# ---- design 1 ----
<file path="src/rtl/mux_scan_pkg.sv">
// rtl/mux_scan_pkg.sv - shared state and mode encodings for mux_scan
package mux_scan_pkg;

  typedef enum logic [1:0] {
    IDLE   = 2'd0,
    MANUAL = 2'd1,
    SCAN   = 2'd2
  } state_t;

  localparam logic MODE_MANUAL = 1'b0;
  localparam logic MODE_SCAN   = 1'b1;

endpackage

</file>
<file path="src/rtl/mux_scan_next.sv">
// rtl/mux_scan_next.sv - wrap-around search for the next unmasked channel after cur
module mux_scan_next #(
  parameter int CHANNELS = 4,
  parameter int SEL_W    = $clog2(CHANNELS)
) (
  input  logic [SEL_W-1:0]    cur,
  input  logic [CHANNELS-1:0] mask,
  output logic [SEL_W-1:0]    nxt,
  output logic                found
);

  // Walk offsets from farthest to nearest so the closest hit is assigned last;
  // offset CHANNELS lands back on cur itself.
  always_comb begin
    nxt   = cur;
    found = |mask;
    for (int off = CHANNELS; off >= 1; off--) begin
      for (int c = 0; c < CHANNELS; c++) begin
        if ((c == (int'(cur) + off) % CHANNELS) && mask[c]) begin
          nxt = SEL_W'(c);
        end
      end
    end
  end

endmodule

</file>
<file path="src/rtl/mux_scan.sv">
// rtl/mux_scan.sv - registered N-channel mux with manual select and round-robin scan
module mux_scan
  import mux_scan_pkg::*;
#(
  parameter int WIDTH    = 4,
  parameter int CHANNELS = 4,
  parameter int DWELL    = 8,
  parameter int SEL_W    = $clog2(CHANNELS)
) (
  input  logic                      i_Clk,
  input  logic                      i_Reset,
  input  logic                      i_Enable,
  input  logic                      i_Mode,
  input  logic [SEL_W-1:0]          i_Sel,
  input  logic [CHANNELS-1:0]       i_Mask,
  input  logic [CHANNELS*WIDTH-1:0] i_Datos,
  output logic [WIDTH-1:0]          o_Salida,
  output logic [SEL_W-1:0]          o_Canal,
  output logic                      o_Valid
);

  localparam int CNT_W = (DWELL > 1) ? $clog2(DWELL) : 1;

  state_t            state, state_d;
  logic [CNT_W-1:0]  cnt, cnt_d;
  logic              parked, parked_d;
  logic [WIDTH-1:0]  salida_d;
  logic [SEL_W-1:0]  canal_d;
  logic              valid_d;
  logic [SEL_W-1:0]  search_cur, nxt;
  logic              found;
  logic [WIDTH-1:0]  sel_data, nxt_data, cur_data;
  logic              cur_in_mask, dwell_done, go_manual, go_scan;

  function automatic logic [WIDTH-1:0] pick(input logic [SEL_W-1:0] k,
                                            input logic [CHANNELS*WIDTH-1:0] d);
    pick = '0;
    for (int c = 0; c < CHANNELS; c++) begin
      if (k == SEL_W'(c)) pick = d[c*WIDTH +: WIDTH];
    end
  endfunction

  // Outside SCAN, searching after the last index yields the lowest unmasked channel.
  assign search_cur = (state == SCAN) ? o_Canal : SEL_W'(CHANNELS - 1);

  mux_scan_next #(.CHANNELS(CHANNELS), .SEL_W(SEL_W)) u_next (
    .cur   (search_cur),
    .mask  (i_Mask),
    .nxt   (nxt),
    .found (found)
  );

  always_comb begin
    sel_data    = pick(i_Sel, i_Datos);
    nxt_data    = pick(nxt, i_Datos);
    cur_data    = pick(o_Canal, i_Datos);
    dwell_done  = (cnt == CNT_W'(DWELL - 1));
    cur_in_mask = 1'b0;
    for (int c = 0; c < CHANNELS; c++) begin
      if (o_Canal == SEL_W'(c) && i_Mask[c]) cur_in_mask = 1'b1;
    end
  end

  always_comb begin
    state_d   = state;
    cnt_d     = cnt;
    parked_d  = parked;
    salida_d  = o_Salida;
    canal_d   = o_Canal;
    valid_d   = 1'b0;
    go_manual = 1'b0;
    go_scan   = 1'b0;
    if (!i_Enable) begin
      state_d = IDLE;
      cnt_d   = '0;
    end else begin
      case (state)
        IDLE: begin
          go_manual = (i_Mode == MODE_MANUAL);
          go_scan   = (i_Mode == MODE_SCAN);
        end
        MANUAL: begin
          if (i_Mode == MODE_SCAN) begin
            go_scan = 1'b1;
          end else begin
            canal_d  = i_Sel;
            salida_d = sel_data;
            valid_d  = (i_Sel != o_Canal);
          end
        end
        SCAN: begin
          if (i_Mode == MODE_MANUAL) begin
            go_manual = 1'b1;
          end else if (!found) begin
            parked_d = 1'b1;
            cnt_d    = '0;
          end else if (parked || dwell_done || !cur_in_mask) begin
            // Parked after an all-zero mask always re-selects, even if cur is unmasked again.
            canal_d  = nxt;
            salida_d = nxt_data;
            valid_d  = 1'b1;
            cnt_d    = '0;
            parked_d = 1'b0;
          end else begin
            cnt_d    = cnt + CNT_W'(1);
            salida_d = cur_data;
          end
        end
        default: state_d = IDLE;
      endcase
      if (go_manual) begin
        state_d  = MANUAL;
        canal_d  = i_Sel;
        salida_d = sel_data;
        valid_d  = 1'b1;
        cnt_d    = '0;
        parked_d = 1'b0;
      end
      if (go_scan) begin
        state_d = SCAN;
        cnt_d   = '0;
        if (found) begin
          canal_d  = nxt;
          salida_d = nxt_data;
          valid_d  = 1'b1;
          parked_d = 1'b0;
        end else begin
          parked_d = 1'b1;
        end
      end
    end
  end

  always_ff @(posedge i_Clk) begin
    if (i_Reset) begin
      state    <= IDLE;
      cnt      <= '0;
      parked   <= 1'b0;
      o_Salida <= '0;
      o_Canal  <= '0;
      o_Valid  <= 1'b0;
    end else begin
      state    <= state_d;
      cnt      <= cnt_d;
      parked   <= parked_d;
      o_Salida <= salida_d;
      o_Canal  <= canal_d;
      o_Valid  <= valid_d;
    end
  end

endmodule

</file>
<file path="config.mk">
export PLATFORM = sky130hd
export DESIGN_NAME = mux_scan
export DESIGN_NICKNAME = d
export VERILOG_FILES = /design/src/rtl/mux_scan_pkg.sv /design/src/rtl/mux_scan_next.sv /design/src/rtl/mux_scan.sv
export SDC_FILE = /design/constraint.sdc
export NUM_CORES = 1
export LEC_CHECK = 0
export CAP_MARGIN = 20
export CORE_MARGIN = 3
export CORE_UTILIZATION = 35
export CTS_CLUSTER_DIAMETER = 120
export DETAILED_ROUTE_END_ITERATION = 10
export HOLD_SLACK_MARGIN = 0.03
export PLACE_DENSITY = 0.64
export SYNTH_ARGS = -nofsm -noshare
export SYNTH_HDL_FRONTEND = slang
export SYNTH_SLANG_ARGS = --single-unit
</file>
<file path="constraint.sdc">
create_clock -name i_Clk -period 2.65 [get_ports i_Clk]
set_clock_uncertainty 0.15 [all_clocks]
set_input_delay 0.53 -clock i_Clk [delete_from_list [all_inputs] [get_ports i_Clk]]
set_output_delay 0.53 -clock i_Clk [all_outputs]
set_load 0.1 [all_outputs]
</file>
Fig. 1: design 1, PDN straps and rails
The bar under the picture is 20 microns long. Pins as bars on the die edge.
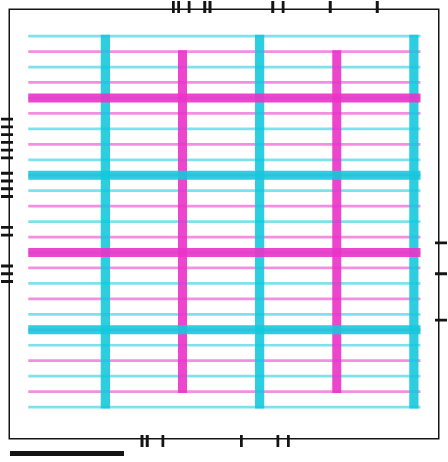
Key: cyan = VSS; magenta = VDD
The core has 24 rows. 25 met1 rails follow the rows. 5 straps on met4.
Placeable Area: 0.00450 sq mm
VDD IR max: 0.000169 V
Die Wd: 75.3 microns

Fig. 2: design 1, placed cells, one color a class
The bar under the picture is 20 microns long.
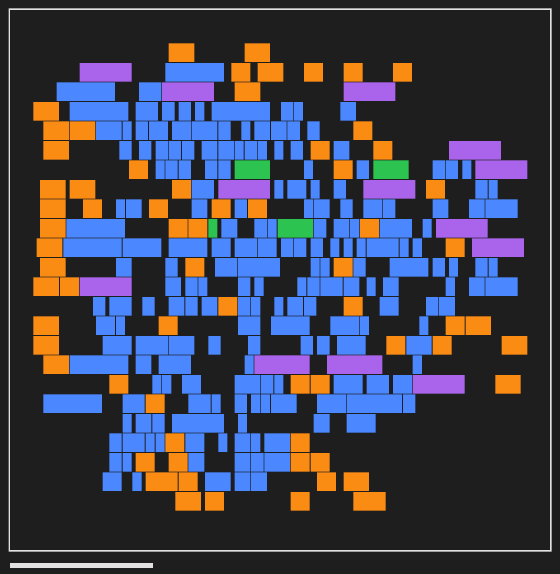
Key: purple = flip-flops [cells 13, share of their area 12%]; blue = all other logic [cells 198, share of their area 61%]; green = clock drivers and dummy loads [cells 4, share of their area 2.0%]; orange = other buffers and delay cells [cells 67, share of their area 25%]
Final Instance Area: 0.00233 sq mm
Seq/total area: 11.3%
row cnt: 24
Final Util: 51.7%

==> run notes <==
flow finished, numbers: initial drt markers 137, delay-heaviest family, CP AND-OR/OR-AND gates, Port-buffer cells 32, Largest regs o_Salida (4), cnt (3), pin count of the biggest net entering global routing 18, Compound Share, Synth 33.8%, total die size 0.00567 sq mm, status complete, no violations, Pins Over Slew Limit 0, Slew HR 68.7%, placed instance count 330, register share of total power 26.1%, Top Layer Used met4, final WL 5700 microns, CTS Hold Bufs 0
Fig. 3: design 1, clock wires, drivers and flops
The bar under the picture is 20 microns long.
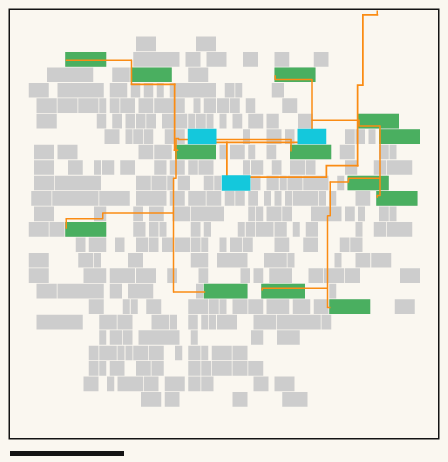
Key: orange = clock wires [length 293 microns]; green = flip-flops [count 13]; cyan = cells driving clock nets [count 3]
There are 4 routed clock nets.
clock power share: 21.6%
Clk Latency, worst-skew pair: 0.26 ns
reported clock group power: 196 uW


# ---- design 2 ----
Fig. 4: design 2, PDN straps and rails
The bar under the picture is 50 microns long. Pins as bars on the die edge.
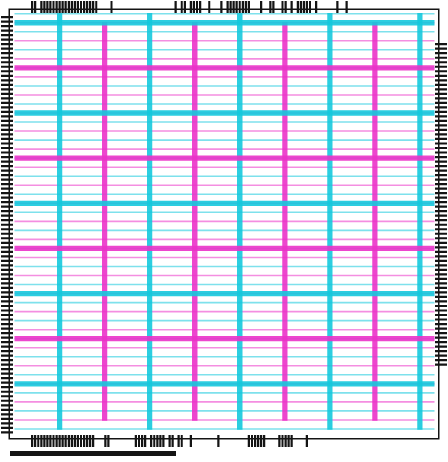
Fig. 5: design 2, placed cells, one color a class
The bar under the picture is 50 microns long.
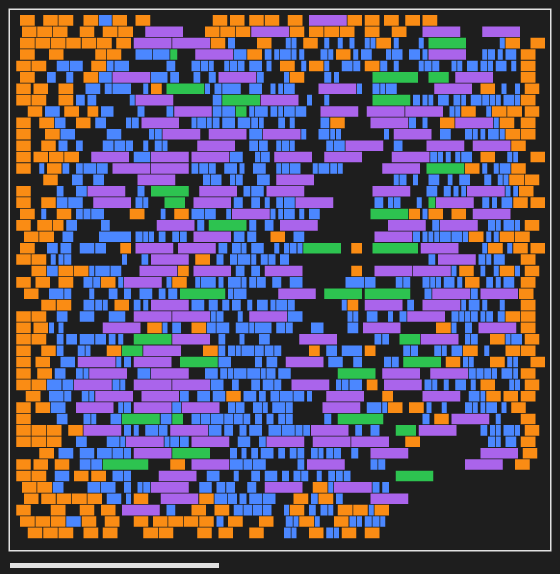
## src/rtl/if_fetch_stage.sv

```systemverilog
// rtl/if_fetch_stage.sv - instruction fetch stage with redirect priority, stall hold buffer and misaligned-target trap
//
// Ports:
//   clk, reset                       clock; asynchronous active-high reset
//   stall_i                          hazard unit asks IF/ID to hold its instruction
//   branch_taken_i/branch_target_i   EX-stage taken branch and its destination
//   jump_i/jump_target_i             ID-stage j/jal and its destination
//   jr_i/jr_target_i                 ID-stage jr/jalr and its register-sourced destination
//   exception_i                      pipeline exception, redirects to EXC_PC
//   imem_addr_o/imem_req_o           instruction memory address (always pc) and request
//   imem_rdata_i/imem_ready_i        same-cycle instruction memory response
//   pcp4_o/ins_o                     PC+4 and instruction delivered to IF/ID
//   stay_o/null_o                    IF/ID hold and IF/ID flush (bubble)
//   exc_fetch_o/badaddr_o            one-cycle misaligned-target pulse and captured target

module if_fetch_stage #(
  parameter logic [31:0] RESET_PC = 32'h0000_0000,
  parameter logic [31:0] EXC_PC   = 32'h8000_0004
) (
  input  logic        clk,
  input  logic        reset,
  input  logic        stall_i,
  input  logic        branch_taken_i,
  input  logic [31:0] branch_target_i,
  input  logic        jump_i,
  input  logic [31:0] jump_target_i,
  input  logic        jr_i,
  input  logic [31:0] jr_target_i,
  input  logic        exception_i,
  output logic [31:0] imem_addr_o,
  output logic        imem_req_o,
  input  logic [31:0] imem_rdata_i,
  input  logic        imem_ready_i,
  output logic [31:0] pcp4_o,
  output logic [31:0] ins_o,
  output logic        stay_o,
  output logic        null_o,
  output logic        exc_fetch_o,
  output logic [31:0] badaddr_o
);

  typedef enum logic {
    FETCH = 1'b0,
    HOLD  = 1'b1
  } state_t;

  state_t      state, state_nxt;
  logic [31:0] pc, pc_nxt;
  logic [31:0] pc_plus4;
  logic [31:0] hbuf_ins, hbuf_ins_nxt;
  logic [31:0] hbuf_pcp4, hbuf_pcp4_nxt;
  logic        exc_fetch_nxt;
  logic [31:0] badaddr_nxt;

  logic        redirect;
  logic [31:0] redirect_target;
  logic        misaligned;

  // Modulo-2^32 increment: 32'hFFFF_FFFC wraps to 0 by truncation.
  assign pc_plus4    = pc + 32'd4;
  assign imem_addr_o = pc;

  // Redirect source selection, highest priority first.
  always_comb begin
    redirect        = 1'b1;
    redirect_target = 32'h0;
    if (exception_i) begin
      redirect_target = EXC_PC;
    end else if (branch_taken_i) begin
      redirect_target = branch_target_i;
    end else if (jr_i) begin
      redirect_target = jr_target_i;
    end else if (jump_i) begin
      redirect_target = jump_target_i;
    end else begin
      redirect = 1'b0;
    end
  end

  // The exception vector itself is trusted; only control-flow targets are checked.
  assign misaligned = redirect && !exception_i && (redirect_target[1:0] != 2'b00);

  // Next-state and output logic.
  always_comb begin
    state_nxt     = state;
    pc_nxt        = pc;
    hbuf_ins_nxt  = hbuf_ins;
    hbuf_pcp4_nxt = hbuf_pcp4;
    exc_fetch_nxt = 1'b0;
    badaddr_nxt   = badaddr_o;
    imem_req_o    = (state == FETCH);
    stay_o        = 1'b0;
    null_o        = 1'b0;
    ins_o         = 32'h0;
    pcp4_o        = 32'h0;

    if (redirect) begin
      // Redirect wins over stall: the wrong-path slot becomes a bubble and
      // any held instruction is thrown away.
      null_o        = 1'b1;
      state_nxt     = FETCH;
      hbuf_ins_nxt  = 32'h0;
      hbuf_pcp4_nxt = 32'h0;
      if (misaligned) begin
        pc_nxt        = EXC_PC;
        exc_fetch_nxt = 1'b1;
        badaddr_nxt   = redirect_target;
      end else begin
        pc_nxt = redirect_target;
      end
    end else begin
      case (state)
        FETCH: begin
          if (imem_ready_i) begin
            if (stall_i) begin
              // Memory answered but ID cannot accept: park the word so the
              // memory is not re-read while the stall lasts.
              stay_o        = 1'b1;
              hbuf_ins_nxt  = imem_rdata_i;
              hbuf_pcp4_nxt = pc_plus4;
              state_nxt     = HOLD;
            end else begin
              ins_o  = imem_rdata_i;
              pcp4_o = pc_plus4;
              pc_nxt = pc_plus4;
            end
          end else if (stall_i) begin
            stay_o = 1'b1;
          end else begin
            null_o = 1'b1;
          end
        end
        HOLD: begin
          if (stall_i) begin
            stay_o = 1'b1;
          end else begin
            ins_o     = hbuf_ins;
            pcp4_o    = hbuf_pcp4;
            pc_nxt    = pc_plus4;
            state_nxt = FETCH;
          end
        end
        default: begin
          state_nxt = FETCH;
        end
      endcase
    end

    // While in reset the stage presents a bubble and makes no request.
    if (reset) begin
      imem_req_o = 1'b0;
      stay_o     = 1'b0;
      null_o     = 1'b1;
      ins_o      = 32'h0;
      pcp4_o     = 32'h0;
    end
  end

  always_ff @(posedge clk or posedge reset) begin
    if (reset) begin
      state       <= FETCH;
      pc          <= RESET_PC;
      hbuf_ins    <= 32'h0;
      hbuf_pcp4   <= 32'h0;
      exc_fetch_o <= 1'b0;
      badaddr_o   <= 32'h0;
    end else begin
      state       <= state_nxt;
      pc          <= pc_nxt;
      hbuf_ins    <= hbuf_ins_nxt;
      hbuf_pcp4   <= hbuf_pcp4_nxt;
      exc_fetch_o <= exc_fetch_nxt;
      badaddr_o   <= badaddr_nxt;
    end
  end

endmodule

```

## config.mk

```make
export PLATFORM = sky130hd
export DESIGN_NAME = if_fetch_stage
export DESIGN_NICKNAME = d
export VERILOG_FILES = /design/src/rtl/if_fetch_stage.sv
export SDC_FILE = /design/constraint.sdc
export NUM_CORES = 1
export LEC_CHECK = 0
export CAP_MARGIN = 20
export CORE_UTILIZATION = 46
export CTS_BUF_LIST = sky130_fd_sc_hd__clkbuf_4 sky130_fd_sc_hd__clkbuf_8 sky130_fd_sc_hd__clkbuf_16
export DETAILED_ROUTE_END_ITERATION = 8
export PLACE_DENSITY = 0.82
export SLEW_MARGIN = 0
export SYNTH_ARGS = -nofsm -noshare
export SYNTH_HDL_FRONTEND = slang
export SYNTH_SLANG_ARGS = --single-unit
```

## constraint.sdc

```tcl
create_clock -name clk -period 7.9 [get_ports clk]
set_clock_uncertainty 0.05 [all_clocks]
set_input_delay 1.58 -clock clk [delete_from_list [all_inputs] [get_ports clk]]
set_output_delay 1.58 -clock clk [all_outputs]
set_load 0.005 [all_outputs]
```

==> run notes <==
flow finished, numbers: Comb/total area 35.0%, Tap Cells 216, Worst path most repeated cell clkdlybuf4s50_1, cell type with the largest total area dfrtp_1, inverters 10, wire per inst 18.9 microns, via count 7765, Nets 1240, FFs w/ async S/R, synth 100%, area fraction in mux cells 0.894%, grt met3 use 7.03%, post-CTS sizing 0, crit-path cells clkdlybuf4s50_1, nor4_2, buf_4, and3_1, nand2_1, o21ai_0, clkdlybuf4s50_1, TritonCTS Sinks 130, Nets at Floorplan 1027, Compound Share, Synth 24.3%, via/cell ratio 5.82, total die size 0.0166 sq mm, clock power share 46.7%, status complete, no violations, Total Routing Usage GR 31.2%, synthesis-to-layout area growth 46.3%, WHS 0.431 ns, R2R Path Start imem_addr_o[7]$_DFFE_PP0P_, Seq cells post-synth 130
Notes on Fig. 4 above:
Key: cyan = VSS; magenta = VDD
47 met1 rails follow the rows. 268 signal pins sit on the boundary.
DIE HEIGHT: 129 microns
Die Wd: 129 microns
Placeable Area: 0.0158 sq mm
VDD IR max: 0.000163 V

Notes on Fig. 5 above:
Key: green = clock drivers and dummy loads [cells 32, share of their area 6.6%]; purple = flip-flops [cells 130, share of their area 31%]; blue = all other logic [cells 673, share of their area 36%]; orange = other buffers and delay cells [cells 281, share of their area 26%]
row cnt: 46
Final Instance Area: 0.0109 sq mm
Final Util: 68.6%


# ---- design 3 ----
Fig. 6: design 3, PDN straps and rails
The bar under the picture is 50 microns long. Pins as bars on the die edge.
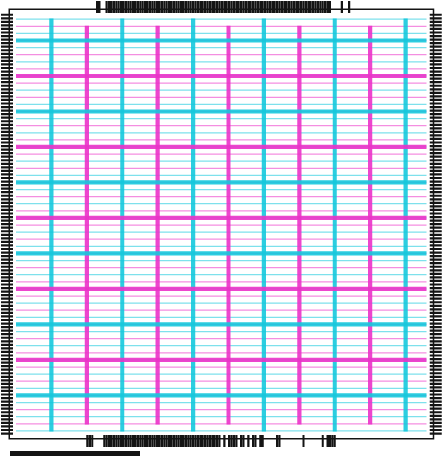
Fig. 7: design 3, placed cells, one color a class
The bar under the picture is 50 microns long.
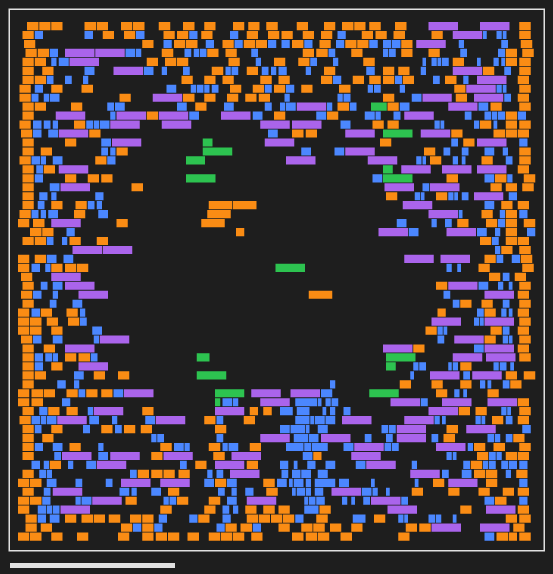
Fig. 8: design 3, clock wires, drivers and flops
The bar under the picture is 50 microns long.
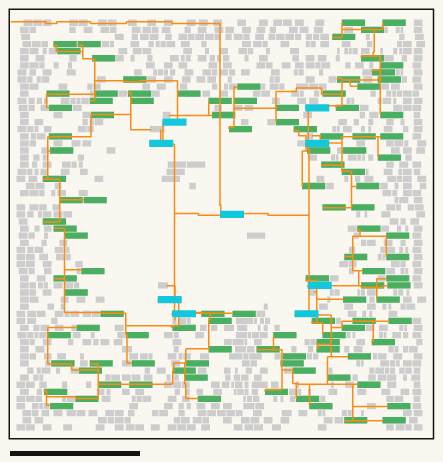
**src/rtl/apb_pkg.sv**
```systemverilog
// apb_pkg: shared state type and default widths for the APB round-robin arbiter.
package apb_pkg;

  typedef enum logic [1:0] {
    IDLE   = 2'd0,
    SETUP  = 2'd1,
    ACCESS = 2'd2
  } apb_state_e;

  localparam int unsigned APB_AW_DEF = 32;
  localparam int unsigned APB_DW_DEF = 32;

endpackage

```
**src/rtl/apb_rr_pick.sv**
```systemverilog
// apb_rr_pick: combinational round-robin picker. Search starts at i_ptr and wraps modulo
// NREQ; requesters set in i_mask are not eligible.
module apb_rr_pick
  import apb_pkg::*;
#(
  parameter int unsigned NREQ = 4,
  parameter int unsigned PW   = (NREQ > 1) ? $clog2(NREQ) : 1
) (
  input  logic [NREQ-1:0] i_req,
  input  logic [PW-1:0]   i_ptr,
  input  logic [NREQ-1:0] i_mask,
  output logic [NREQ-1:0] o_win,
  output logic [PW-1:0]   o_idx,
  output logic            o_any
);

  logic [NREQ-1:0]   w_elig;
  logic [2*NREQ-1:0] w_dbl;
  logic [NREQ-1:0]   w_rot;
  logic [PW:0]       w_sum;

  assign w_elig = i_req & ~i_mask;
  // Rotate so that bit j of w_rot is requester (ptr + j) mod NREQ.
  assign w_dbl  = {w_elig, w_elig} >> i_ptr;
  assign w_rot  = w_dbl[NREQ-1:0];

  // Find the smallest rotated offset with a request; scanning downward lets it overwrite.
  always_comb begin
    o_any = 1'b0;
    w_sum = '0;
    for (int j = NREQ - 1; j >= 0; j--) begin
      if (w_rot[j]) begin
        o_any = 1'b1;
        w_sum = {1'b0, i_ptr} + (PW+1)'(j);
      end
    end
    if (w_sum >= (PW+1)'(NREQ)) begin
      w_sum = w_sum - (PW+1)'(NREQ);
    end
  end

  assign o_idx = w_sum[PW-1:0];

  // Expand the winning index to a one-hot vector.
  always_comb begin
    o_win = '0;
    for (int i = 0; i < NREQ; i++) begin
      o_win[i] = o_any && (o_idx == PW'(i));
    end
  end

endmodule

```
**src/rtl/apb_rr_arbiter.sv**
```systemverilog
// apb_rr_arbiter: shares one APB master port among NREQ requesters, round-robin.
// Optional build macro APB_TIMEOUT_EN: ACCESS is force-terminated with an error after
// TIMEOUT cycles without pready. Without it, ACCESS waits indefinitely.
module apb_rr_arbiter
  import apb_pkg::*;
#(
  parameter int unsigned NREQ    = 4,
  parameter int unsigned AW      = APB_AW_DEF,
  parameter int unsigned DW      = APB_DW_DEF,
  parameter int unsigned TIMEOUT = 16
) (
  input  logic               pclk,
  input  logic               presetn,
  input  logic [NREQ-1:0]    req,
  input  logic [NREQ-1:0]    req_write,
  input  logic [NREQ*AW-1:0] req_addr,
  input  logic [NREQ*DW-1:0] req_wdata,
  output logic [NREQ-1:0]    gnt,
  output logic [NREQ-1:0]    done,
  output logic [DW-1:0]      rsp_rdata,
  output logic               rsp_err,
  output logic               pselx,
  output logic               penable,
  output logic               pwrite,
  output logic [AW-1:0]      paddr,
  output logic [DW-1:0]      pwdata,
  input  logic [DW-1:0]      prdata,
  input  logic               pready,
  input  logic               pslverr
);

  localparam int unsigned PW = (NREQ > 1) ? $clog2(NREQ) : 1;

  apb_state_e      r_state;
  logic [PW-1:0]   r_ptr;
  logic [NREQ-1:0] r_gnt, r_done;
  logic [DW-1:0]   r_rsp_rdata, r_pwdata;
  logic [AW-1:0]   r_paddr;
  logic            r_rsp_err, r_pselx, r_penable, r_pwrite;

  logic [NREQ-1:0] w_mask, w_win;
  logic [PW-1:0]   w_idx, w_ptr_nxt;
  logic            w_any, w_sel_write;
  logic [AW-1:0]   w_sel_addr;
  logic [DW-1:0]   w_sel_wdata;

`ifdef APB_TIMEOUT_EN
  localparam int unsigned CW = $clog2(TIMEOUT + 1);
  logic [CW-1:0] r_cnt;
`else
  logic w_unused_timeout;
  assign w_unused_timeout = ^TIMEOUT;
`endif

  // The owner's own request is masked at its completion edge so others get a turn.
  assign w_mask = (r_state == ACCESS) ? r_gnt : '0;

  apb_rr_pick #(
    .NREQ (NREQ),
    .PW   (PW)
  ) u_pick (
    .i_req  (req),
    .i_ptr  (r_ptr),
    .i_mask (w_mask),
    .o_win  (w_win),
    .o_idx  (w_idx),
    .o_any  (w_any)
  );

  assign w_ptr_nxt = (w_idx == PW'(NREQ - 1)) ? '0 : w_idx + 1'b1;

  // Select the winning requester's command for latching at the grant edge.
  always_comb begin
    w_sel_write = 1'b0;
    w_sel_addr  = '0;
    w_sel_wdata = '0;
    for (int i = 0; i < NREQ; i++) begin
      if (w_win[i]) begin
        w_sel_write = req_write[i];
        w_sel_addr  = req_addr[i*AW +: AW];
        w_sel_wdata = req_wdata[i*DW +: DW];
      end
    end
  end

  // Transfer sequencer: state, latched command and all registered outputs.
  always_ff @(posedge pclk or negedge presetn) begin
    if (!presetn) begin
      r_state     <= IDLE;
      r_ptr       <= '0;
      r_gnt       <= '0;
      r_done      <= '0;
      r_rsp_rdata <= '0;
      r_rsp_err   <= 1'b0;
      r_pselx     <= 1'b0;
      r_penable   <= 1'b0;
      r_pwrite    <= 1'b0;
      r_paddr     <= '0;
      r_pwdata    <= '0;
`ifdef APB_TIMEOUT_EN
      r_cnt       <= '0;
`endif
    end else begin
      r_done <= '0;
      case (r_state)
        IDLE: begin
          r_pselx   <= 1'b0;
          r_penable <= 1'b0;
          r_gnt     <= '0;
          if (w_any) begin
            r_state   <= SETUP;
            r_pselx   <= 1'b1;
            r_gnt     <= w_win;
            r_ptr     <= w_ptr_nxt;
            r_pwrite  <= w_sel_write;
            r_paddr   <= w_sel_addr;
            r_pwdata  <= w_sel_wdata;
            r_rsp_err <= 1'b0;
          end
        end
        SETUP: begin
          r_state   <= ACCESS;
          r_penable <= 1'b1;
          // After a back-to-back grant the previous error stays visible for its done cycle only.
          r_rsp_err <= 1'b0;
`ifdef APB_TIMEOUT_EN
          r_cnt     <= '0;
`endif
        end
        ACCESS: begin
          if (pready) begin
            r_rsp_rdata <= r_pwrite ? '0 : prdata;
            r_rsp_err   <= pslverr;
            r_done      <= r_gnt;
            r_penable   <= 1'b0;
            if (w_any) begin
              r_state  <= SETUP;
              r_gnt    <= w_win;
              r_ptr    <= w_ptr_nxt;
              r_pwrite <= w_sel_write;
              r_paddr  <= w_sel_addr;
              r_pwdata <= w_sel_wdata;
            end else begin
              r_state <= IDLE;
              r_pselx <= 1'b0;
              r_gnt   <= '0;
            end
          end
`ifdef APB_TIMEOUT_EN
          else if (r_cnt == CW'(TIMEOUT - 1)) begin
            r_rsp_rdata <= '0;
            r_rsp_err   <= 1'b1;
            r_done      <= r_gnt;
            r_state     <= IDLE;
            r_pselx     <= 1'b0;
            r_penable   <= 1'b0;
            r_gnt       <= '0;
          end else begin
            r_cnt <= r_cnt + 1'b1;
          end
`endif
        end
        default: begin
          r_state   <= IDLE;
          r_gnt     <= '0;
          r_rsp_err <= 1'b0;
          r_pselx   <= 1'b0;
          r_penable <= 1'b0;
          r_pwrite  <= 1'b0;
          r_paddr   <= '0;
          r_pwdata  <= '0;
        end
      endcase
    end
  end

  assign gnt       = r_gnt;
  assign done      = r_done;
  assign rsp_rdata = r_rsp_rdata;
  assign rsp_err   = r_rsp_err;
  assign pselx     = r_pselx;
  assign penable   = r_penable;
  assign pwrite    = r_pwrite;
  assign paddr     = r_paddr;
  assign pwdata    = r_pwdata;

endmodule

```
**config.mk**
```make
export PLATFORM = sky130hd
export DESIGN_NAME = apb_rr_arbiter
export DESIGN_NICKNAME = d
export VERILOG_FILES = /design/src/rtl/apb_pkg.sv /design/src/rtl/apb_rr_pick.sv /design/src/rtl/apb_rr_arbiter.sv
export SDC_FILE = /design/constraint.sdc
export NUM_CORES = 1
export LEC_CHECK = 0
export CORE_AREA = 2 2 160 162
export CTS_BUF_LIST = sky130_fd_sc_hd__clkbuf_4 sky130_fd_sc_hd__clkbuf_8 sky130_fd_sc_hd__clkbuf_16
export DETAILED_ROUTE_END_ITERATION = 8
export DIE_AREA = 0 0 162 164
export SLEW_MARGIN = 20
export SYNTH_ARGS = -nofsm -noshare
export SYNTH_HDL_FRONTEND = slang
export SYNTH_SLANG_ARGS = --single-unit
export TNS_END_PERCENT = 30
```
**constraint.sdc**
```tcl
create_clock -name pclk -period 5.4 [get_ports pclk]
set_clock_uncertainty 0.15 [all_clocks]
set_input_delay 1.08 -clock pclk [delete_from_list [all_inputs] [get_ports pclk]]
set_output_delay 1.08 -clock pclk [all_outputs]
set_load 0.01 [all_outputs]
```
==> run notes <==
flow finished, numbers: top cells by area dfrtp_1, a22o_1, a22oi_1, Total Routing Usage GR 18.3%, Leak 4.20 nW, initial antenna violation count 1, Seq cells post-synth 112, CP Max Fanout 47, P_sw 2.18 mW, vias in the first global route 6573, clock slew at reported path FFs 0.07 ns, Yosys top cell by instances dfrtp_1, wire length on met2 12100 microns, post-CTS sizing 0, Top-area cell share 48.2%, H-tree depth 3, TritonCTS Sinks 112, Syn Area/Cell 9.83 sq um, fillers 2484, multi-input gates 412, Worst Hold Launch rsp_rdata[27]$_DFFE_PN0P_, most frequent logic cell in the layout clkdlybuf4s50_1, Seq/Total Area, Yosys 48.2%, number of placed I/O pins 408, Tmin final 3.94 ns, pin count of the biggest net entering global routing 71, Commonest flop dfrtp_1, MaxCap Viol Count 0, WHS 0.334 ns, PD cells 504 mW/mm^2, setup ws final 1.46 ns, post-DP HPWL 18100 microns, Slew HR 29.9%, share of post-route cells with drive strength above 1 4.05%, CTS Hold Bufs 0, status complete, no violations, critical path endpoint category flip-flop, grt met3 use 4.47%
Notes on Fig. 6 above:
Key: cyan = VSS; magenta = VDD
The core has 58 rows. 11 straps on met5. 11 straps on met4. 408 signal pins sit on the boundary.
Placeable Area: 0.0248 sq mm
Die Wd: 162 microns
DIE HEIGHT: 164 microns

Notes on Fig. 7 above:
Key: orange = other buffers and delay cells [cells 417, share of their area 42%]; purple = flip-flops [cells 112, share of their area 28%]; blue = all other logic [cells 419, share of their area 27%]; green = clock drivers and dummy loads [cells 16, share of their area 3.0%]
Final Instance Area: 0.0105 sq mm
Seq/total area: 26.7%
row cnt: 58

Notes on Fig. 8 above:
Key: orange = clock wires [length 1640 microns]; green = flip-flops [count 112]; cyan = cells driving clock nets [count 9]
Position of the flops: spread over the die.
clock power share: 12.9%
Clk Latency, worst-skew pair: 0.36 ns


# ---- design 4 ----
Fig. 9: design 4, PDN straps and rails
The bar under the picture is 50 microns long. Pins as bars on the die edge.
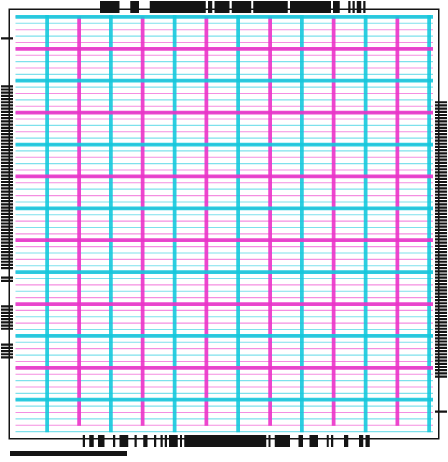
Fig. 10: design 4, placed cells, one color a class
The bar under the picture is 50 microns long.
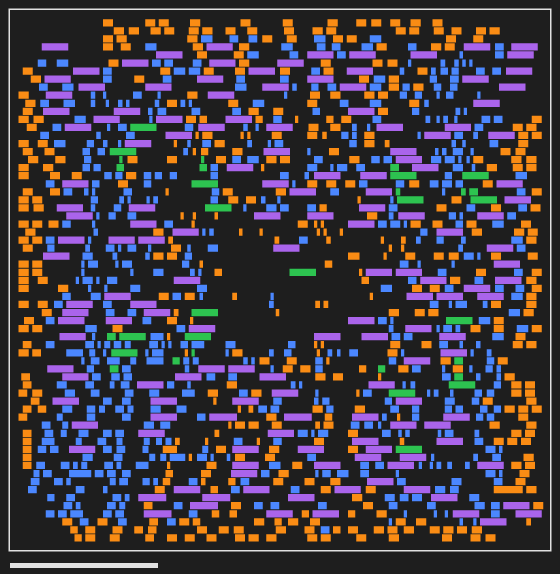
Fig. 11: design 4, clock wires, drivers and flops
The bar under the picture is 50 microns long.
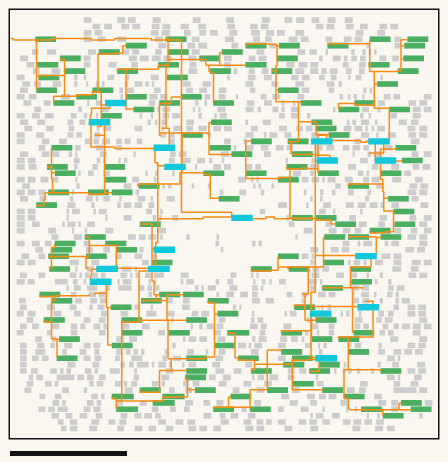
===== src/rtl/ex_operand_stage_pkg.sv =====
// Shared types for the ID/EX operand stage: operand selects, forward selects,
// the latched ID/EX record and its bubble value.
package ex_operand_stage_pkg;

  // Widths of the latched record; the top-level XLEN/REG_AW must equal these.
  localparam int EX_XLEN   = 32;
  localparam int EX_REG_AW = 5;

  localparam logic [3:0] ALU_ADD_OP = 4'h0;

  typedef enum logic [1:0] {
    A_SEL_RS1      = 2'd0,
    A_SEL_PC       = 2'd1,
    A_SEL_ZERO     = 2'd2,
    A_SEL_ZERO_ALT = 2'd3
  } a_sel_e;

  typedef enum logic {
    B_SEL_RS2 = 1'b0,
    B_SEL_IMM = 1'b1
  } b_sel_e;

  typedef enum logic [1:0] {
    FWD_RF  = 2'd0,
    FWD_MEM = 2'd1,
    FWD_WB  = 2'd2
  } fwd_sel_e;

  typedef enum logic {
    SLOT_EMPTY = 1'b0,
    SLOT_FULL  = 1'b1
  } slot_state_e;

  typedef struct packed {
    logic [EX_XLEN-1:0]   pc;
    logic [EX_REG_AW-1:0] rs1_addr;
    logic [EX_REG_AW-1:0] rs2_addr;
    logic [EX_XLEN-1:0]   rs1_data;
    logic [EX_XLEN-1:0]   rs2_data;
    logic [EX_XLEN-1:0]   imm;
    a_sel_e               a_sel;
    b_sel_e               b_sel;
    logic [3:0]           alu_op;
    logic [EX_REG_AW-1:0] rd_addr;
    logic                 rd_wren;
    logic                 is_load;
  } id_ex_t;

  // A bubble writes nothing, so it can never be picked as a forwarding source.
  localparam id_ex_t ID_EX_BUBBLE = '{
    pc:       '0,
    rs1_addr: '0,
    rs2_addr: '0,
    rs1_data: '0,
    rs2_data: '0,
    imm:      '0,
    a_sel:    A_SEL_RS1,
    b_sel:    B_SEL_RS2,
    alu_op:   ALU_ADD_OP,
    rd_addr:  '0,
    rd_wren:  1'b0,
    is_load:  1'b0
  };

  // True when a used, non-x0 source register is written by the given producer.
  function automatic logic src_match(input logic [EX_REG_AW-1:0] src,
                                     input logic                 used,
                                     input logic [EX_REG_AW-1:0] rd,
                                     input logic                 wren);
    return used && (src != '0) && wren && (src == rd);
  endfunction

endpackage


===== src/rtl/ex_operand_stage_fwd_mux.sv =====
// Per-operand forwarding select: x0 always reads the regfile, a MEM-stage
// producer wins over a WB-stage producer, otherwise the regfile data is used.
module fwd_mux import ex_operand_stage_pkg::*; #(
  parameter int XLEN   = 32,
  parameter int REG_AW = 5
) (
  input  logic [REG_AW-1:0] src_addr_i,
  input  logic [XLEN-1:0]   rf_data_i,
  input  logic [REG_AW-1:0] mem_rd_addr_i,
  input  logic              mem_rd_wren_i,
  input  logic [XLEN-1:0]   mem_fwd_data_i,
  input  logic [REG_AW-1:0] wb_rd_addr_i,
  input  logic              wb_rd_wren_i,
  input  logic [XLEN-1:0]   wb_fwd_data_i,
  output logic [XLEN-1:0]   data_o
);

  fwd_sel_e fwd_sel;

  // Pick the youngest producer of this source register.
  always_comb begin
    fwd_sel = FWD_RF;
    if (src_addr_i != '0) begin
      if (mem_rd_wren_i && (mem_rd_addr_i == src_addr_i)) begin
        fwd_sel = FWD_MEM;
      end else if (wb_rd_wren_i && (wb_rd_addr_i == src_addr_i)) begin
        fwd_sel = FWD_WB;
      end
    end
  end

  // Steer the selected source onto the operand.
  always_comb begin
    data_o = rf_data_i;
    case (fwd_sel)
      FWD_MEM: data_o = mem_fwd_data_i;
      FWD_WB:  data_o = wb_fwd_data_i;
      default: data_o = rf_data_i;
    endcase
  end

endmodule


===== src/rtl/ex_operand_stage.sv =====
// ID/EX pipeline register with operand forwarding and hazard handling.
// Define OPERAND_FWD_EN to enable MEM/WB forwarding (only load-use stalls);
// without it operands come straight from the latched regfile data and any
// RAW dependence on EX, MEM or WB stalls decode until the producer retires.
module ex_operand_stage import ex_operand_stage_pkg::*; #(
  parameter int XLEN   = EX_XLEN,
  parameter int REG_AW = EX_REG_AW
) (
  input  logic              clk_i,
  input  logic              rst_ni,
  input  logic              id_valid_i,
  output logic              id_ready_o,
  input  logic [XLEN-1:0]   id_pc_i,
  input  logic [REG_AW-1:0] id_rs1_addr_i,
  input  logic [REG_AW-1:0] id_rs2_addr_i,
  input  logic              id_rs1_used_i,
  input  logic              id_rs2_used_i,
  input  logic [XLEN-1:0]   id_rs1_data_i,
  input  logic [XLEN-1:0]   id_rs2_data_i,
  input  logic [XLEN-1:0]   id_imm_i,
  input  logic [1:0]        id_a_sel_i,
  input  logic              id_b_sel_i,
  input  logic [3:0]        id_alu_op_i,
  input  logic [REG_AW-1:0] id_rd_addr_i,
  input  logic              id_rd_wren_i,
  input  logic              id_is_load_i,
  input  logic              mem_stall_i,
  input  logic              flush_i,
  input  logic [REG_AW-1:0] mem_rd_addr_i,
  input  logic              mem_rd_wren_i,
  input  logic [XLEN-1:0]   mem_fwd_data_i,
  input  logic [REG_AW-1:0] wb_rd_addr_i,
  input  logic              wb_rd_wren_i,
  input  logic [XLEN-1:0]   wb_fwd_data_i,
  output logic              ex_valid_o,
  output logic [3:0]        alu_op_o,
  output logic [XLEN-1:0]   operand_a_o,
  output logic [XLEN-1:0]   operand_b_o,
  output logic [XLEN-1:0]   store_data_o,
  output logic [REG_AW-1:0] ex_rd_addr_o,
  output logic              ex_rd_wren_o,
  output logic              ex_is_load_o
);

`ifdef OPERAND_FWD_EN
  localparam logic FWD_EN = 1'b1;
`else
  localparam logic FWD_EN = 1'b0;
`endif

  slot_state_e      state_q, state_d;
  id_ex_t           ex_q, ex_d;
  logic             hazard;
  logic [XLEN-1:0]  rs1_fwd;
  logic [XLEN-1:0]  rs2_fwd;

`ifdef OPERAND_FWD_EN
  // Only a load in EX cannot be forwarded in time; everything else is bypassed.
  always_comb begin
    hazard = id_valid_i && ex_q.is_load &&
             (src_match(id_rs1_addr_i, id_rs1_used_i, ex_q.rd_addr, ex_q.rd_wren) ||
              src_match(id_rs2_addr_i, id_rs2_used_i, ex_q.rd_addr, ex_q.rd_wren));
  end
`else
  // Without bypassing, any in-flight writer of a used source blocks decode.
  always_comb begin
    hazard = id_valid_i &&
             (src_match(id_rs1_addr_i, id_rs1_used_i, ex_q.rd_addr, ex_q.rd_wren)   ||
              src_match(id_rs1_addr_i, id_rs1_used_i, mem_rd_addr_i, mem_rd_wren_i) ||
              src_match(id_rs1_addr_i, id_rs1_used_i, wb_rd_addr_i, wb_rd_wren_i)   ||
              src_match(id_rs2_addr_i, id_rs2_used_i, ex_q.rd_addr, ex_q.rd_wren)   ||
              src_match(id_rs2_addr_i, id_rs2_used_i, mem_rd_addr_i, mem_rd_wren_i) ||
              src_match(id_rs2_addr_i, id_rs2_used_i, wb_rd_addr_i, wb_rd_wren_i));
  end
`endif

  assign id_ready_o = !mem_stall_i && !hazard;

  // Slot update: flush kills first, a downstream stall freezes, else capture or bubble.
  always_comb begin
    state_d = state_q;
    ex_d    = ex_q;
    if (flush_i) begin
      state_d = SLOT_EMPTY;
      ex_d    = ID_EX_BUBBLE;
    end else if (!mem_stall_i) begin
      if (id_valid_i && !hazard) begin
        state_d = SLOT_FULL;
        ex_d    = '{
          pc:       id_pc_i,
          rs1_addr: id_rs1_addr_i,
          rs2_addr: id_rs2_addr_i,
          rs1_data: id_rs1_data_i,
          rs2_data: id_rs2_data_i,
          imm:      id_imm_i,
          a_sel:    a_sel_e'(id_a_sel_i),
          b_sel:    b_sel_e'(id_b_sel_i),
          alu_op:   id_alu_op_i,
          rd_addr:  id_rd_addr_i,
          rd_wren:  id_rd_wren_i,
          is_load:  id_is_load_i
        };
      end else begin
        state_d = SLOT_EMPTY;
        ex_d    = ID_EX_BUBBLE;
      end
    end
  end

  // EX slot register; reset leaves an empty slot that drives an ADD of zeros.
  always_ff @(posedge clk_i or negedge rst_ni) begin
    if (!rst_ni) begin
      state_q <= SLOT_EMPTY;
      ex_q    <= ID_EX_BUBBLE;
    end else begin
      state_q <= state_d;
      ex_q    <= ex_d;
    end
  end

  fwd_mux #(.XLEN(XLEN), .REG_AW(REG_AW)) u_fwd_rs1 (
    .src_addr_i     (ex_q.rs1_addr),
    .rf_data_i      (ex_q.rs1_data),
    .mem_rd_addr_i  (mem_rd_addr_i),
    .mem_rd_wren_i  (mem_rd_wren_i & FWD_EN),
    .mem_fwd_data_i (mem_fwd_data_i),
    .wb_rd_addr_i   (wb_rd_addr_i),
    .wb_rd_wren_i   (wb_rd_wren_i & FWD_EN),
    .wb_fwd_data_i  (wb_fwd_data_i),
    .data_o         (rs1_fwd)
  );

  fwd_mux #(.XLEN(XLEN), .REG_AW(REG_AW)) u_fwd_rs2 (
    .src_addr_i     (ex_q.rs2_addr),
    .rf_data_i      (ex_q.rs2_data),
    .mem_rd_addr_i  (mem_rd_addr_i),
    .mem_rd_wren_i  (mem_rd_wren_i & FWD_EN),
    .mem_fwd_data_i (mem_fwd_data_i),
    .wb_rd_addr_i   (wb_rd_addr_i),
    .wb_rd_wren_i   (wb_rd_wren_i & FWD_EN),
    .wb_fwd_data_i  (wb_fwd_data_i),
    .data_o         (rs2_fwd)
  );

  // ALU operand A: forwarded rs1, the PC, or zero.
  always_comb begin
    operand_a_o = '0;
    case (ex_q.a_sel)
      A_SEL_RS1: operand_a_o = rs1_fwd;
      A_SEL_PC:  operand_a_o = ex_q.pc;
      default:   operand_a_o = '0;
    endcase
  end

  // ALU operand B: forwarded rs2 or the immediate.
  always_comb begin
    operand_b_o = rs2_fwd;
    if (ex_q.b_sel == B_SEL_IMM) begin
      operand_b_o = ex_q.imm;
    end
  end

  assign store_data_o = rs2_fwd;
  assign ex_valid_o   = (state_q == SLOT_FULL);
  assign alu_op_o     = ex_q.alu_op;
  assign ex_rd_addr_o = ex_q.rd_addr;
  assign ex_rd_wren_o = ex_q.rd_wren;
  assign ex_is_load_o = ex_q.is_load;

endmodule

===== config.mk =====
export PLATFORM = sky130hd
export DESIGN_NAME = ex_operand_stage
export DESIGN_NICKNAME = d
export VERILOG_FILES = /design/src/rtl/ex_operand_stage_pkg.sv /design/src/rtl/ex_operand_stage_fwd_mux.sv /design/src/rtl/ex_operand_stage.sv
export SDC_FILE = /design/constraint.sdc
export NUM_CORES = 1
export LEC_CHECK = 0
export CELL_PAD_IN_SITES_DETAIL_PLACEMENT = 1
export CELL_PAD_IN_SITES_GLOBAL_PLACEMENT = 2
export CORE_MARGIN = 2
export CORE_UTILIZATION = 26
export CTS_BUF_LIST = sky130_fd_sc_hd__clkbuf_16
export DETAILED_ROUTE_END_ITERATION = 8
export GPL_TIMING_DRIVEN = 0
export PLACE_DENSITY_LB_ADDON = 0.1
export RECOVER_POWER = 100
export SYNTH_ARGS = -nofsm -noshare
export SYNTH_HDL_FRONTEND = slang
export SYNTH_HIERARCHICAL = 1
export SYNTH_SLANG_ARGS = --single-unit

===== constraint.sdc =====
create_clock -name clk_i -period 2.7 [get_ports clk_i]
set_input_delay 0.405 -clock clk_i [delete_from_list [all_inputs] [get_ports clk_i]]
set_output_delay 0.405 -clock clk_i [all_outputs]
set_load 0.01 [all_outputs]

==> run notes <==
flow finished, numbers: Syn Area/Cell 10.5 sq um, initial antenna violation count 6, tool warnings 27, initial drt markers 473, Post-synth EDFFs 0, met3 WL 1720 microns, delay-heaviest family, CP buffers and inverters, post-CTS sizing 49, Min-Delay Endpoint ex_valid_o$_DFFE_PN0P_, CLK BUF 17, cell count in the Yosys report 786, Post-Place Worst Slack -0.907 ns, Crit Path Class reg2out, failing checks capacitance limit, slew limit, Yosys top cell by instances dfrtp_1, Critical Path Start Type flip-flop, status finished, violations left, setup violators final 0, Tap Cells 402, number of placed I/O pins 344, multi-input gates 552, cell type with the largest total area dfrtp_1, RSZ-0062 raised after global routing true, MaxCap Viol Count 1, Clock-cell share 4.12%, CTS Root Cell clkbuf_16, VDD IR max 0.000430 V, vias in the first global route 8683, Top reg by flops ex_q, Pins Over Slew Limit 66, slowest CP cell clkdlybuf4s50_1
## Picture notes: Fig. 9
Key: cyan = VSS; magenta = VDD
13 straps on met4. 13 straps on met5. 344 signal pins sit on the boundary. 66 met1 rails follow the rows.
DIE HEIGHT: 182 microns
Placeable Area: 0.0315 sq mm

## Picture notes: Fig. 10
Key: green = clock drivers and dummy loads [cells 32, share of their area 4.3%]; blue = all other logic [cells 553, share of their area 33%]; orange = other buffers and delay cells [cells 430, share of their area 31%]; purple = flip-flops [cells 153, share of their area 31%]
Seq/total area: 29.9%
Final Util: 40.8%
Final Instance Area: 0.0128 sq mm

## Picture notes: Fig. 11
Key: cyan = cells driving clock nets [count 17]; green = flip-flops [count 153]; orange = clock wires [length 2500 microns]
Position of the flops: spread over the die. There are 18 routed clock nets.
Clk Latency, worst-skew pair: 0.43 ns
clk_skew: 0.0146 ns
reported clock group power: 2.24 mW


# ---- design 5 ----
## config.mk

```make
export PLATFORM = sky130hd
export DESIGN_NAME = tt_um_db_pwm
export DESIGN_NICKNAME = d
export VERILOG_FILES = /design/src/rtl/tt_um_db_pwm_pkg.sv /design/src/rtl/tt_um_db_pwm_deadtime.sv /design/src/rtl/tt_um_db_pwm.sv
export SDC_FILE = /design/constraint.sdc
export NUM_CORES = 1
export LEC_CHECK = 0
export ABC_AREA = 1
export CORE_MARGIN = 5
export CORE_UTILIZATION = 50
export DETAILED_ROUTE_END_ITERATION = 7
export GPL_ROUTABILITY_DRIVEN = 1
export GPL_TIMING_DRIVEN = 0
export PLACE_DENSITY = 0.87
export SKIP_LAST_GASP = 1
export SLEW_MARGIN = 20
export SYNTH_ARGS = -nofsm -noshare
export SYNTH_HDL_FRONTEND = slang
export SYNTH_SLANG_ARGS = --single-unit
```

## constraint.sdc

```tcl
create_clock -name clk -period 2.9 [get_ports clk]
set_input_delay 0.435 -clock clk [delete_from_list [all_inputs] [get_ports clk]]
set_output_delay 0.435 -clock clk [all_outputs]
set_load 0.01 [all_outputs]
```

## src/rtl/tt_um_db_pwm_pkg.sv

```systemverilog
// tt_um_db_pwm_pkg: shared widths, defaults and prescaler mask helper for tt_um_db_pwm
package tt_um_db_pwm_pkg;
    localparam int CNT_W = 8;
    localparam int PRESC_W = 7;
    localparam int PSEL_W = 3;
    localparam int DEADTIME_DEFAULT = 4;
    // Low P bits set: tick when those pcnt bits are all ones (P=0 gives an empty mask, so every clock ticks)
    function automatic logic [PRESC_W-1:0] tick_mask(input logic [PSEL_W-1:0] psel);
        return ~({PRESC_W{1'b1}} << psel);
    endfunction
endpackage

```

## src/rtl/tt_um_db_pwm_deadtime.sv

```systemverilog
// pwm_deadtime: gates complementary outputs until pwm has held its level for DEADTIME clocks
module pwm_deadtime
    import tt_um_db_pwm_pkg::*;
#(
    parameter int DEADTIME = DEADTIME_DEFAULT
) (
    input  logic clk,
    input  logic rst_n,
    input  logic ena,
    input  logic pwm,
    output logic hs,
    output logic ls
);
    localparam logic [3:0] DT = 4'(DEADTIME);
    logic       pwm_q;
    logic [3:0] stable;
    logic       ok;
    // A level that differs from the last registered one is brand new, so both sides drop at once
    assign ok = (pwm == pwm_q) && (stable >= DT);
    assign hs = pwm && ok;
    assign ls = !pwm && ok;
    always_ff @(posedge clk or negedge rst_n)
        if (!rst_n) begin
            pwm_q  <= 1'b0;
            stable <= '0;
        end else if (ena) begin
            pwm_q  <= pwm;
            stable <= (pwm != pwm_q) ? 4'd1 : (stable == 4'hF) ? stable : stable + 4'd1;
        end
endmodule

```

## src/rtl/tt_um_db_pwm.sv

```systemverilog
// tt_um_db_pwm: prescaled 8-bit PWM with period pulse; define PWM_DEADTIME_EN for a dead band on hs/ls
module tt_um_db_pwm
    import tt_um_db_pwm_pkg::*;
#(
    parameter int DEADTIME = DEADTIME_DEFAULT
) (
    input  logic       clk,
    input  logic       rst_n,
    input  logic       ena,
    input  logic [7:0] ui_in,
    input  logic [7:0] uio_in,
    output logic [7:0] uo_out,
    output logic [7:0] uio_out,
    output logic [7:0] uio_oe
);
    logic [PRESC_W-1:0] pcnt, pmask;
    logic [CNT_W-1:0]   cnt, duty_reg;
    logic tick, wrap, pulse, pwm, hs, ls, unused;
    assign pmask = tick_mask(uio_in[PSEL_W-1:0]);
    assign tick  = (pcnt & pmask) == pmask;
    assign wrap  = ena && tick && (cnt == '1);
    assign pwm   = (cnt < duty_reg) ^ uio_in[3];
    always_ff @(posedge clk or negedge rst_n)
        if (!rst_n) begin
            pcnt     <= '0;
            cnt      <= '0;
            duty_reg <= '0;
            pulse    <= 1'b0;
        end else begin
            pulse <= wrap;
            if (ena) begin
                pcnt <= pcnt + 1'b1;
                if (tick) cnt <= cnt + 1'b1;
                if (wrap) duty_reg <= ui_in;
            end
        end
`ifdef PWM_DEADTIME_EN
    pwm_deadtime #(.DEADTIME(DEADTIME)) u_dt (
        .clk  (clk),
        .rst_n(rst_n),
        .ena  (ena),
        .pwm  (pwm),
        .hs   (hs),
        .ls   (ls)
    );
    assign unused = &{1'b0, uio_in[7:4]};
`else
    assign hs = pwm;
    assign ls = ~pwm;
    assign unused = &{1'b0, uio_in[7:4], DEADTIME[0]};
`endif
    assign uo_out  = {cnt[7:3], pulse, ls, hs};
    assign uio_out = {duty_reg[7:4], 4'b0};
    assign uio_oe  = 8'hF0;
endmodule

```

Fig. 12: design 5, PDN straps and rails
The bar under the picture is 20 microns long. Pins as bars on the die edge.
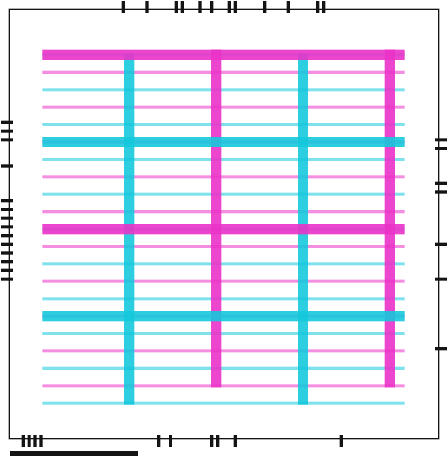
Key: magenta = VDD; cyan = VSS
4 straps on met5. 4 straps on met4. The core has 20 rows. 43 signal pins sit on the boundary.
Placeable Area: 0.00308 sq mm
Die Wd: 66.9 microns

==> run notes <==
flow finished, numbers: status complete, no violations, register share of total power 41.2%, Top Layer Used met4, Seq/total area 30.0%, XOR Share, Synth 5.42%, via/cell ratio 4.63, CP Max Fanout 5, initial antenna violation count 0, fa+ha+maj area frac 6.97%, Nets 271, Worst path most repeated cell nand2_1, most frequent logic cell in the layout nand2_1, MI comb area 776 sq um, Top Layout Cells nand2_1, buf_4, clkdlybuf4s50_1, Syn Area/Cell 8.04 sq um, yosys synthesis chip area 0.00162 sq mm, vias in the first global route 1319, critical path endpoint category output port, FMAX 366 MHz, Clock-cell share 1.12%, combinational power 568 uW, Leak 1.07 nW, Seq/Total Area, Yosys 37.2%

# ---- design 6 ----
===== src/rtl/imem_pkg.sv =====
// Shared types and helpers for the instruction-memory arbiter.
package imem_pkg;

   localparam int unsigned LANE_W = 2;

   typedef enum logic [1:0] {
      ST_RUN   = 2'd0,
      ST_LOAD  = 2'd1,
      ST_DRAIN = 2'd2
   } state_t;

   // Byte-lane write enable for a lane index within a 32-bit word.
   function automatic logic [3:0] lane_onehot(input logic [LANE_W-1:0] lane);
      return 4'(4'b0001 << lane);
   endfunction

endpackage


===== src/rtl/imem_load_ptr.sv =====
// Loader byte pointer with saturating byte count and sticky overflow flag.
module imem_load_ptr #(
   parameter int unsigned ADDR_W    = 10,
   parameter int unsigned BOOT_ADDR = 0
) (
   input  logic              clk,
   input  logic              reset,
   input  logic              start,
   input  logic              accept,
   output logic [ADDR_W-1:0] ptr,
   output logic [ADDR_W:0]   count,
   output logic              err,
   output logic              full_c
);

   localparam int unsigned CNT_W = ADDR_W + 1;
   localparam logic [CNT_W-1:0] FULL_CNT = CNT_W'(1) << ADDR_W;

   // Once every byte of memory has been written, further bytes are dropped.
   assign full_c = (count == FULL_CNT);

   always_ff @(posedge clk) begin
      if (reset || start) begin
         ptr   <= ADDR_W'(BOOT_ADDR);
         count <= '0;
         err   <= 1'b0;
      end else if (accept) begin
         ptr <= ptr + ADDR_W'(1);
         if (full_c) begin
            err <= 1'b1;
         end else begin
            count <= count + CNT_W'(1);
         end
      end
   end

endmodule


===== src/rtl/imem_arbiter.sv =====
// Shares the byte-lane instruction memory between the fetch port and the
// program loader; the loader owns the banks while a load is in progress.
module imem_arbiter
   import imem_pkg::*;
#(
   parameter int unsigned ADDR_W    = 10,
   parameter int unsigned BOOT_ADDR = 0
) (
   input  logic              clk,
   input  logic              reset,
   input  logic              fetch_req,
   input  logic [31:0]       fetch_addr,
   output logic              fetch_ready,
   output logic              fetch_rvalid,
   output logic [31:0]       fetch_rdata,
   input  logic              ld_start,
   input  logic              ld_valid,
   input  logic [7:0]        ld_byte,
   input  logic              ld_last,
   output logic              ld_ready,
   output logic              ld_err,
   output logic [ADDR_W:0]   ld_count,
   output logic              cpu_hold,
   output logic [ADDR_W-3:0] mem_addr,
   output logic [3:0]        mem_we,
   output logic [7:0]        mem_wdata,
   input  logic [31:0]       mem_rdata
);

   state_t            state;
   logic [ADDR_W-1:0] ptr;
   logic              full;
   logic              start;
   logic              accept;
   logic              unused_addr;

   assign start       = (state == ST_RUN) && ld_start;
   assign accept      = (state == ST_LOAD) && ld_valid;
   assign fetch_rdata = mem_rdata;
   assign unused_addr = ^{fetch_addr[31:ADDR_W], fetch_addr[1:0]};

   imem_load_ptr #(
      .ADDR_W    (ADDR_W),
      .BOOT_ADDR (BOOT_ADDR)
   ) u_load_ptr (
      .clk    (clk),
      .reset  (reset),
      .start  (start),
      .accept (accept),
      .ptr    (ptr),
      .count  (ld_count),
      .err    (ld_err),
      .full_c (full)
   );

   // Mode sequencing and fetch-return flag.
   always_ff @(posedge clk) begin
      if (reset) begin
         state        <= ST_RUN;
         fetch_rvalid <= 1'b0;
      end else begin
         fetch_rvalid <= fetch_req && fetch_ready;
         case (state)
            ST_RUN:   if (ld_start) state <= ST_LOAD;
            ST_LOAD:  if (accept && ld_last) state <= ST_DRAIN;
            ST_DRAIN: state <= ST_RUN;
            default:  state <= ST_RUN;
         endcase
      end
   end

   // Bank steering: fetch address in RUN, loader pointer in LOAD.
   always_comb begin
      fetch_ready = 1'b0;
      ld_ready    = 1'b0;
      cpu_hold    = 1'b0;
      mem_addr    = fetch_addr[ADDR_W-1:2];
      mem_we      = 4'b0000;
      mem_wdata   = ld_byte;
      case (state)
         ST_RUN: begin
            fetch_ready = fetch_req && !ld_start;
            cpu_hold    = ld_start;
         end
         ST_LOAD: begin
            ld_ready = 1'b1;
            cpu_hold = 1'b1;
            mem_addr = ptr[ADDR_W-1:2];
            if (ld_valid && !full) begin
               mem_we = lane_onehot(ptr[LANE_W-1:0]);
            end
         end
         ST_DRAIN: begin
            cpu_hold = 1'b1;
         end
         default: begin
            cpu_hold = 1'b1;
         end
      endcase
   end

endmodule


===== config.mk =====
export PLATFORM = sky130hd
export DESIGN_NAME = imem_arbiter
export DESIGN_NICKNAME = d
export VERILOG_FILES = /design/src/rtl/imem_pkg.sv /design/src/rtl/imem_load_ptr.sv /design/src/rtl/imem_arbiter.sv
export SDC_FILE = /design/constraint.sdc
export NUM_CORES = 1
export LEC_CHECK = 0
export ABC_AREA = 0
export CAP_MARGIN = 10
export CORE_MARGIN = 5
export CORE_UTILIZATION = 25
export DETAILED_ROUTE_END_ITERATION = 6
export GPL_ROUTABILITY_DRIVEN = 0
export PLACE_DENSITY_LB_ADDON = 0.08
export SYNTH_ARGS = -nofsm -noshare
export SYNTH_HDL_FRONTEND = slang
export SYNTH_SLANG_ARGS = --single-unit

===== constraint.sdc =====
create_clock -name clk -period 2 [get_ports clk]
set_input_delay 0.2 -clock clk [delete_from_list [all_inputs] [get_ports clk]]
set_output_delay 0.2 -clock clk [all_outputs]
set_load 0.005 [all_outputs]

==> run notes <==
flow finished, numbers: DRT Pass-1 Iters 4, Commonest flop dfxtp_1, Total Routing Usage GR 9.38%, Worst Hold Launch mem_rdata[10], slowest CP cell clkdlybuf4s50_1, Critical Path Stages 4, Worst Path Required 1.80 ns, post-synthesis cell count 202, Top Layout Cells clkdlybuf4s50_1, dfxtp_1, buf_4, via count 1414, Critical Path Max Stage Delay 0.50 ns, Clock-cell share 2.18%, Switching Share 25.0%, post-DP HPWL 3090 microns, Setup TNS 0 ns, MI comb area 882 sq um, max FFs per register 11, first-pass GRT wire length 6600 microns, number of placed I/O pins 146, post-CTS sizing 7, Clk Latency, worst-skew pair 0.27 ns, Worst R2R Setup Slack 0.41 ns, crit-path cells buf_4, nor3_1, and2_1, clkdlybuf4s50_1, delay-heaviest family, CP buffers and inverters, Compound Share, Synth 10.5%, status complete, no violations, library cells used by synthesis 37, Critical Path AT 1.70 ns
Fig. 13: design 6, PDN straps and rails
The bar under the picture is 20 microns long. Pins as bars on the die edge.
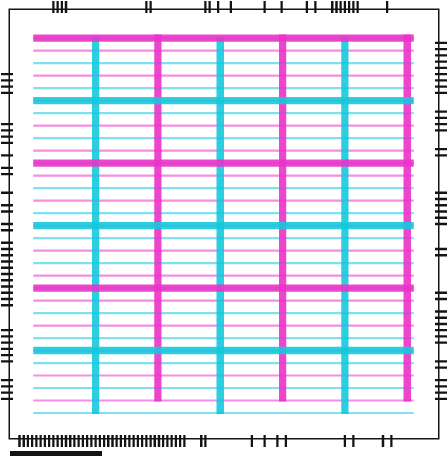
Key: magenta = VDD; cyan = VSS
31 met1 rails follow the rows. The core has 30 rows. 6 straps on met5. 6 straps on met4. 146 signal pins sit on the boundary.
VDD IR max: 0.000231 V
DIE HEIGHT: 93.2 microns
Placeable Area: 0.00676 sq mm

Fig. 14: design 6, placed cells, one color a class
The bar under the picture is 20 microns long.
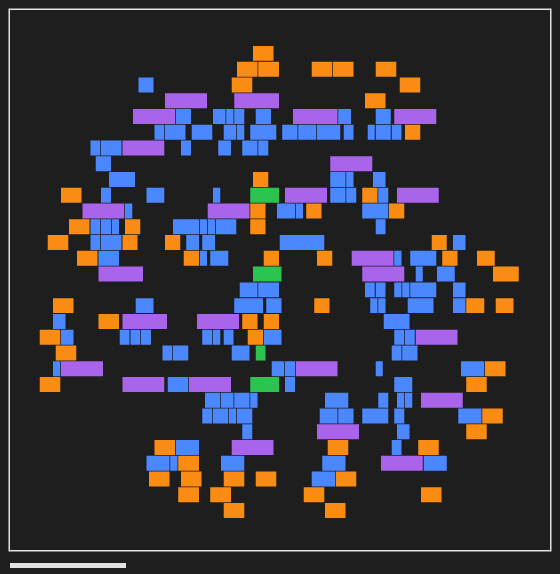
Key: orange = other buffers and delay cells [cells 60, share of their area 27%]; purple = flip-flops [cells 25, share of their area 25%]; blue = all other logic [cells 130, share of their area 45%]; green = clock drivers and dummy loads [cells 4, share of their area 2.3%]
Seq/total area: 23.8%
row cnt: 30
Final Util: 31.4%
Final Instance Area: 0.00212 sq mm


# ---- design 7 ----
$ cat src/rtl/datapath.sv
// Datapath slice: R0, R1 and MDR share one WIDTH-bit bus picked by a priority-encoded one-hot select.
// Latency: bus is combinational (0 cycles); register loads appear 1 cycle after the enabling edge.
// Backpressure: none; enables are obeyed on every edge and Clear overrides them all.
// Optional feature: define DATAPATH_MEM_BYPASS_EN to make encIn[3] drive Mdatain straight onto the bus.
module datapath #(
  parameter int WIDTH = 32
) (
  input  logic             Clock,
  input  logic             Clear,
  input  logic [WIDTH-1:0] Mdatain,
  input  logic [31:0]      encIn,
  input  logic             Read,
  input  logic             R0in,
  input  logic             R1in,
  input  logic             MDRin,
  output logic [WIDTH-1:0] busMuxOut,
  output logic [WIDTH-1:0] R0out,
  output logic [WIDTH-1:0] R1out,
  output logic [WIDTH-1:0] MDRout
);

  // Source indices produced by the encoder; anything else is a reserved source.
  localparam logic [4:0] SRC_R0  = 5'd0;
  localparam logic [4:0] SRC_R1  = 5'd1;
  localparam logic [4:0] SRC_MDR = 5'd2;
`ifdef DATAPATH_MEM_BYPASS_EN
  localparam logic [4:0] SRC_MEM = 5'd3;
`endif

  logic [4:0]       enc_idx;
  logic             enc_vld;
  logic [WIDTH-1:0] r0_d,  r0_q;
  logic [WIDTH-1:0] r1_d,  r1_q;
  logic [WIDTH-1:0] mdr_d, mdr_q;

  // Priority encoder: scan from the top so the lowest set bit is the last to write.
  always_comb begin
    enc_idx = '0;
    enc_vld = 1'b0;
    for (int i = 31; i >= 0; i--) begin
      if (encIn[i]) begin
        enc_idx = 5'(i);
        enc_vld = 1'b1;
      end
    end
  end

  // Bus mux: reserved or absent selects leave the bus at zero rather than floating.
  always_comb begin
    busMuxOut = '0;
    if (enc_vld) begin
      case (enc_idx)
        SRC_R0:  busMuxOut = r0_q;
        SRC_R1:  busMuxOut = r1_q;
        SRC_MDR: busMuxOut = mdr_q;
`ifdef DATAPATH_MEM_BYPASS_EN
        SRC_MEM: busMuxOut = Mdatain;
`endif
        default: busMuxOut = '0;
      endcase
    end
  end

  // Next-state for the register file: enabled registers take the pre-edge bus, MDR may take memory.
  always_comb begin
    r0_d  = r0_q;
    r1_d  = r1_q;
    mdr_d = mdr_q;
    if (R0in)  r0_d  = busMuxOut;
    if (R1in)  r1_d  = busMuxOut;
    if (MDRin) mdr_d = Read ? Mdatain : busMuxOut;
  end

  // State registers with synchronous clear taking precedence over every load enable.
  always_ff @(posedge Clock) begin
    if (Clear) begin
      r0_q  <= '0;
      r1_q  <= '0;
      mdr_q <= '0;
    end else begin
      r0_q  <= r0_d;
      r1_q  <= r1_d;
      mdr_q <= mdr_d;
    end
  end

  assign R0out  = r0_q;
  assign R1out  = r1_q;
  assign MDRout = mdr_q;

endmodule

$ cat config.mk
export PLATFORM = sky130hd
export DESIGN_NAME = datapath
export DESIGN_NICKNAME = d
export VERILOG_FILES = /design/src/rtl/datapath.sv
export SDC_FILE = /design/constraint.sdc
export NUM_CORES = 1
export LEC_CHECK = 0
export ABC_AREA = 1
export CAP_MARGIN = 20
export CORE_MARGIN = 2
export CORE_UTILIZATION = 50
export DETAILED_ROUTE_END_ITERATION = 8
export DONT_BUFFER_PORTS = 1
export PLACE_DENSITY_LB_ADDON = 0.2
export SKIP_CTS_REPAIR_TIMING = 1
export SLEW_MARGIN = 20
export SYNTH_ARGS = -nofsm -noshare
export SYNTH_HDL_FRONTEND = slang
export SYNTH_SLANG_ARGS = --single-unit
$ cat constraint.sdc
create_clock -name Clock -period 4.6 [get_ports Clock]
set_input_delay 0.92 -clock Clock [delete_from_list [all_inputs] [get_ports Clock]]
set_output_delay 0.92 -clock Clock [all_outputs]
set_load 0.02 [all_outputs]
Fig. 15: design 7, PDN straps and rails
The bar under the picture is 20 microns long. Pins as bars on the die edge.
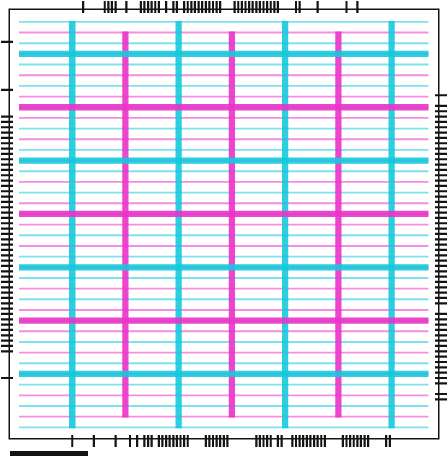
Key: cyan = VSS; magenta = VDD
7 straps on met5. The core has 38 rows. 39 met1 rails follow the rows. 7 straps on met4. 198 signal pins sit on the boundary.
DIE HEIGHT: 109 microns
Die Wd: 109 microns
VDD IR max: 0.000179 V
Placeable Area: 0.0108 sq mm

Fig. 16: design 7, placed cells, one color a class
The bar under the picture is 20 microns long.
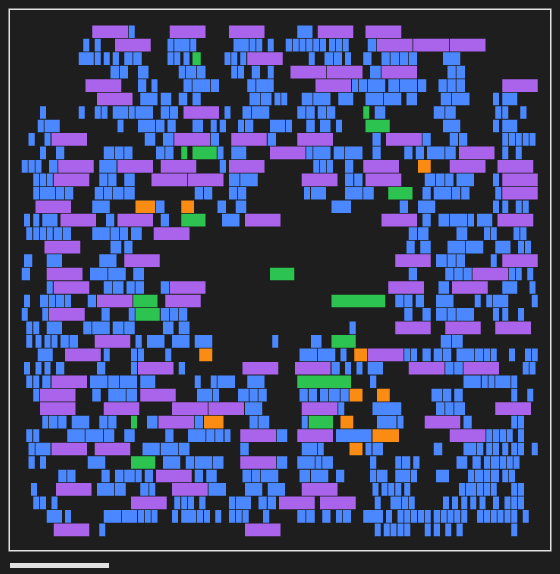
Key: blue = all other logic [cells 613, share of their area 60%]; orange = other buffers and delay cells [cells 11, share of their area 1.8%]; purple = flip-flops [cells 96, share of their area 35%]; green = clock drivers and dummy loads [cells 16, share of their area 3.9%]
row cnt: 38
Final Instance Area: 0.00572 sq mm
Final Util: 53.0%
Seq/total area: 33.6%

Fig. 17: design 7, clock wires, drivers and flops
The bar under the picture is 20 microns long.
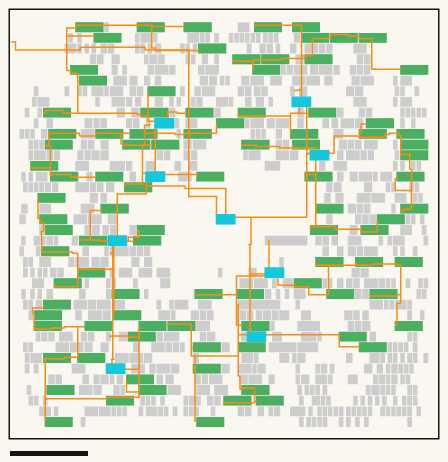
Key: orange = clock wires [length 1260 microns]; cyan = cells driving clock nets [count 9]; green = flip-flops [count 96]
There are 10 routed clock nets.
reported clock group power: 615 uW
clk_skew: 0.00335 ns
Clk Latency, worst-skew pair: 0.36 ns
clock power share: 31.6%

==> run notes <==
flow finished, numbers: Max power group sequential cells, yosys warns 0, Fin. Hold Viols 0, Worst Hold Launch MDRout[18]$_SDFFE_PP0P_, Top Layer Used met4, FMAX 239 MHz, via/cell ratio 5.82, placed instance count 859, main logic family after synthesis simple AND/OR/NAND/NOR gates, cells on worst reg2reg path 6, Compound Share, Synth 17.2%, grt met3 use 6.81%, Syn Area/Cell 7.19 sq um, busiest grt layer met2, met2 Track Usage GR 41.7%, Power Internal 1.31 mW, top cells by area dfxtp_1, nand3_2, nand2_1, status complete, no violations, Tmin final 4.18 ns, placer's final routability congestion estimate 0.788, setup violators final 0, Signal buf overhead 1.71%, Worst path most repeated cell nand2_1, Area-dominant class multi-input combinational cells, Switching Share 32.9%, Area after DPL 0.00547 sq mm, Nets at Floorplan 838, DRT Pass-1 Iters 6, Slew HR 34.7%, vias in the first global route 4809

# ---- design 8 ----
Fig. 18: design 8, PDN straps and rails
The bar under the picture is 20 microns long. Pins as bars on the die edge.
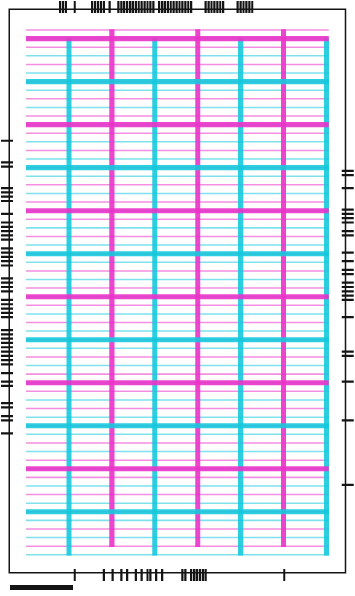
==> src/rtl/regfile_arb_pkg.sv <==
// Shared types and widths for the register-file write arbiter.
package regfile_arb_pkg;
  localparam int REG_ADDR_W = 5;
  localparam int DATA_W     = 32;

  typedef enum logic {
    NORMAL = 1'b0,
    FORCE  = 1'b1
  } arb_state_t;

  typedef struct packed {
    logic [REG_ADDR_W-1:0] wreg;
    logic [DATA_W-1:0]     data;
  } muu_entry_t;
endpackage

==> src/rtl/regfile_write_arbiter_if.sv <==
// Pipeline/MUU/bank signal bundle for regfile_write_arbiter.
// REGFILE_ARB_BYPASS_EN adds the forwarding outputs.
interface regfile_write_arbiter_if;
  import regfile_arb_pkg::*;

  logic                  wb_valid;
  logic [REG_ADDR_W-1:0] wb_reg;
  logic [DATA_W-1:0]     wb_data;
  logic                  wb_ready;
  logic                  muu_issue;
  logic [REG_ADDR_W-1:0] muu_issue_reg;
  logic                  muu_valid;
  logic [REG_ADDR_W-1:0] muu_reg;
  logic [DATA_W-1:0]     muu_data;
  logic                  muu_ready;
  logic [REG_ADDR_W-1:0] query_reg1;
  logic [REG_ADDR_W-1:0] query_reg2;
  logic                  hazard;
  logic [REG_ADDR_W-1:0] write_reg;
  logic [DATA_W-1:0]     write_data;
  logic                  write_enable;
  logic                  muu_write_enable;
`ifdef REGFILE_ARB_BYPASS_EN
  logic                  bypass_valid1;
  logic                  bypass_valid2;
  logic [DATA_W-1:0]     bypass_data1;
  logic [DATA_W-1:0]     bypass_data2;
`endif

  modport slave (
    input  wb_valid, wb_reg, wb_data, muu_issue, muu_issue_reg,
    input  muu_valid, muu_reg, muu_data, query_reg1, query_reg2,
`ifdef REGFILE_ARB_BYPASS_EN
    output bypass_valid1, bypass_valid2, bypass_data1, bypass_data2,
`endif
    output wb_ready, muu_ready, hazard, write_reg, write_data,
    output write_enable, muu_write_enable
  );

  modport master (
    output wb_valid, wb_reg, wb_data, muu_issue, muu_issue_reg,
    output muu_valid, muu_reg, muu_data, query_reg1, query_reg2,
`ifdef REGFILE_ARB_BYPASS_EN
    input  bypass_valid1, bypass_valid2, bypass_data1, bypass_data2,
`endif
    input  wb_ready, muu_ready, hazard, write_reg, write_data,
    input  write_enable, muu_write_enable
  );
endinterface

==> src/rtl/regfile_arb_fifo.sv <==
// Small synchronous FIFO buffering MUU results; pointers carry a wrap bit
// so full/empty need no separate counter.
module regfile_arb_fifo
  import regfile_arb_pkg::*;
#(
  parameter int DEPTH = 2
) (
  input  logic       clock,
  input  logic       reset_n,
  input  logic       push,
  input  logic       pop,
  input  muu_entry_t din,
  output muu_entry_t dout,
  output logic       full,
  output logic       empty
);
  localparam int AW = $clog2(DEPTH);

  muu_entry_t    mem_q [DEPTH];
  muu_entry_t    mem_d [DEPTH];
  logic [AW:0]   wr_ptr_q, wr_ptr_d;
  logic [AW:0]   rd_ptr_q, rd_ptr_d;
  logic          do_push, do_pop;

  assign empty   = (wr_ptr_q == rd_ptr_q);
  assign full    = (wr_ptr_q[AW] != rd_ptr_q[AW]) &&
                   (wr_ptr_q[AW-1:0] == rd_ptr_q[AW-1:0]);
  assign do_pop  = pop && !empty;
  // A pop in the same cycle frees the slot a push into a full FIFO needs.
  assign do_push = push && (!full || do_pop);
  assign dout    = mem_q[rd_ptr_q[AW-1:0]];

  always_comb begin
    mem_d    = mem_q;
    wr_ptr_d = wr_ptr_q;
    rd_ptr_d = rd_ptr_q;
    if (do_push) begin
      mem_d[wr_ptr_q[AW-1:0]] = din;
      wr_ptr_d = wr_ptr_q + (AW+1)'(1);
    end
    if (do_pop) begin
      rd_ptr_d = rd_ptr_q + (AW+1)'(1);
    end
  end

  always_ff @(posedge clock or negedge reset_n) begin
    if (!reset_n) begin
      wr_ptr_q <= '0;
      rd_ptr_q <= '0;
    end else begin
      wr_ptr_q <= wr_ptr_d;
      rd_ptr_q <= rd_ptr_d;
    end
  end

  always_ff @(posedge clock) begin
    mem_q <= mem_d;
  end
endmodule

==> src/rtl/regfile_write_arbiter.sv <==
// Shares the register-bank write port between pipeline writeback and the MUU.
// Optional REGFILE_ARB_BYPASS_EN forwards the output-stage write to the issue stage.
module regfile_write_arbiter
  import regfile_arb_pkg::*;
#(
  parameter int FIFO_DEPTH   = 2,
  parameter int STARVE_LIMIT = 4
) (
  input  logic                  clock,
  input  logic                  reset_n,
  regfile_write_arbiter_if.slave bus
);
  localparam int CNT_W = $clog2(STARVE_LIMIT + 1);

  arb_state_t            state_q, state_d;
  logic [CNT_W-1:0]      starve_cnt_q, starve_cnt_d;
  logic [31:0]           pending_q, pending_d;
  logic [REG_ADDR_W-1:0] write_reg_q, write_reg_d;
  logic [DATA_W-1:0]     write_data_q, write_data_d;
  logic                  write_en_q, write_en_d;
  logic                  wb_ready;
  logic                  grant_wb, grant_fifo;
  logic                  fifo_full, fifo_empty, fifo_push;
  muu_entry_t            fifo_din, fifo_head, grant_entry;
  logic                  out_hit1, out_hit2;

  function automatic logic out_stage_hit(input logic                  vld,
                                         input logic [REG_ADDR_W-1:0] wreg,
                                         input logic [REG_ADDR_W-1:0] q);
    return vld && (wreg == q) && (q != '0);
  endfunction

  assign fifo_din  = '{wreg: bus.muu_reg, data: bus.muu_data};
  assign fifo_push = bus.muu_valid && !fifo_full;

  regfile_arb_fifo #(.DEPTH(FIFO_DEPTH)) u_fifo (
    .clock   (clock),
    .reset_n (reset_n),
    .push    (fifo_push),
    .pop     (grant_fifo),
    .din     (fifo_din),
    .dout    (fifo_head),
    .full    (fifo_full),
    .empty   (fifo_empty)
  );

  // Arbitration: writeback wins in NORMAL; FORCE hands one slot to the FIFO.
  always_comb begin
    state_d      = state_q;
    starve_cnt_d = starve_cnt_q;
    grant_wb     = 1'b0;
    grant_fifo   = 1'b0;
    wb_ready     = 1'b1;
    case (state_q)
      NORMAL: begin
        if (bus.wb_valid) begin
          grant_wb = 1'b1;
        end else if (!fifo_empty) begin
          grant_fifo = 1'b1;
        end
        if (fifo_empty || grant_fifo) begin
          starve_cnt_d = '0;
        end else begin
          starve_cnt_d = starve_cnt_q + CNT_W'(1);
          if (starve_cnt_q == CNT_W'(STARVE_LIMIT - 1)) state_d = FORCE;
        end
      end
      FORCE: begin
        wb_ready     = 1'b0;
        grant_fifo   = !fifo_empty;
        starve_cnt_d = '0;
        state_d      = NORMAL;
      end
      default: state_d = NORMAL;
    endcase
  end

  assign grant_entry = grant_wb ? '{wreg: bus.wb_reg, data: bus.wb_data} : fifo_head;

  always_comb begin
    write_reg_d  = write_reg_q;
    write_data_d = write_data_q;
    write_en_d   = 1'b0;
    pending_d    = pending_q;
    // Register 0 writes are consumed without ever reaching the bank.
    if ((grant_wb || grant_fifo) && (grant_entry.wreg != '0)) begin
      write_reg_d  = grant_entry.wreg;
      write_data_d = grant_entry.data;
      write_en_d   = 1'b1;
    end
    if (grant_fifo && (fifo_head.wreg != '0)) pending_d[fifo_head.wreg] = 1'b0;
    if (bus.muu_issue && (bus.muu_issue_reg != '0)) pending_d[bus.muu_issue_reg] = 1'b1;
  end

  always_ff @(posedge clock or negedge reset_n) begin
    if (!reset_n) begin
      state_q      <= NORMAL;
      starve_cnt_q <= '0;
      pending_q    <= '0;
      write_reg_q  <= '0;
      write_data_q <= '0;
      write_en_q   <= 1'b0;
    end else begin
      state_q      <= state_d;
      starve_cnt_q <= starve_cnt_d;
      pending_q    <= pending_d;
      write_reg_q  <= write_reg_d;
      write_data_q <= write_data_d;
      write_en_q   <= write_en_d;
    end
  end

  assign out_hit1 = out_stage_hit(write_en_q, write_reg_q, bus.query_reg1);
  assign out_hit2 = out_stage_hit(write_en_q, write_reg_q, bus.query_reg2);

  assign bus.wb_ready         = wb_ready;
  assign bus.muu_ready        = !fifo_full;
  assign bus.write_reg        = write_reg_q;
  assign bus.write_data       = write_data_q;
  assign bus.write_enable     = write_en_q;
  assign bus.muu_write_enable = write_en_q;

`ifdef REGFILE_ARB_BYPASS_EN
  assign bus.bypass_valid1 = out_hit1;
  assign bus.bypass_valid2 = out_hit2;
  assign bus.bypass_data1  = write_data_q;
  assign bus.bypass_data2  = write_data_q;
  assign bus.hazard        = pending_q[bus.query_reg1] || pending_q[bus.query_reg2];
`else
  assign bus.hazard = pending_q[bus.query_reg1] || out_hit1 ||
                      pending_q[bus.query_reg2] || out_hit2;
`endif
endmodule

==> src/flat_wrapper.sv <==
// flat-port wrapper written by rule: the top's interface ports become plain ports
module regfile_write_arbiter_flat import regfile_arb_pkg::*;
#(
  parameter int FIFO_DEPTH   = 2,
  parameter int STARVE_LIMIT = 4
)
  (clock, reset_n, bus_wb_valid, bus_wb_reg, bus_wb_data, bus_muu_issue, bus_muu_issue_reg, bus_muu_valid, bus_muu_reg, bus_muu_data, bus_query_reg1, bus_query_reg2, bus_wb_ready, bus_muu_ready, bus_hazard, bus_write_reg, bus_write_data, bus_write_enable, bus_muu_write_enable);
  regfile_write_arbiter_if bus_i ();
  input  logic clock;
  input  logic reset_n;
  input wire logic [$bits(bus_i.wb_valid)-1:0] bus_wb_valid;
  input wire logic [$bits(bus_i.wb_reg)-1:0] bus_wb_reg;
  input wire logic [$bits(bus_i.wb_data)-1:0] bus_wb_data;
  input wire logic [$bits(bus_i.muu_issue)-1:0] bus_muu_issue;
  input wire logic [$bits(bus_i.muu_issue_reg)-1:0] bus_muu_issue_reg;
  input wire logic [$bits(bus_i.muu_valid)-1:0] bus_muu_valid;
  input wire logic [$bits(bus_i.muu_reg)-1:0] bus_muu_reg;
  input wire logic [$bits(bus_i.muu_data)-1:0] bus_muu_data;
  input wire logic [$bits(bus_i.query_reg1)-1:0] bus_query_reg1;
  input wire logic [$bits(bus_i.query_reg2)-1:0] bus_query_reg2;
  output wire logic [$bits(bus_i.wb_ready)-1:0] bus_wb_ready;
  output wire logic [$bits(bus_i.muu_ready)-1:0] bus_muu_ready;
  output wire logic [$bits(bus_i.hazard)-1:0] bus_hazard;
  output wire logic [$bits(bus_i.write_reg)-1:0] bus_write_reg;
  output wire logic [$bits(bus_i.write_data)-1:0] bus_write_data;
  output wire logic [$bits(bus_i.write_enable)-1:0] bus_write_enable;
  output wire logic [$bits(bus_i.muu_write_enable)-1:0] bus_muu_write_enable;
  assign bus_i.wb_valid = bus_wb_valid;
  assign bus_i.wb_reg = bus_wb_reg;
  assign bus_i.wb_data = bus_wb_data;
  assign bus_i.muu_issue = bus_muu_issue;
  assign bus_i.muu_issue_reg = bus_muu_issue_reg;
  assign bus_i.muu_valid = bus_muu_valid;
  assign bus_i.muu_reg = bus_muu_reg;
  assign bus_i.muu_data = bus_muu_data;
  assign bus_i.query_reg1 = bus_query_reg1;
  assign bus_i.query_reg2 = bus_query_reg2;
  assign bus_wb_ready = bus_i.wb_ready;
  assign bus_muu_ready = bus_i.muu_ready;
  assign bus_hazard = bus_i.hazard;
  assign bus_write_reg = bus_i.write_reg;
  assign bus_write_data = bus_i.write_data;
  assign bus_write_enable = bus_i.write_enable;
  assign bus_muu_write_enable = bus_i.muu_write_enable;
  regfile_write_arbiter #(.FIFO_DEPTH(FIFO_DEPTH), .STARVE_LIMIT(STARVE_LIMIT)) u_core (.clock(clock), .reset_n(reset_n), .bus(bus_i));
endmodule
==> config.mk <==
export PLATFORM = sky130hd
export DESIGN_NAME = regfile_write_arbiter_flat
export DESIGN_NICKNAME = d
export VERILOG_FILES = /design/src/rtl/regfile_arb_pkg.sv /design/src/rtl/regfile_write_arbiter_if.sv /design/src/rtl/regfile_arb_fifo.sv /design/src/rtl/regfile_write_arbiter.sv /design/src/flat_wrapper.sv
export SDC_FILE = /design/constraint.sdc
export NUM_CORES = 1
export LEC_CHECK = 0
export ABC_AREA = 1
export CAP_MARGIN = 40
export CORE_ASPECT_RATIO = 1.75
export CORE_MARGIN = 5
export CORE_UTILIZATION = 45
export CTS_BUF_LIST = sky130_fd_sc_hd__clkbuf_4 sky130_fd_sc_hd__clkbuf_8
export DETAILED_ROUTE_END_ITERATION = 10
export GPL_ROUTABILITY_DRIVEN = 0
export PLACE_DENSITY = 0.71
export SYNTH_ARGS = -nofsm -noshare
export SYNTH_HDL_FRONTEND = slang
export SYNTH_SLANG_ARGS = --single-unit
==> constraint.sdc <==
create_clock -name clock -period 2.91 [get_ports clock]
set_input_delay 0.4365 -clock clock [delete_from_list [all_inputs] [get_ports clock]]
set_output_delay 0.4365 -clock clock [all_outputs]
set_load 0.01 [all_outputs]
==> run notes <==
flow finished, numbers: status complete, no violations, PD cells 952 mW/mm^2, vias in the first global route 6073, post-CTS sizing 0, first-pass GRT wire length 30100 microns, Pins Over Slew Limit 0, R2R Path Start u_core.u_fifo.rd_ptr_q[0]$_DFFE_PN0P_, Final period util 94.8%, Worst R2R Setup Slack 0.49 ns, HP Class reg2reg, Setup TNS 0 ns, Final Util 58.0%, XOR Share, Synth 1.21%, Seq/total area 45.4%, Slew HR 45.6%, combinational power 3.55 mW, Worst Path Required 2.47 ns, Post-synth top cells nand2_1, o21ai_0, nand3_1, Total Routing Usage GR 20.5%, via/cell ratio 5.24, Syn Area/Cell 9.27 sq um
## Picture notes: Fig. 18
Key: magenta = VDD; cyan = VSS
136 signal pins sit on the boundary. The core has 61 rows. 62 met1 rails follow the rows.
Placeable Area: 0.0159 sq mm
VDD IR max: 0.000686 V
DIE HEIGHT: 178 microns
Die Wd: 106 microns


# ---- design 9 ----
Fig. 19: design 9, PDN straps and rails
The bar under the picture is 50 microns long. Pins as bars on the die edge.
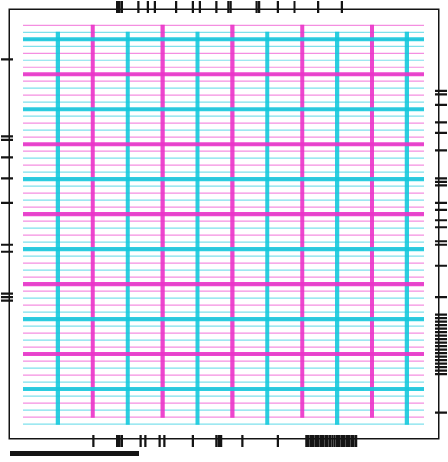
Fig. 20: design 9, placed cells, one color a class
The bar under the picture is 50 microns long.
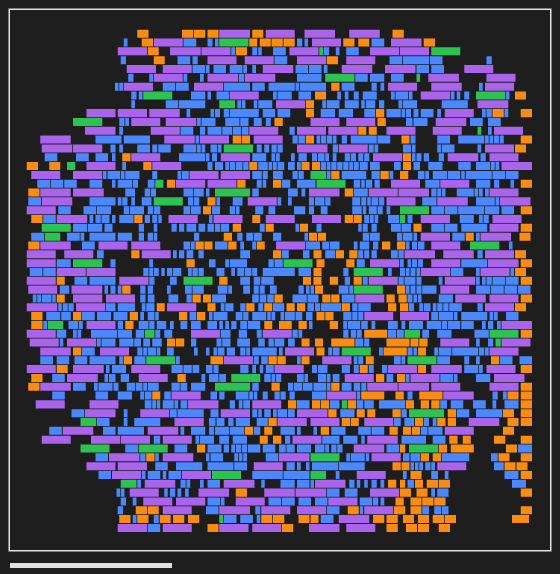
$ cat src/rtl/perip_timecmp.sv
// Machine timer peripheral: 1 us mtime counter, atomically committed 64-bit compare,
// torn-read-safe mtime snapshot and a level-sensitive registered interrupt.
module perip_timecmp #(
  parameter int unsigned CLK_DIV = 50
) (
  input  logic        clk,
  input  logic        rst,
  input  logic        ena,
  input  logic        rw,
  input  logic [31:0] addr,
  input  logic [31:0] wdata,
  output logic [31:0] rdata,
  output logic        irq
);

  localparam int unsigned DW = 32;
  localparam int unsigned TW = 64;
  localparam int unsigned PW = $clog2(CLK_DIV);
  localparam logic [PW-1:0] PRESC_MAX = PW'(CLK_DIV - 1);

  typedef enum logic [1:0] {
    SEL_MTIME_LO = 2'd0,
    SEL_MTIME_HI = 2'd1,
    SEL_CMP_LO   = 2'd2,
    SEL_CMP_HI   = 2'd3
  } reg_sel_e;

  logic [PW-1:0] presc_q, presc_d;
  logic [TW-1:0] mtime_q, mtime_d;
  logic [TW-1:0] cmp_q, cmp_d;
  logic [DW-1:0] stage_q, stage_d;
  logic [DW-1:0] snap_q, snap_d;
  logic [DW-1:0] rdata_q, rdata_d;
  logic          irq_q, irq_d;

  logic     addr_ok;
  reg_sel_e sel;
  logic     wr_en;
  logic     rd_en;
  logic     mtime_wr;
  logic     tick;

  // Only word-aligned offsets inside the 16-byte window are decoded.
  assign addr_ok  = (addr[31:4] == 28'd0) && (addr[1:0] == 2'd0);
  assign sel      = reg_sel_e'(addr[3:2]);
  assign wr_en    = ena && rw && addr_ok;
  assign rd_en    = ena && !rw;
  assign mtime_wr = wr_en && ((sel == SEL_MTIME_LO) || (sel == SEL_MTIME_HI));
  assign tick     = (presc_q == PRESC_MAX) && !mtime_wr;

  // Next-state logic for timebase, compare, snapshot and read port.
  always_comb begin
    presc_d = presc_q;
    mtime_d = mtime_q;
    cmp_d   = cmp_q;
    stage_d = stage_q;
    snap_d  = snap_q;
    rdata_d = rdata_q;
    irq_d   = (mtime_q >= cmp_q);

    // Software writes to mtime restart the microsecond phase.
    if (mtime_wr) begin
      presc_d = '0;
      if (sel == SEL_MTIME_LO) begin
        mtime_d[31:0] = wdata;
      end else begin
        mtime_d[63:32] = wdata;
      end
    end else if (tick) begin
      presc_d = '0;
      mtime_d = mtime_q + 64'd1;
    end else begin
      presc_d = presc_q + PW'(1);
    end

    if (wr_en && (sel == SEL_CMP_LO)) begin
      stage_d = wdata;
    end
    if (wr_en && (sel == SEL_CMP_HI)) begin
      cmp_d = {wdata, stage_q};
    end

    // Reads see pre-tick register values; MTIME_LO latches the upper half.
    if (rd_en) begin
      if (!addr_ok) begin
        rdata_d = '0;
      end else begin
        case (sel)
          SEL_MTIME_LO: begin
            rdata_d = mtime_q[31:0];
            snap_d  = mtime_q[63:32];
          end
          SEL_MTIME_HI: rdata_d = snap_q;
          SEL_CMP_LO:   rdata_d = cmp_q[31:0];
          SEL_CMP_HI:   rdata_d = cmp_q[63:32];
        endcase
      end
    end
  end

  // State registers.
  always_ff @(posedge clk or negedge rst) begin
    if (!rst) begin
      presc_q <= '0;
      mtime_q <= '0;
      cmp_q   <= '1;
      stage_q <= '0;
      snap_q  <= '0;
      rdata_q <= '0;
      irq_q   <= 1'b0;
    end else begin
      presc_q <= presc_d;
      mtime_q <= mtime_d;
      cmp_q   <= cmp_d;
      stage_q <= stage_d;
      snap_q  <= snap_d;
      rdata_q <= rdata_d;
      irq_q   <= irq_d;
    end
  end

  assign rdata = rdata_q;
  assign irq   = irq_q;

endmodule
$ cat config.mk
export PLATFORM = sky130hd
export DESIGN_NAME = perip_timecmp
export DESIGN_NICKNAME = d
export VERILOG_FILES = /design/src/rtl/perip_timecmp.sv
export SDC_FILE = /design/constraint.sdc
export NUM_CORES = 1
export LEC_CHECK = 0
export CORE_MARGIN = 5
export CORE_UTILIZATION = 54
export DETAILED_ROUTE_END_ITERATION = 10
export PLACE_DENSITY = 0.75
export SLEW_MARGIN = 20
export SYNTH_ARGS = -nofsm -noshare
export SYNTH_HDL_FRONTEND = slang
export SYNTH_SLANG_ARGS = --single-unit
$ cat constraint.sdc
create_clock -name clk -period 2.3 [get_ports clk]
set_input_delay 0.23 -clock clk [delete_from_list [all_inputs] [get_ports clk]]
set_output_delay 0.23 -clock clk [all_outputs]
set_load 0.01 [all_outputs]
==> run notes <==
flow finished, numbers: Setup Buffers After CTS 0, FMAX 442 MHz, final WL 39600 microns, Critical Path Stages 8, pin count of the biggest net entering global routing 68, critical path endpoint category flip-flop, yosys synthesis chip area 0.0132 sq mm, initial antenna violation count 0, status complete, no violations, Critical Path Max Stage Delay 0.55 ns, setup ws final 0.0364 ns, CP Max Fanout 3, Tmin final 2.26 ns, Critical Path Start Type flip-flop, Worst Path Required 2.69 ns, most frequent logic cell in the layout dfrtp_1, setup violators final 0, P_sw 1.94 mW, via count 11500, grt met3 use 5.50%, synthesis-to-layout area growth 27.2%, placer's final routability congestion estimate 1.01
About Fig. 19:
Key: magenta = VDD; cyan = VSS
11 straps on met4. The core has 57 rows. 101 signal pins sit on the boundary. 11 straps on met5. 58 met1 rails follow the rows.
Placeable Area: 0.0242 sq mm
DIE HEIGHT: 166 microns
VDD IR max: 0.000497 V
Die Wd: 166 microns

About Fig. 20:
Key: purple = flip-flops [cells 231, share of their area 36%]; orange = other buffers and delay cells [cells 265, share of their area 14%]; green = clock drivers and dummy loads [cells 48, share of their area 5.7%]; blue = all other logic [cells 971, share of their area 44%]
Final Util: 69.5%
row cnt: 57
Seq/total area: 34.9%
Final Instance Area: 0.0168 sq mm


# ---- design 10 ----
Fig. 21: design 10, PDN straps and rails
The bar under the picture is 100 microns long. Pins as bars on the die edge.
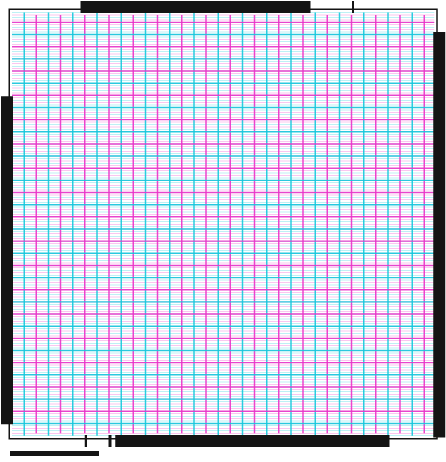
Fig. 22: design 10, placed cells, one color a class
The bar under the picture is 100 microns long.
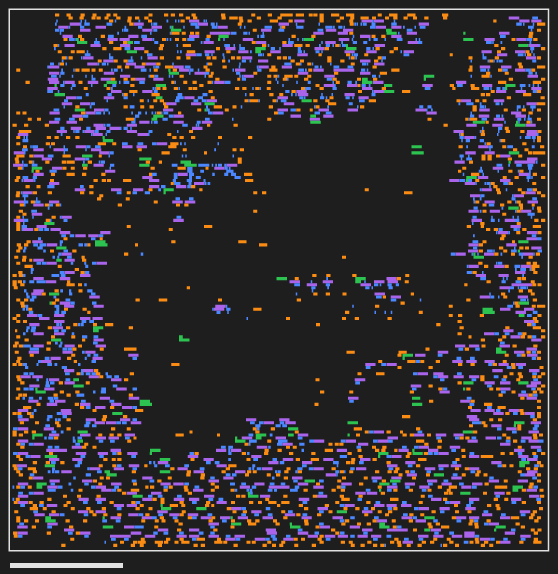
Fig. 23: design 10, clock wires, drivers and flops
The bar under the picture is 100 microns long.
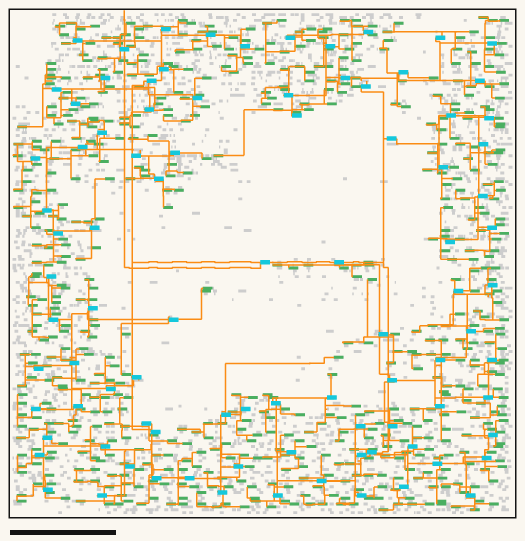
--- config.mk ---
export PLATFORM = sky130hd
export DESIGN_NAME = snow64_lar_file_mem_access_controller
export DESIGN_NICKNAME = d
export VERILOG_FILES = /design/src/rtl/snow64_lar_file_mem_access_controller.sv
export SDC_FILE = /design/constraint.sdc
export NUM_CORES = 1
export LEC_CHECK = 0
export CAP_MARGIN = 15
export CORE_AREA = 2 2 475 477
export DETAILED_ROUTE_END_ITERATION = 8
export DIE_AREA = 0 0 477 479
export PLACE_DENSITY = 0.3
export SKIP_CTS_REPAIR_TIMING = 1
export SLEW_MARGIN = 20
export SYNTH_ARGS = -nofsm -noshare
export SYNTH_HDL_FRONTEND = slang
export SYNTH_SLANG_ARGS = --single-unit
--- constraint.sdc ---
create_clock -name clk -period 2.78 [get_ports clk]
set_clock_uncertainty 0.15 [all_clocks]
set_input_delay 0.556 -clock clk [delete_from_list [all_inputs] [get_ports clk]]
set_output_delay 0.556 -clock clk [all_outputs]
set_load 0.01 [all_outputs]
--- src/rtl/snow64_lar_file_mem_access_controller.sv ---
// Serialises LAR file write-back and fill requests onto one req/ack memory bus port.
// Write-back always precedes fill when both are sampled together; a one-cycle cooldown follows every op.
module snow64_lar_file_mem_access_controller #(
  parameter int DATA_WIDTH = 256,
  parameter int ADDR_WIDTH = 64,
  localparam int OFFS_WIDTH = $clog2(DATA_WIDTH / 8),
  localparam int BASE_WIDTH = ADDR_WIDTH - OFFS_WIDTH
) (
  input  logic                  clk,
  input  logic                  rst_n,
  input  logic                  in_mem_read_req,
  input  logic [BASE_WIDTH-1:0] in_mem_read_base_addr,
  input  logic                  in_mem_write_req,
  input  logic [BASE_WIDTH-1:0] in_mem_write_base_addr,
  input  logic [DATA_WIDTH-1:0] in_mem_write_data,
  output logic                  out_mem_read_valid,
  output logic [DATA_WIDTH-1:0] out_mem_read_data,
  output logic                  out_mem_write_valid,
  output logic                  out_bus_req,
  output logic                  out_bus_we,
  output logic [ADDR_WIDTH-1:0] out_bus_addr,
  output logic [DATA_WIDTH-1:0] out_bus_wdata,
  input  logic                  in_bus_ack,
  input  logic [DATA_WIDTH-1:0] in_bus_rdata,
  output logic                  out_busy
);

  typedef enum logic [1:0] {
    ST_IDLE     = 2'd0,
    ST_WRITE    = 2'd1,
    ST_READ     = 2'd2,
    ST_COOLDOWN = 2'd3
  } state_t;

  state_t                  state_q;
  logic                    pend_rd_q;
  logic [BASE_WIDTH-1:0]   pend_rd_base_q;
  logic                    bus_req_q;
  logic                    bus_we_q;
  logic [ADDR_WIDTH-1:0]   bus_addr_q;
  logic [DATA_WIDTH-1:0]   bus_wdata_q;
  logic                    rd_valid_q;
  logic [DATA_WIDTH-1:0]   rd_data_q;
  logic                    wr_valid_q;
  logic                    busy_q;

  // Request sequencing FSM; every output is a register updated alongside the state.
  always_ff @(posedge clk or negedge rst_n) begin
    if (!rst_n) begin
      state_q        <= ST_IDLE;
      pend_rd_q      <= 1'b0;
      pend_rd_base_q <= '0;
      bus_req_q      <= 1'b0;
      bus_we_q       <= 1'b0;
      bus_addr_q     <= '0;
      bus_wdata_q    <= '0;
      rd_valid_q     <= 1'b0;
      rd_data_q      <= '0;
      wr_valid_q     <= 1'b0;
      busy_q         <= 1'b0;
    end else begin
      rd_valid_q <= 1'b0;
      wr_valid_q <= 1'b0;
      case (state_q)
        ST_IDLE: begin
          if (in_mem_write_req) begin
            state_q        <= ST_WRITE;
            busy_q         <= 1'b1;
            bus_req_q      <= 1'b1;
            bus_we_q       <= 1'b1;
            bus_addr_q     <= {in_mem_write_base_addr, {OFFS_WIDTH{1'b0}}};
            bus_wdata_q    <= in_mem_write_data;
            pend_rd_q      <= in_mem_read_req;
            pend_rd_base_q <= in_mem_read_base_addr;
          end else if (in_mem_read_req) begin
            state_q        <= ST_READ;
            busy_q         <= 1'b1;
            bus_req_q      <= 1'b1;
            bus_we_q       <= 1'b0;
            bus_addr_q     <= {in_mem_read_base_addr, {OFFS_WIDTH{1'b0}}};
            bus_wdata_q    <= '0;
            pend_rd_q      <= 1'b0;
            pend_rd_base_q <= in_mem_read_base_addr;
          end else begin
            state_q   <= ST_IDLE;
            busy_q    <= 1'b0;
            bus_req_q <= 1'b0;
          end
        end
        ST_WRITE: begin
          if (in_bus_ack && bus_req_q) begin
            wr_valid_q <= 1'b1;
            // A fill sampled with this write-back starts without a bus bubble.
            if (pend_rd_q) begin
              state_q     <= ST_READ;
              bus_we_q    <= 1'b0;
              bus_addr_q  <= {pend_rd_base_q, {OFFS_WIDTH{1'b0}}};
              bus_wdata_q <= '0;
              pend_rd_q   <= 1'b0;
            end else begin
              state_q   <= ST_COOLDOWN;
              bus_req_q <= 1'b0;
            end
          end else begin
            state_q <= ST_WRITE;
          end
        end
        ST_READ: begin
          if (in_bus_ack && bus_req_q) begin
            state_q    <= ST_COOLDOWN;
            bus_req_q  <= 1'b0;
            rd_valid_q <= 1'b1;
            rd_data_q  <= in_bus_rdata;
          end else begin
            state_q <= ST_READ;
          end
        end
        ST_COOLDOWN: begin
          // Requests are still high this cycle and must not be re-sampled.
          state_q <= ST_IDLE;
          busy_q  <= 1'b0;
        end
        default: begin
          state_q   <= ST_IDLE;
          busy_q    <= 1'b0;
          bus_req_q <= 1'b0;
          pend_rd_q <= 1'b0;
        end
      endcase
    end
  end

  assign out_mem_read_valid  = rd_valid_q;
  assign out_mem_read_data   = rd_data_q;
  assign out_mem_write_valid = wr_valid_q;
  assign out_bus_req         = bus_req_q;
  assign out_bus_we          = bus_we_q;
  assign out_bus_addr        = bus_addr_q;
  assign out_bus_wdata       = bus_wdata_q;
  assign out_busy            = busy_q;

endmodule

==> run notes <==
flow finished, numbers: Top Layout Cells clkdlybuf4s50_1, dfrtp_1, mux2_2, first-pass GRT wire length 219000 microns, Port-buffer cells 1210, cell count in the Yosys report 2135, Critical Path Stages 1, logic gate share of total power 45.2%, Fin. Hold Viols 0, status complete, no violations, Max power group combinational logic, Tap Cells 2992, Reg area 0.0160 sq mm, Flops 638, PD cells 1110 mW/mm^2, Commonest flop dfrtp_1, P_sw 18.5 mW, post-DP HPWL 131000 microns, tool warnings 31, Seq cells post-synth 638, placer's final routability congestion estimate 0.823, MI comb area 0.00914 sq mm, clock slew at reported path FFs 0.06 ns, share of post-route cells with drive strength above 1 17.5%, Post-synth EDFFs 0, Routed met1 length 70900 microns, Clock-cell share 6.61%, yosys synthesis chip area 0.0269 sq mm, pin count of the biggest net entering global routing 87, Post-synth top cells dfrtp_1, mux2_2, inv_1, Power Internal 32.8 mW, most frequent logic cell in the layout clkdlybuf4s50_1, DRT Pass-1 Iters 4, met2 Track Usage GR 22.2%
About Fig. 21:
Key: cyan = VSS; magenta = VDD
175 met1 rails follow the rows. The core has 174 rows. 34 straps on met4. 1216 signal pins sit on the boundary. 34 straps on met5.
DIE HEIGHT: 479 microns
VDD IR max: 0.000569 V
Placeable Area: 0.224 sq mm

About Fig. 22:
Key: purple = flip-flops [cells 638, share of their area 38%]; green = clock drivers and dummy loads [cells 164, share of their area 7.2%]; blue = all other logic [cells 1363, share of their area 24%]; orange = other buffers and delay cells [cells 1305, share of their area 31%]
row cnt: 174
Final Util: 20.7%
Seq/total area: 34.5%

About Fig. 23:
Key: cyan = cells driving clock nets [count 91]; orange = clock wires [length 13900 microns]; green = flip-flops [count 638]
Position of the flops: spread over the die. There are 92 routed clock nets.
Clk Latency, worst-skew pair: 0.73 ns
clock power share: 23.7%
reported clock group power: 12.1 mW


# ---- design 11 ----
File: src/rtl/fc_sched_pkg.sv
// Shared types and helpers for the fully-connected MAC scheduler.
package fc_sched_pkg;

    typedef enum logic [1:0] {
        IDLE,
        ISSUE,
        DRAIN,
        DONE
    } sched_state_t;

    // Bit positions inside the tag that travels with each issued read.
    localparam int unsigned TAG_FIRST    = 0;
    localparam int unsigned TAG_LAST     = 1;
    localparam int unsigned TAG_NODE_LSB = 2;

    function automatic int unsigned chunks(input int unsigned n_in, input int unsigned lanes);
        return (n_in + lanes - 1) / lanes;
    endfunction

    function automatic int unsigned idx_width(input int unsigned n);
        return (n > 1) ? $clog2(n) : 1;
    endfunction

endpackage

File: src/rtl/fc_sched_delay.sv
// Valid+payload shift register with synchronous active-low clear; DEPTH=0 is a wire.
module fc_sched_delay #(
    parameter int unsigned DEPTH = 1,
    parameter int unsigned W     = 1
) (
    input  logic         clk,
    input  logic         reset,
    input  logic         in_valid,
    input  logic [W-1:0] in_data,
    output logic         out_valid,
    output logic [W-1:0] out_data,
    output logic         empty
);

    generate
        if (DEPTH == 0) begin : g_pass
            always_comb begin
                out_valid = in_valid;
                out_data  = in_data;
                empty     = !in_valid;
            end
        end else begin : g_pipe
            logic [DEPTH-1:0] vld;
            logic [W-1:0]     dat [DEPTH];

            always_ff @(posedge clk) begin
                if (!reset) begin
                    vld <= '0;
                    for (int unsigned i = 0; i < DEPTH; i++) dat[i] <= '0;
                end else begin
                    vld[0] <= in_valid;
                    dat[0] <= in_valid ? in_data : '0;
                    for (int unsigned i = 1; i < DEPTH; i++) begin
                        vld[i] <= vld[i-1];
                        dat[i] <= dat[i-1];
                    end
                end
            end

            always_comb begin
                out_valid = vld[DEPTH-1];
                out_data  = dat[DEPTH-1];
                empty     = ~|vld;
            end
        end
    endgenerate

endmodule

File: src/rtl/fc_mac_scheduler.sv
// Walks every (output node, input chunk) pair, issuing feature/weight reads and
// MAC strobes aligned to the returning data; pulses done after the last capture.
module fc_mac_scheduler
    import fc_sched_pkg::*;
#(
    parameter int unsigned input_nodes    = 784,
    parameter int unsigned output_nodes   = 2,
    parameter int unsigned Mult_Add_Units = 16,
    parameter int unsigned ROM_LAT        = 1,
    parameter int unsigned MAC_LAT        = 2,
    parameter int unsigned WADDR_W        = 7,
    localparam int unsigned CHUNKS = chunks(input_nodes, Mult_Add_Units),
    localparam int unsigned CW     = idx_width(CHUNKS),
    localparam int unsigned NW     = idx_width(output_nodes)
) (
    input  logic               clk,
    input  logic               reset,
    input  logic               start,
    input  logic               feat_ready,
    output logic [CW-1:0]      feat_addr,
    output logic               feat_rd,
    output logic [WADDR_W-1:0] weight_addr,
    output logic               rom_en,
    output logic               mac_valid,
    output logic               mac_clear,
    output logic               mac_last,
    output logic               acc_capture,
    output logic [NW-1:0]      node_idx,
    output logic               busy,
    output logic               done
);

    localparam int unsigned TW = NW + 2;

    sched_state_t       state;
    logic               start_q;
    logic [CW-1:0]      c;
    logic [NW-1:0]      n;
    logic [WADDR_W-1:0] waddr;

    logic               c_first, c_last, n_last, issue_fire;
    logic [TW-1:0]      iss_in_data, iss_out_data;
    logic               iss_out_valid, iss_empty;
    logic               cap_in_valid, cap_out_valid, cap_empty;
    logic [NW-1:0]      cap_in_data, cap_out_data;

    always_comb begin
        c_first     = (c == '0);
        c_last      = (c == CW'(CHUNKS - 1));
        n_last      = (n == NW'(output_nodes - 1));
        issue_fire  = (state == ISSUE) && feat_ready;
        iss_in_data = {n, c_last, c_first};
        // The capture line is fed from the same beat that becomes mac_last on the
        // next edge, so MAC_LAT=0 makes acc_capture coincide with mac_last.
        cap_in_valid = iss_out_valid && iss_out_data[TAG_LAST];
        cap_in_data  = iss_out_data[TAG_NODE_LSB +: NW];
    end

    fc_sched_delay #(
        .DEPTH (ROM_LAT),
        .W     (TW)
    ) u_issue_dly (
        .clk       (clk),
        .reset     (reset),
        .in_valid  (issue_fire),
        .in_data   (iss_in_data),
        .out_valid (iss_out_valid),
        .out_data  (iss_out_data),
        .empty     (iss_empty)
    );

    fc_sched_delay #(
        .DEPTH (MAC_LAT),
        .W     (NW)
    ) u_capture_dly (
        .clk       (clk),
        .reset     (reset),
        .in_valid  (cap_in_valid),
        .in_data   (cap_in_data),
        .out_valid (cap_out_valid),
        .out_data  (cap_out_data),
        .empty     (cap_empty)
    );

    always_ff @(posedge clk) begin
        if (!reset) begin
            state       <= IDLE;
            start_q     <= 1'b0;
            c           <= '0;
            n           <= '0;
            waddr       <= '0;
            feat_addr   <= '0;
            feat_rd     <= 1'b0;
            weight_addr <= '0;
            rom_en      <= 1'b0;
            mac_valid   <= 1'b0;
            mac_clear   <= 1'b0;
            mac_last    <= 1'b0;
            acc_capture <= 1'b0;
            node_idx    <= '0;
            busy        <= 1'b0;
            done        <= 1'b0;
        end else begin
            start_q     <= start;
            feat_rd     <= 1'b0;
            rom_en      <= 1'b0;
            done        <= 1'b0;
            mac_valid   <= iss_out_valid;
            mac_clear   <= iss_out_valid && iss_out_data[TAG_FIRST];
            mac_last    <= cap_in_valid;
            acc_capture <= cap_out_valid;
            node_idx    <= cap_out_valid ? cap_out_data : '0;

            unique case (state)
                IDLE: begin
                    if (start && !start_q) begin
                        state <= ISSUE;
                        c     <= '0;
                        n     <= '0;
                        waddr <= '0;
                    end
                end
                ISSUE: begin
                    busy <= 1'b1;
                    if (feat_ready) begin
                        feat_rd     <= 1'b1;
                        rom_en      <= 1'b1;
                        feat_addr   <= c;
                        weight_addr <= waddr;
                        waddr       <= waddr + WADDR_W'(1);
                        if (c_last) begin
                            c <= '0;
                            if (n_last) state <= DRAIN;
                            else        n     <= n + NW'(1);
                        end else begin
                            c <= c + CW'(1);
                        end
                    end
                end
                DRAIN: begin
                    if (iss_empty && cap_empty) begin
                        state <= DONE;
                        busy  <= 1'b0;
                        done  <= 1'b1;
                    end
                end
                DONE: begin
                    state <= IDLE;
                end
                default: begin
                    state <= IDLE;
                end
            endcase
        end
    end

endmodule

File: config.mk
export PLATFORM = sky130hd
export DESIGN_NAME = fc_mac_scheduler
export DESIGN_NICKNAME = d
export VERILOG_FILES = /design/src/rtl/fc_sched_pkg.sv /design/src/rtl/fc_sched_delay.sv /design/src/rtl/fc_mac_scheduler.sv
export SDC_FILE = /design/constraint.sdc
export NUM_CORES = 1
export LEC_CHECK = 0
export ABC_AREA = 1
export CAP_MARGIN = 20
export CELL_PAD_IN_SITES_DETAIL_PLACEMENT = 2
export CELL_PAD_IN_SITES_GLOBAL_PLACEMENT = 2
export CORE_UTILIZATION = 30
export DETAILED_ROUTE_END_ITERATION = 7
export HOLD_SLACK_MARGIN = 0.08
export PLACE_DENSITY_LB_ADDON = 0.1
export SLEW_MARGIN = 20
export SYNTH_ARGS = -nofsm -noshare
export SYNTH_HDL_FRONTEND = slang
export SYNTH_HIERARCHICAL = 1
export SYNTH_SLANG_ARGS = --single-unit
File: constraint.sdc
create_clock -name clk -period 1.8 [get_ports clk]
set_input_delay 0.18 -clock clk [delete_from_list [all_inputs] [get_ports clk]]
set_output_delay 0.18 -clock clk [all_outputs]
set_load 0.05 [all_outputs]
Fig. 24: design 11, PDN straps and rails
The bar under the picture is 20 microns long. Pins as bars on the die edge.
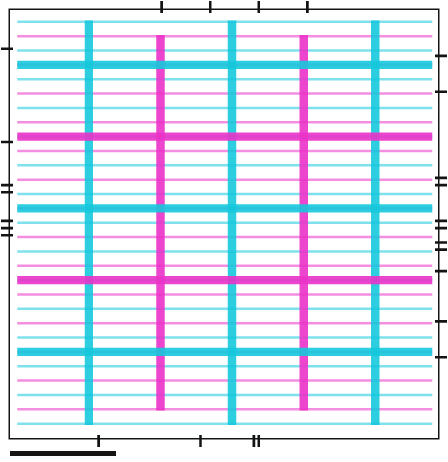
Key: magenta = VDD; cyan = VSS
5 straps on met4. The core has 28 rows. 5 straps on met5. 29 met1 rails follow the rows.
DIE HEIGHT: 81.1 microns
VDD IR max: 0.000541 V
Placeable Area: 0.00599 sq mm
Die Wd: 81.1 microns

==> run notes <==
flow finished, numbers: Critical Path End weight_addr[1], Pins Over Slew Limit 0, initial antenna violation count 0, reported clock group power 958 uW, Seq/Total Area, Yosys 49.0%, setup ws final 0.161 ns, MaxCap Viol Count 0, Top-area cell share 49.0%, placer's final routability congestion estimate 0.721, total power 3.55 mW, Worst R2R Setup Slack 0.23 ns, crit-path cells clkdlybuf4s50_1, Buf/Inv on CP 1, Compound Share, Synth 11.0%, Critical Path Stages 1, clock buffer count from CTS 5, status complete, no violations, Reg area 921 sq um, MI comb area 741 sq um, met2 Track Usage GR 29.2%, Worst Hold Launch u_issue_dly/g_pipe.dat[0][0]$_SDFF_PN0_, Power Internal 2.20 mW, HP Class reg2reg, P_sw 1.36 mW, FFs w/ async S/R, synth 0%, Critical Path AT 1.46 ns, Signal buf overhead 13.2%, Post-synth EDFFs 0, cell type with the largest total area dfxtp_1, total die size 0.00658 sq mm, post-synthesis cell count 252, post-CTS sizing 0, top cells by area dfxtp_1, inv_1, nand2_1, Flops 46, wire per inst 13.2 microns, Slew HR 65.7%, Clk Latency, worst-skew pair 0.31 ns, first-pass GRT wire length 8200 microns, Critical Path Max Stage Delay 0.80 ns, tool warnings 29, grt met3 use 4.49%, met3 WL 165 microns, Seq cells post-synth 46
Fig. 25: design 11, placed cells, one color a class
The bar under the picture is 20 microns long.
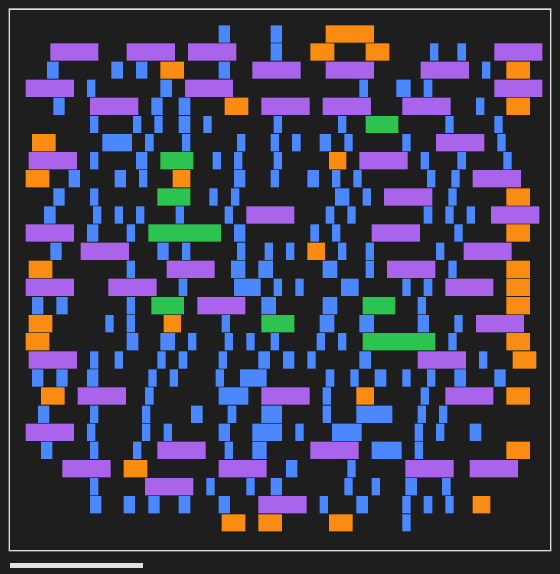
Key: blue = all other logic [cells 200, share of their area 40%]; orange = other buffers and delay cells [cells 32, share of their area 14%]; green = clock drivers and dummy loads [cells 8, share of their area 6.2%]; purple = flip-flops [cells 46, share of their area 40%]
Final Instance Area: 0.00239 sq mm
row cnt: 28
Seq/total area: 38.5%
Final Util: 40.0%



## Gallery

Clock wires, drivers and flops.
image #1
The bar under the picture is 20 microns long.
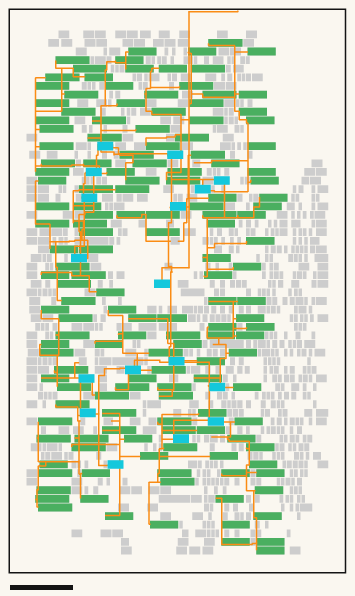
image #2
The bar under the picture is 20 microns long.
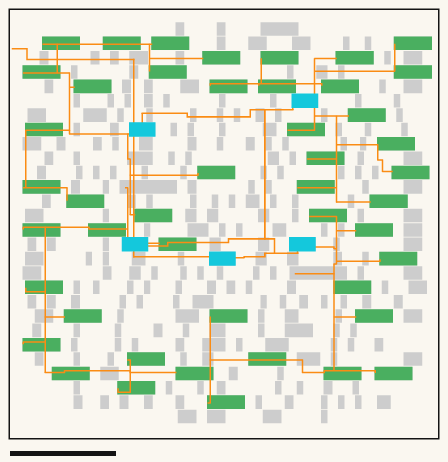
image #3
The bar under the picture is 50 microns long.
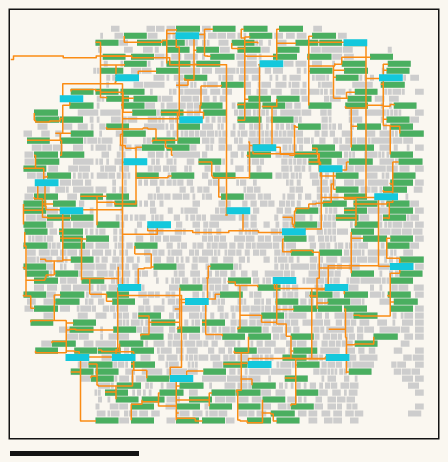
image #4
The bar under the picture is 50 microns long.
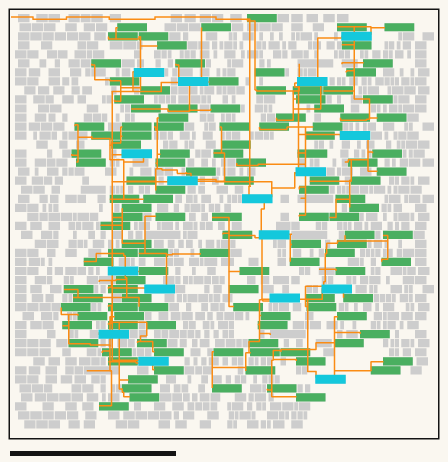
image #5
The bar under the picture is 20 microns long.
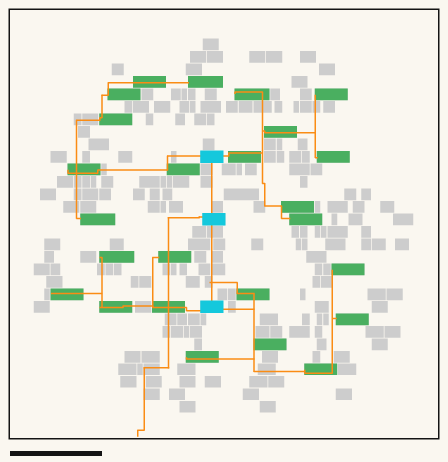
image #6
The bar under the picture is 20 microns long.
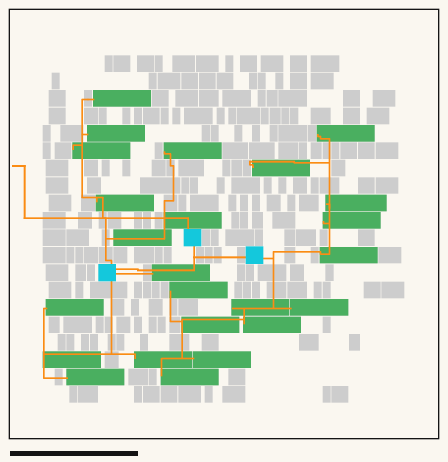
image #2: design 11
image #5: design 6
image #6: design 5
image #1: design 8
image #3: design 9
image #4: design 2


==> layout pictures side by side <==
Track usage over the die.
picture 1
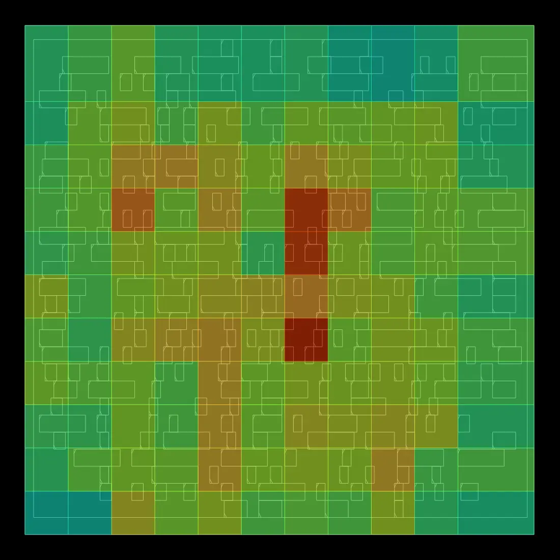
picture 2
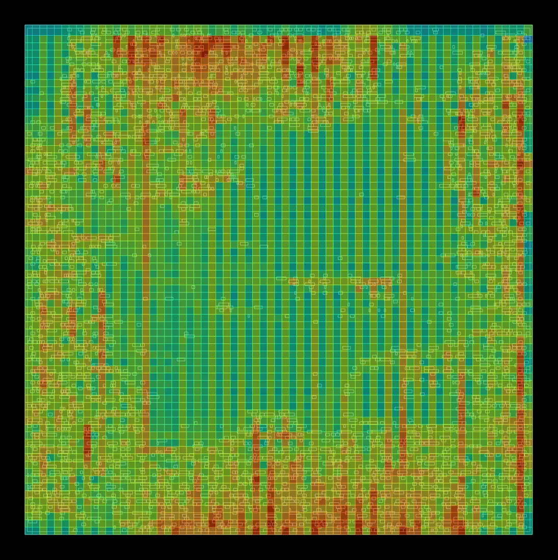
picture 3
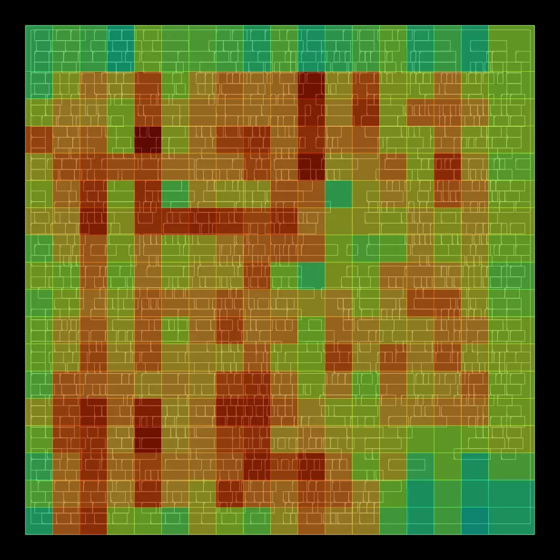
picture 4
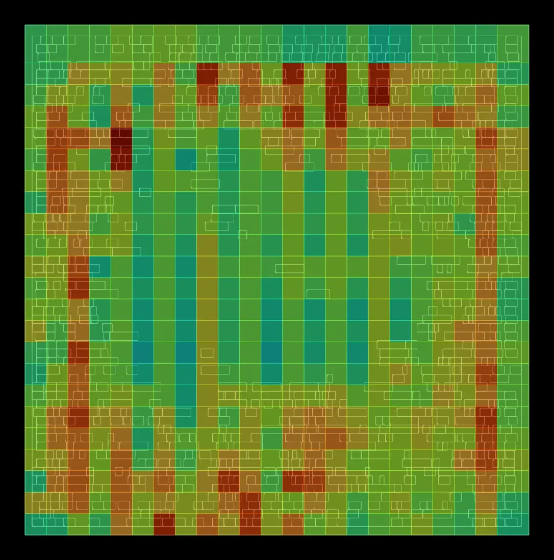
picture 5
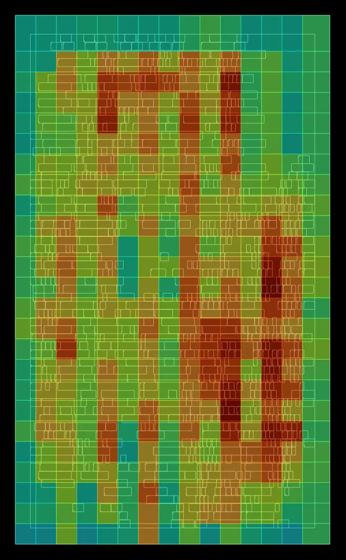
picture 6
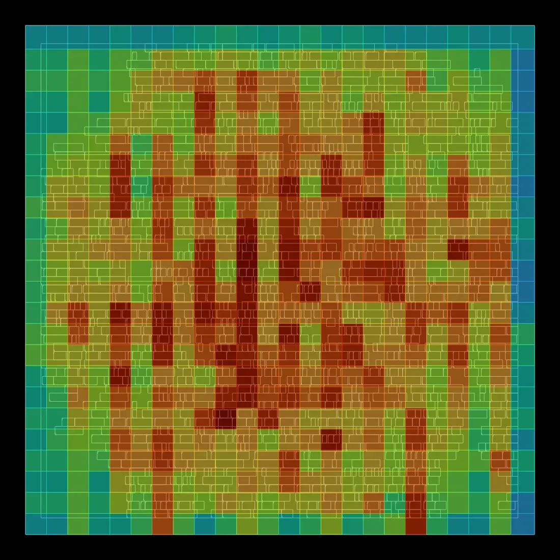
- design 8 = picture 5
- design 9 = picture 6
- design 10 = picture 2
- design 11 = picture 1
- design 2 = picture 3
- design 3 = picture 4
The one with the most wire per cell is picture 2.

Power is estimated from default activity; no workload was simulated.
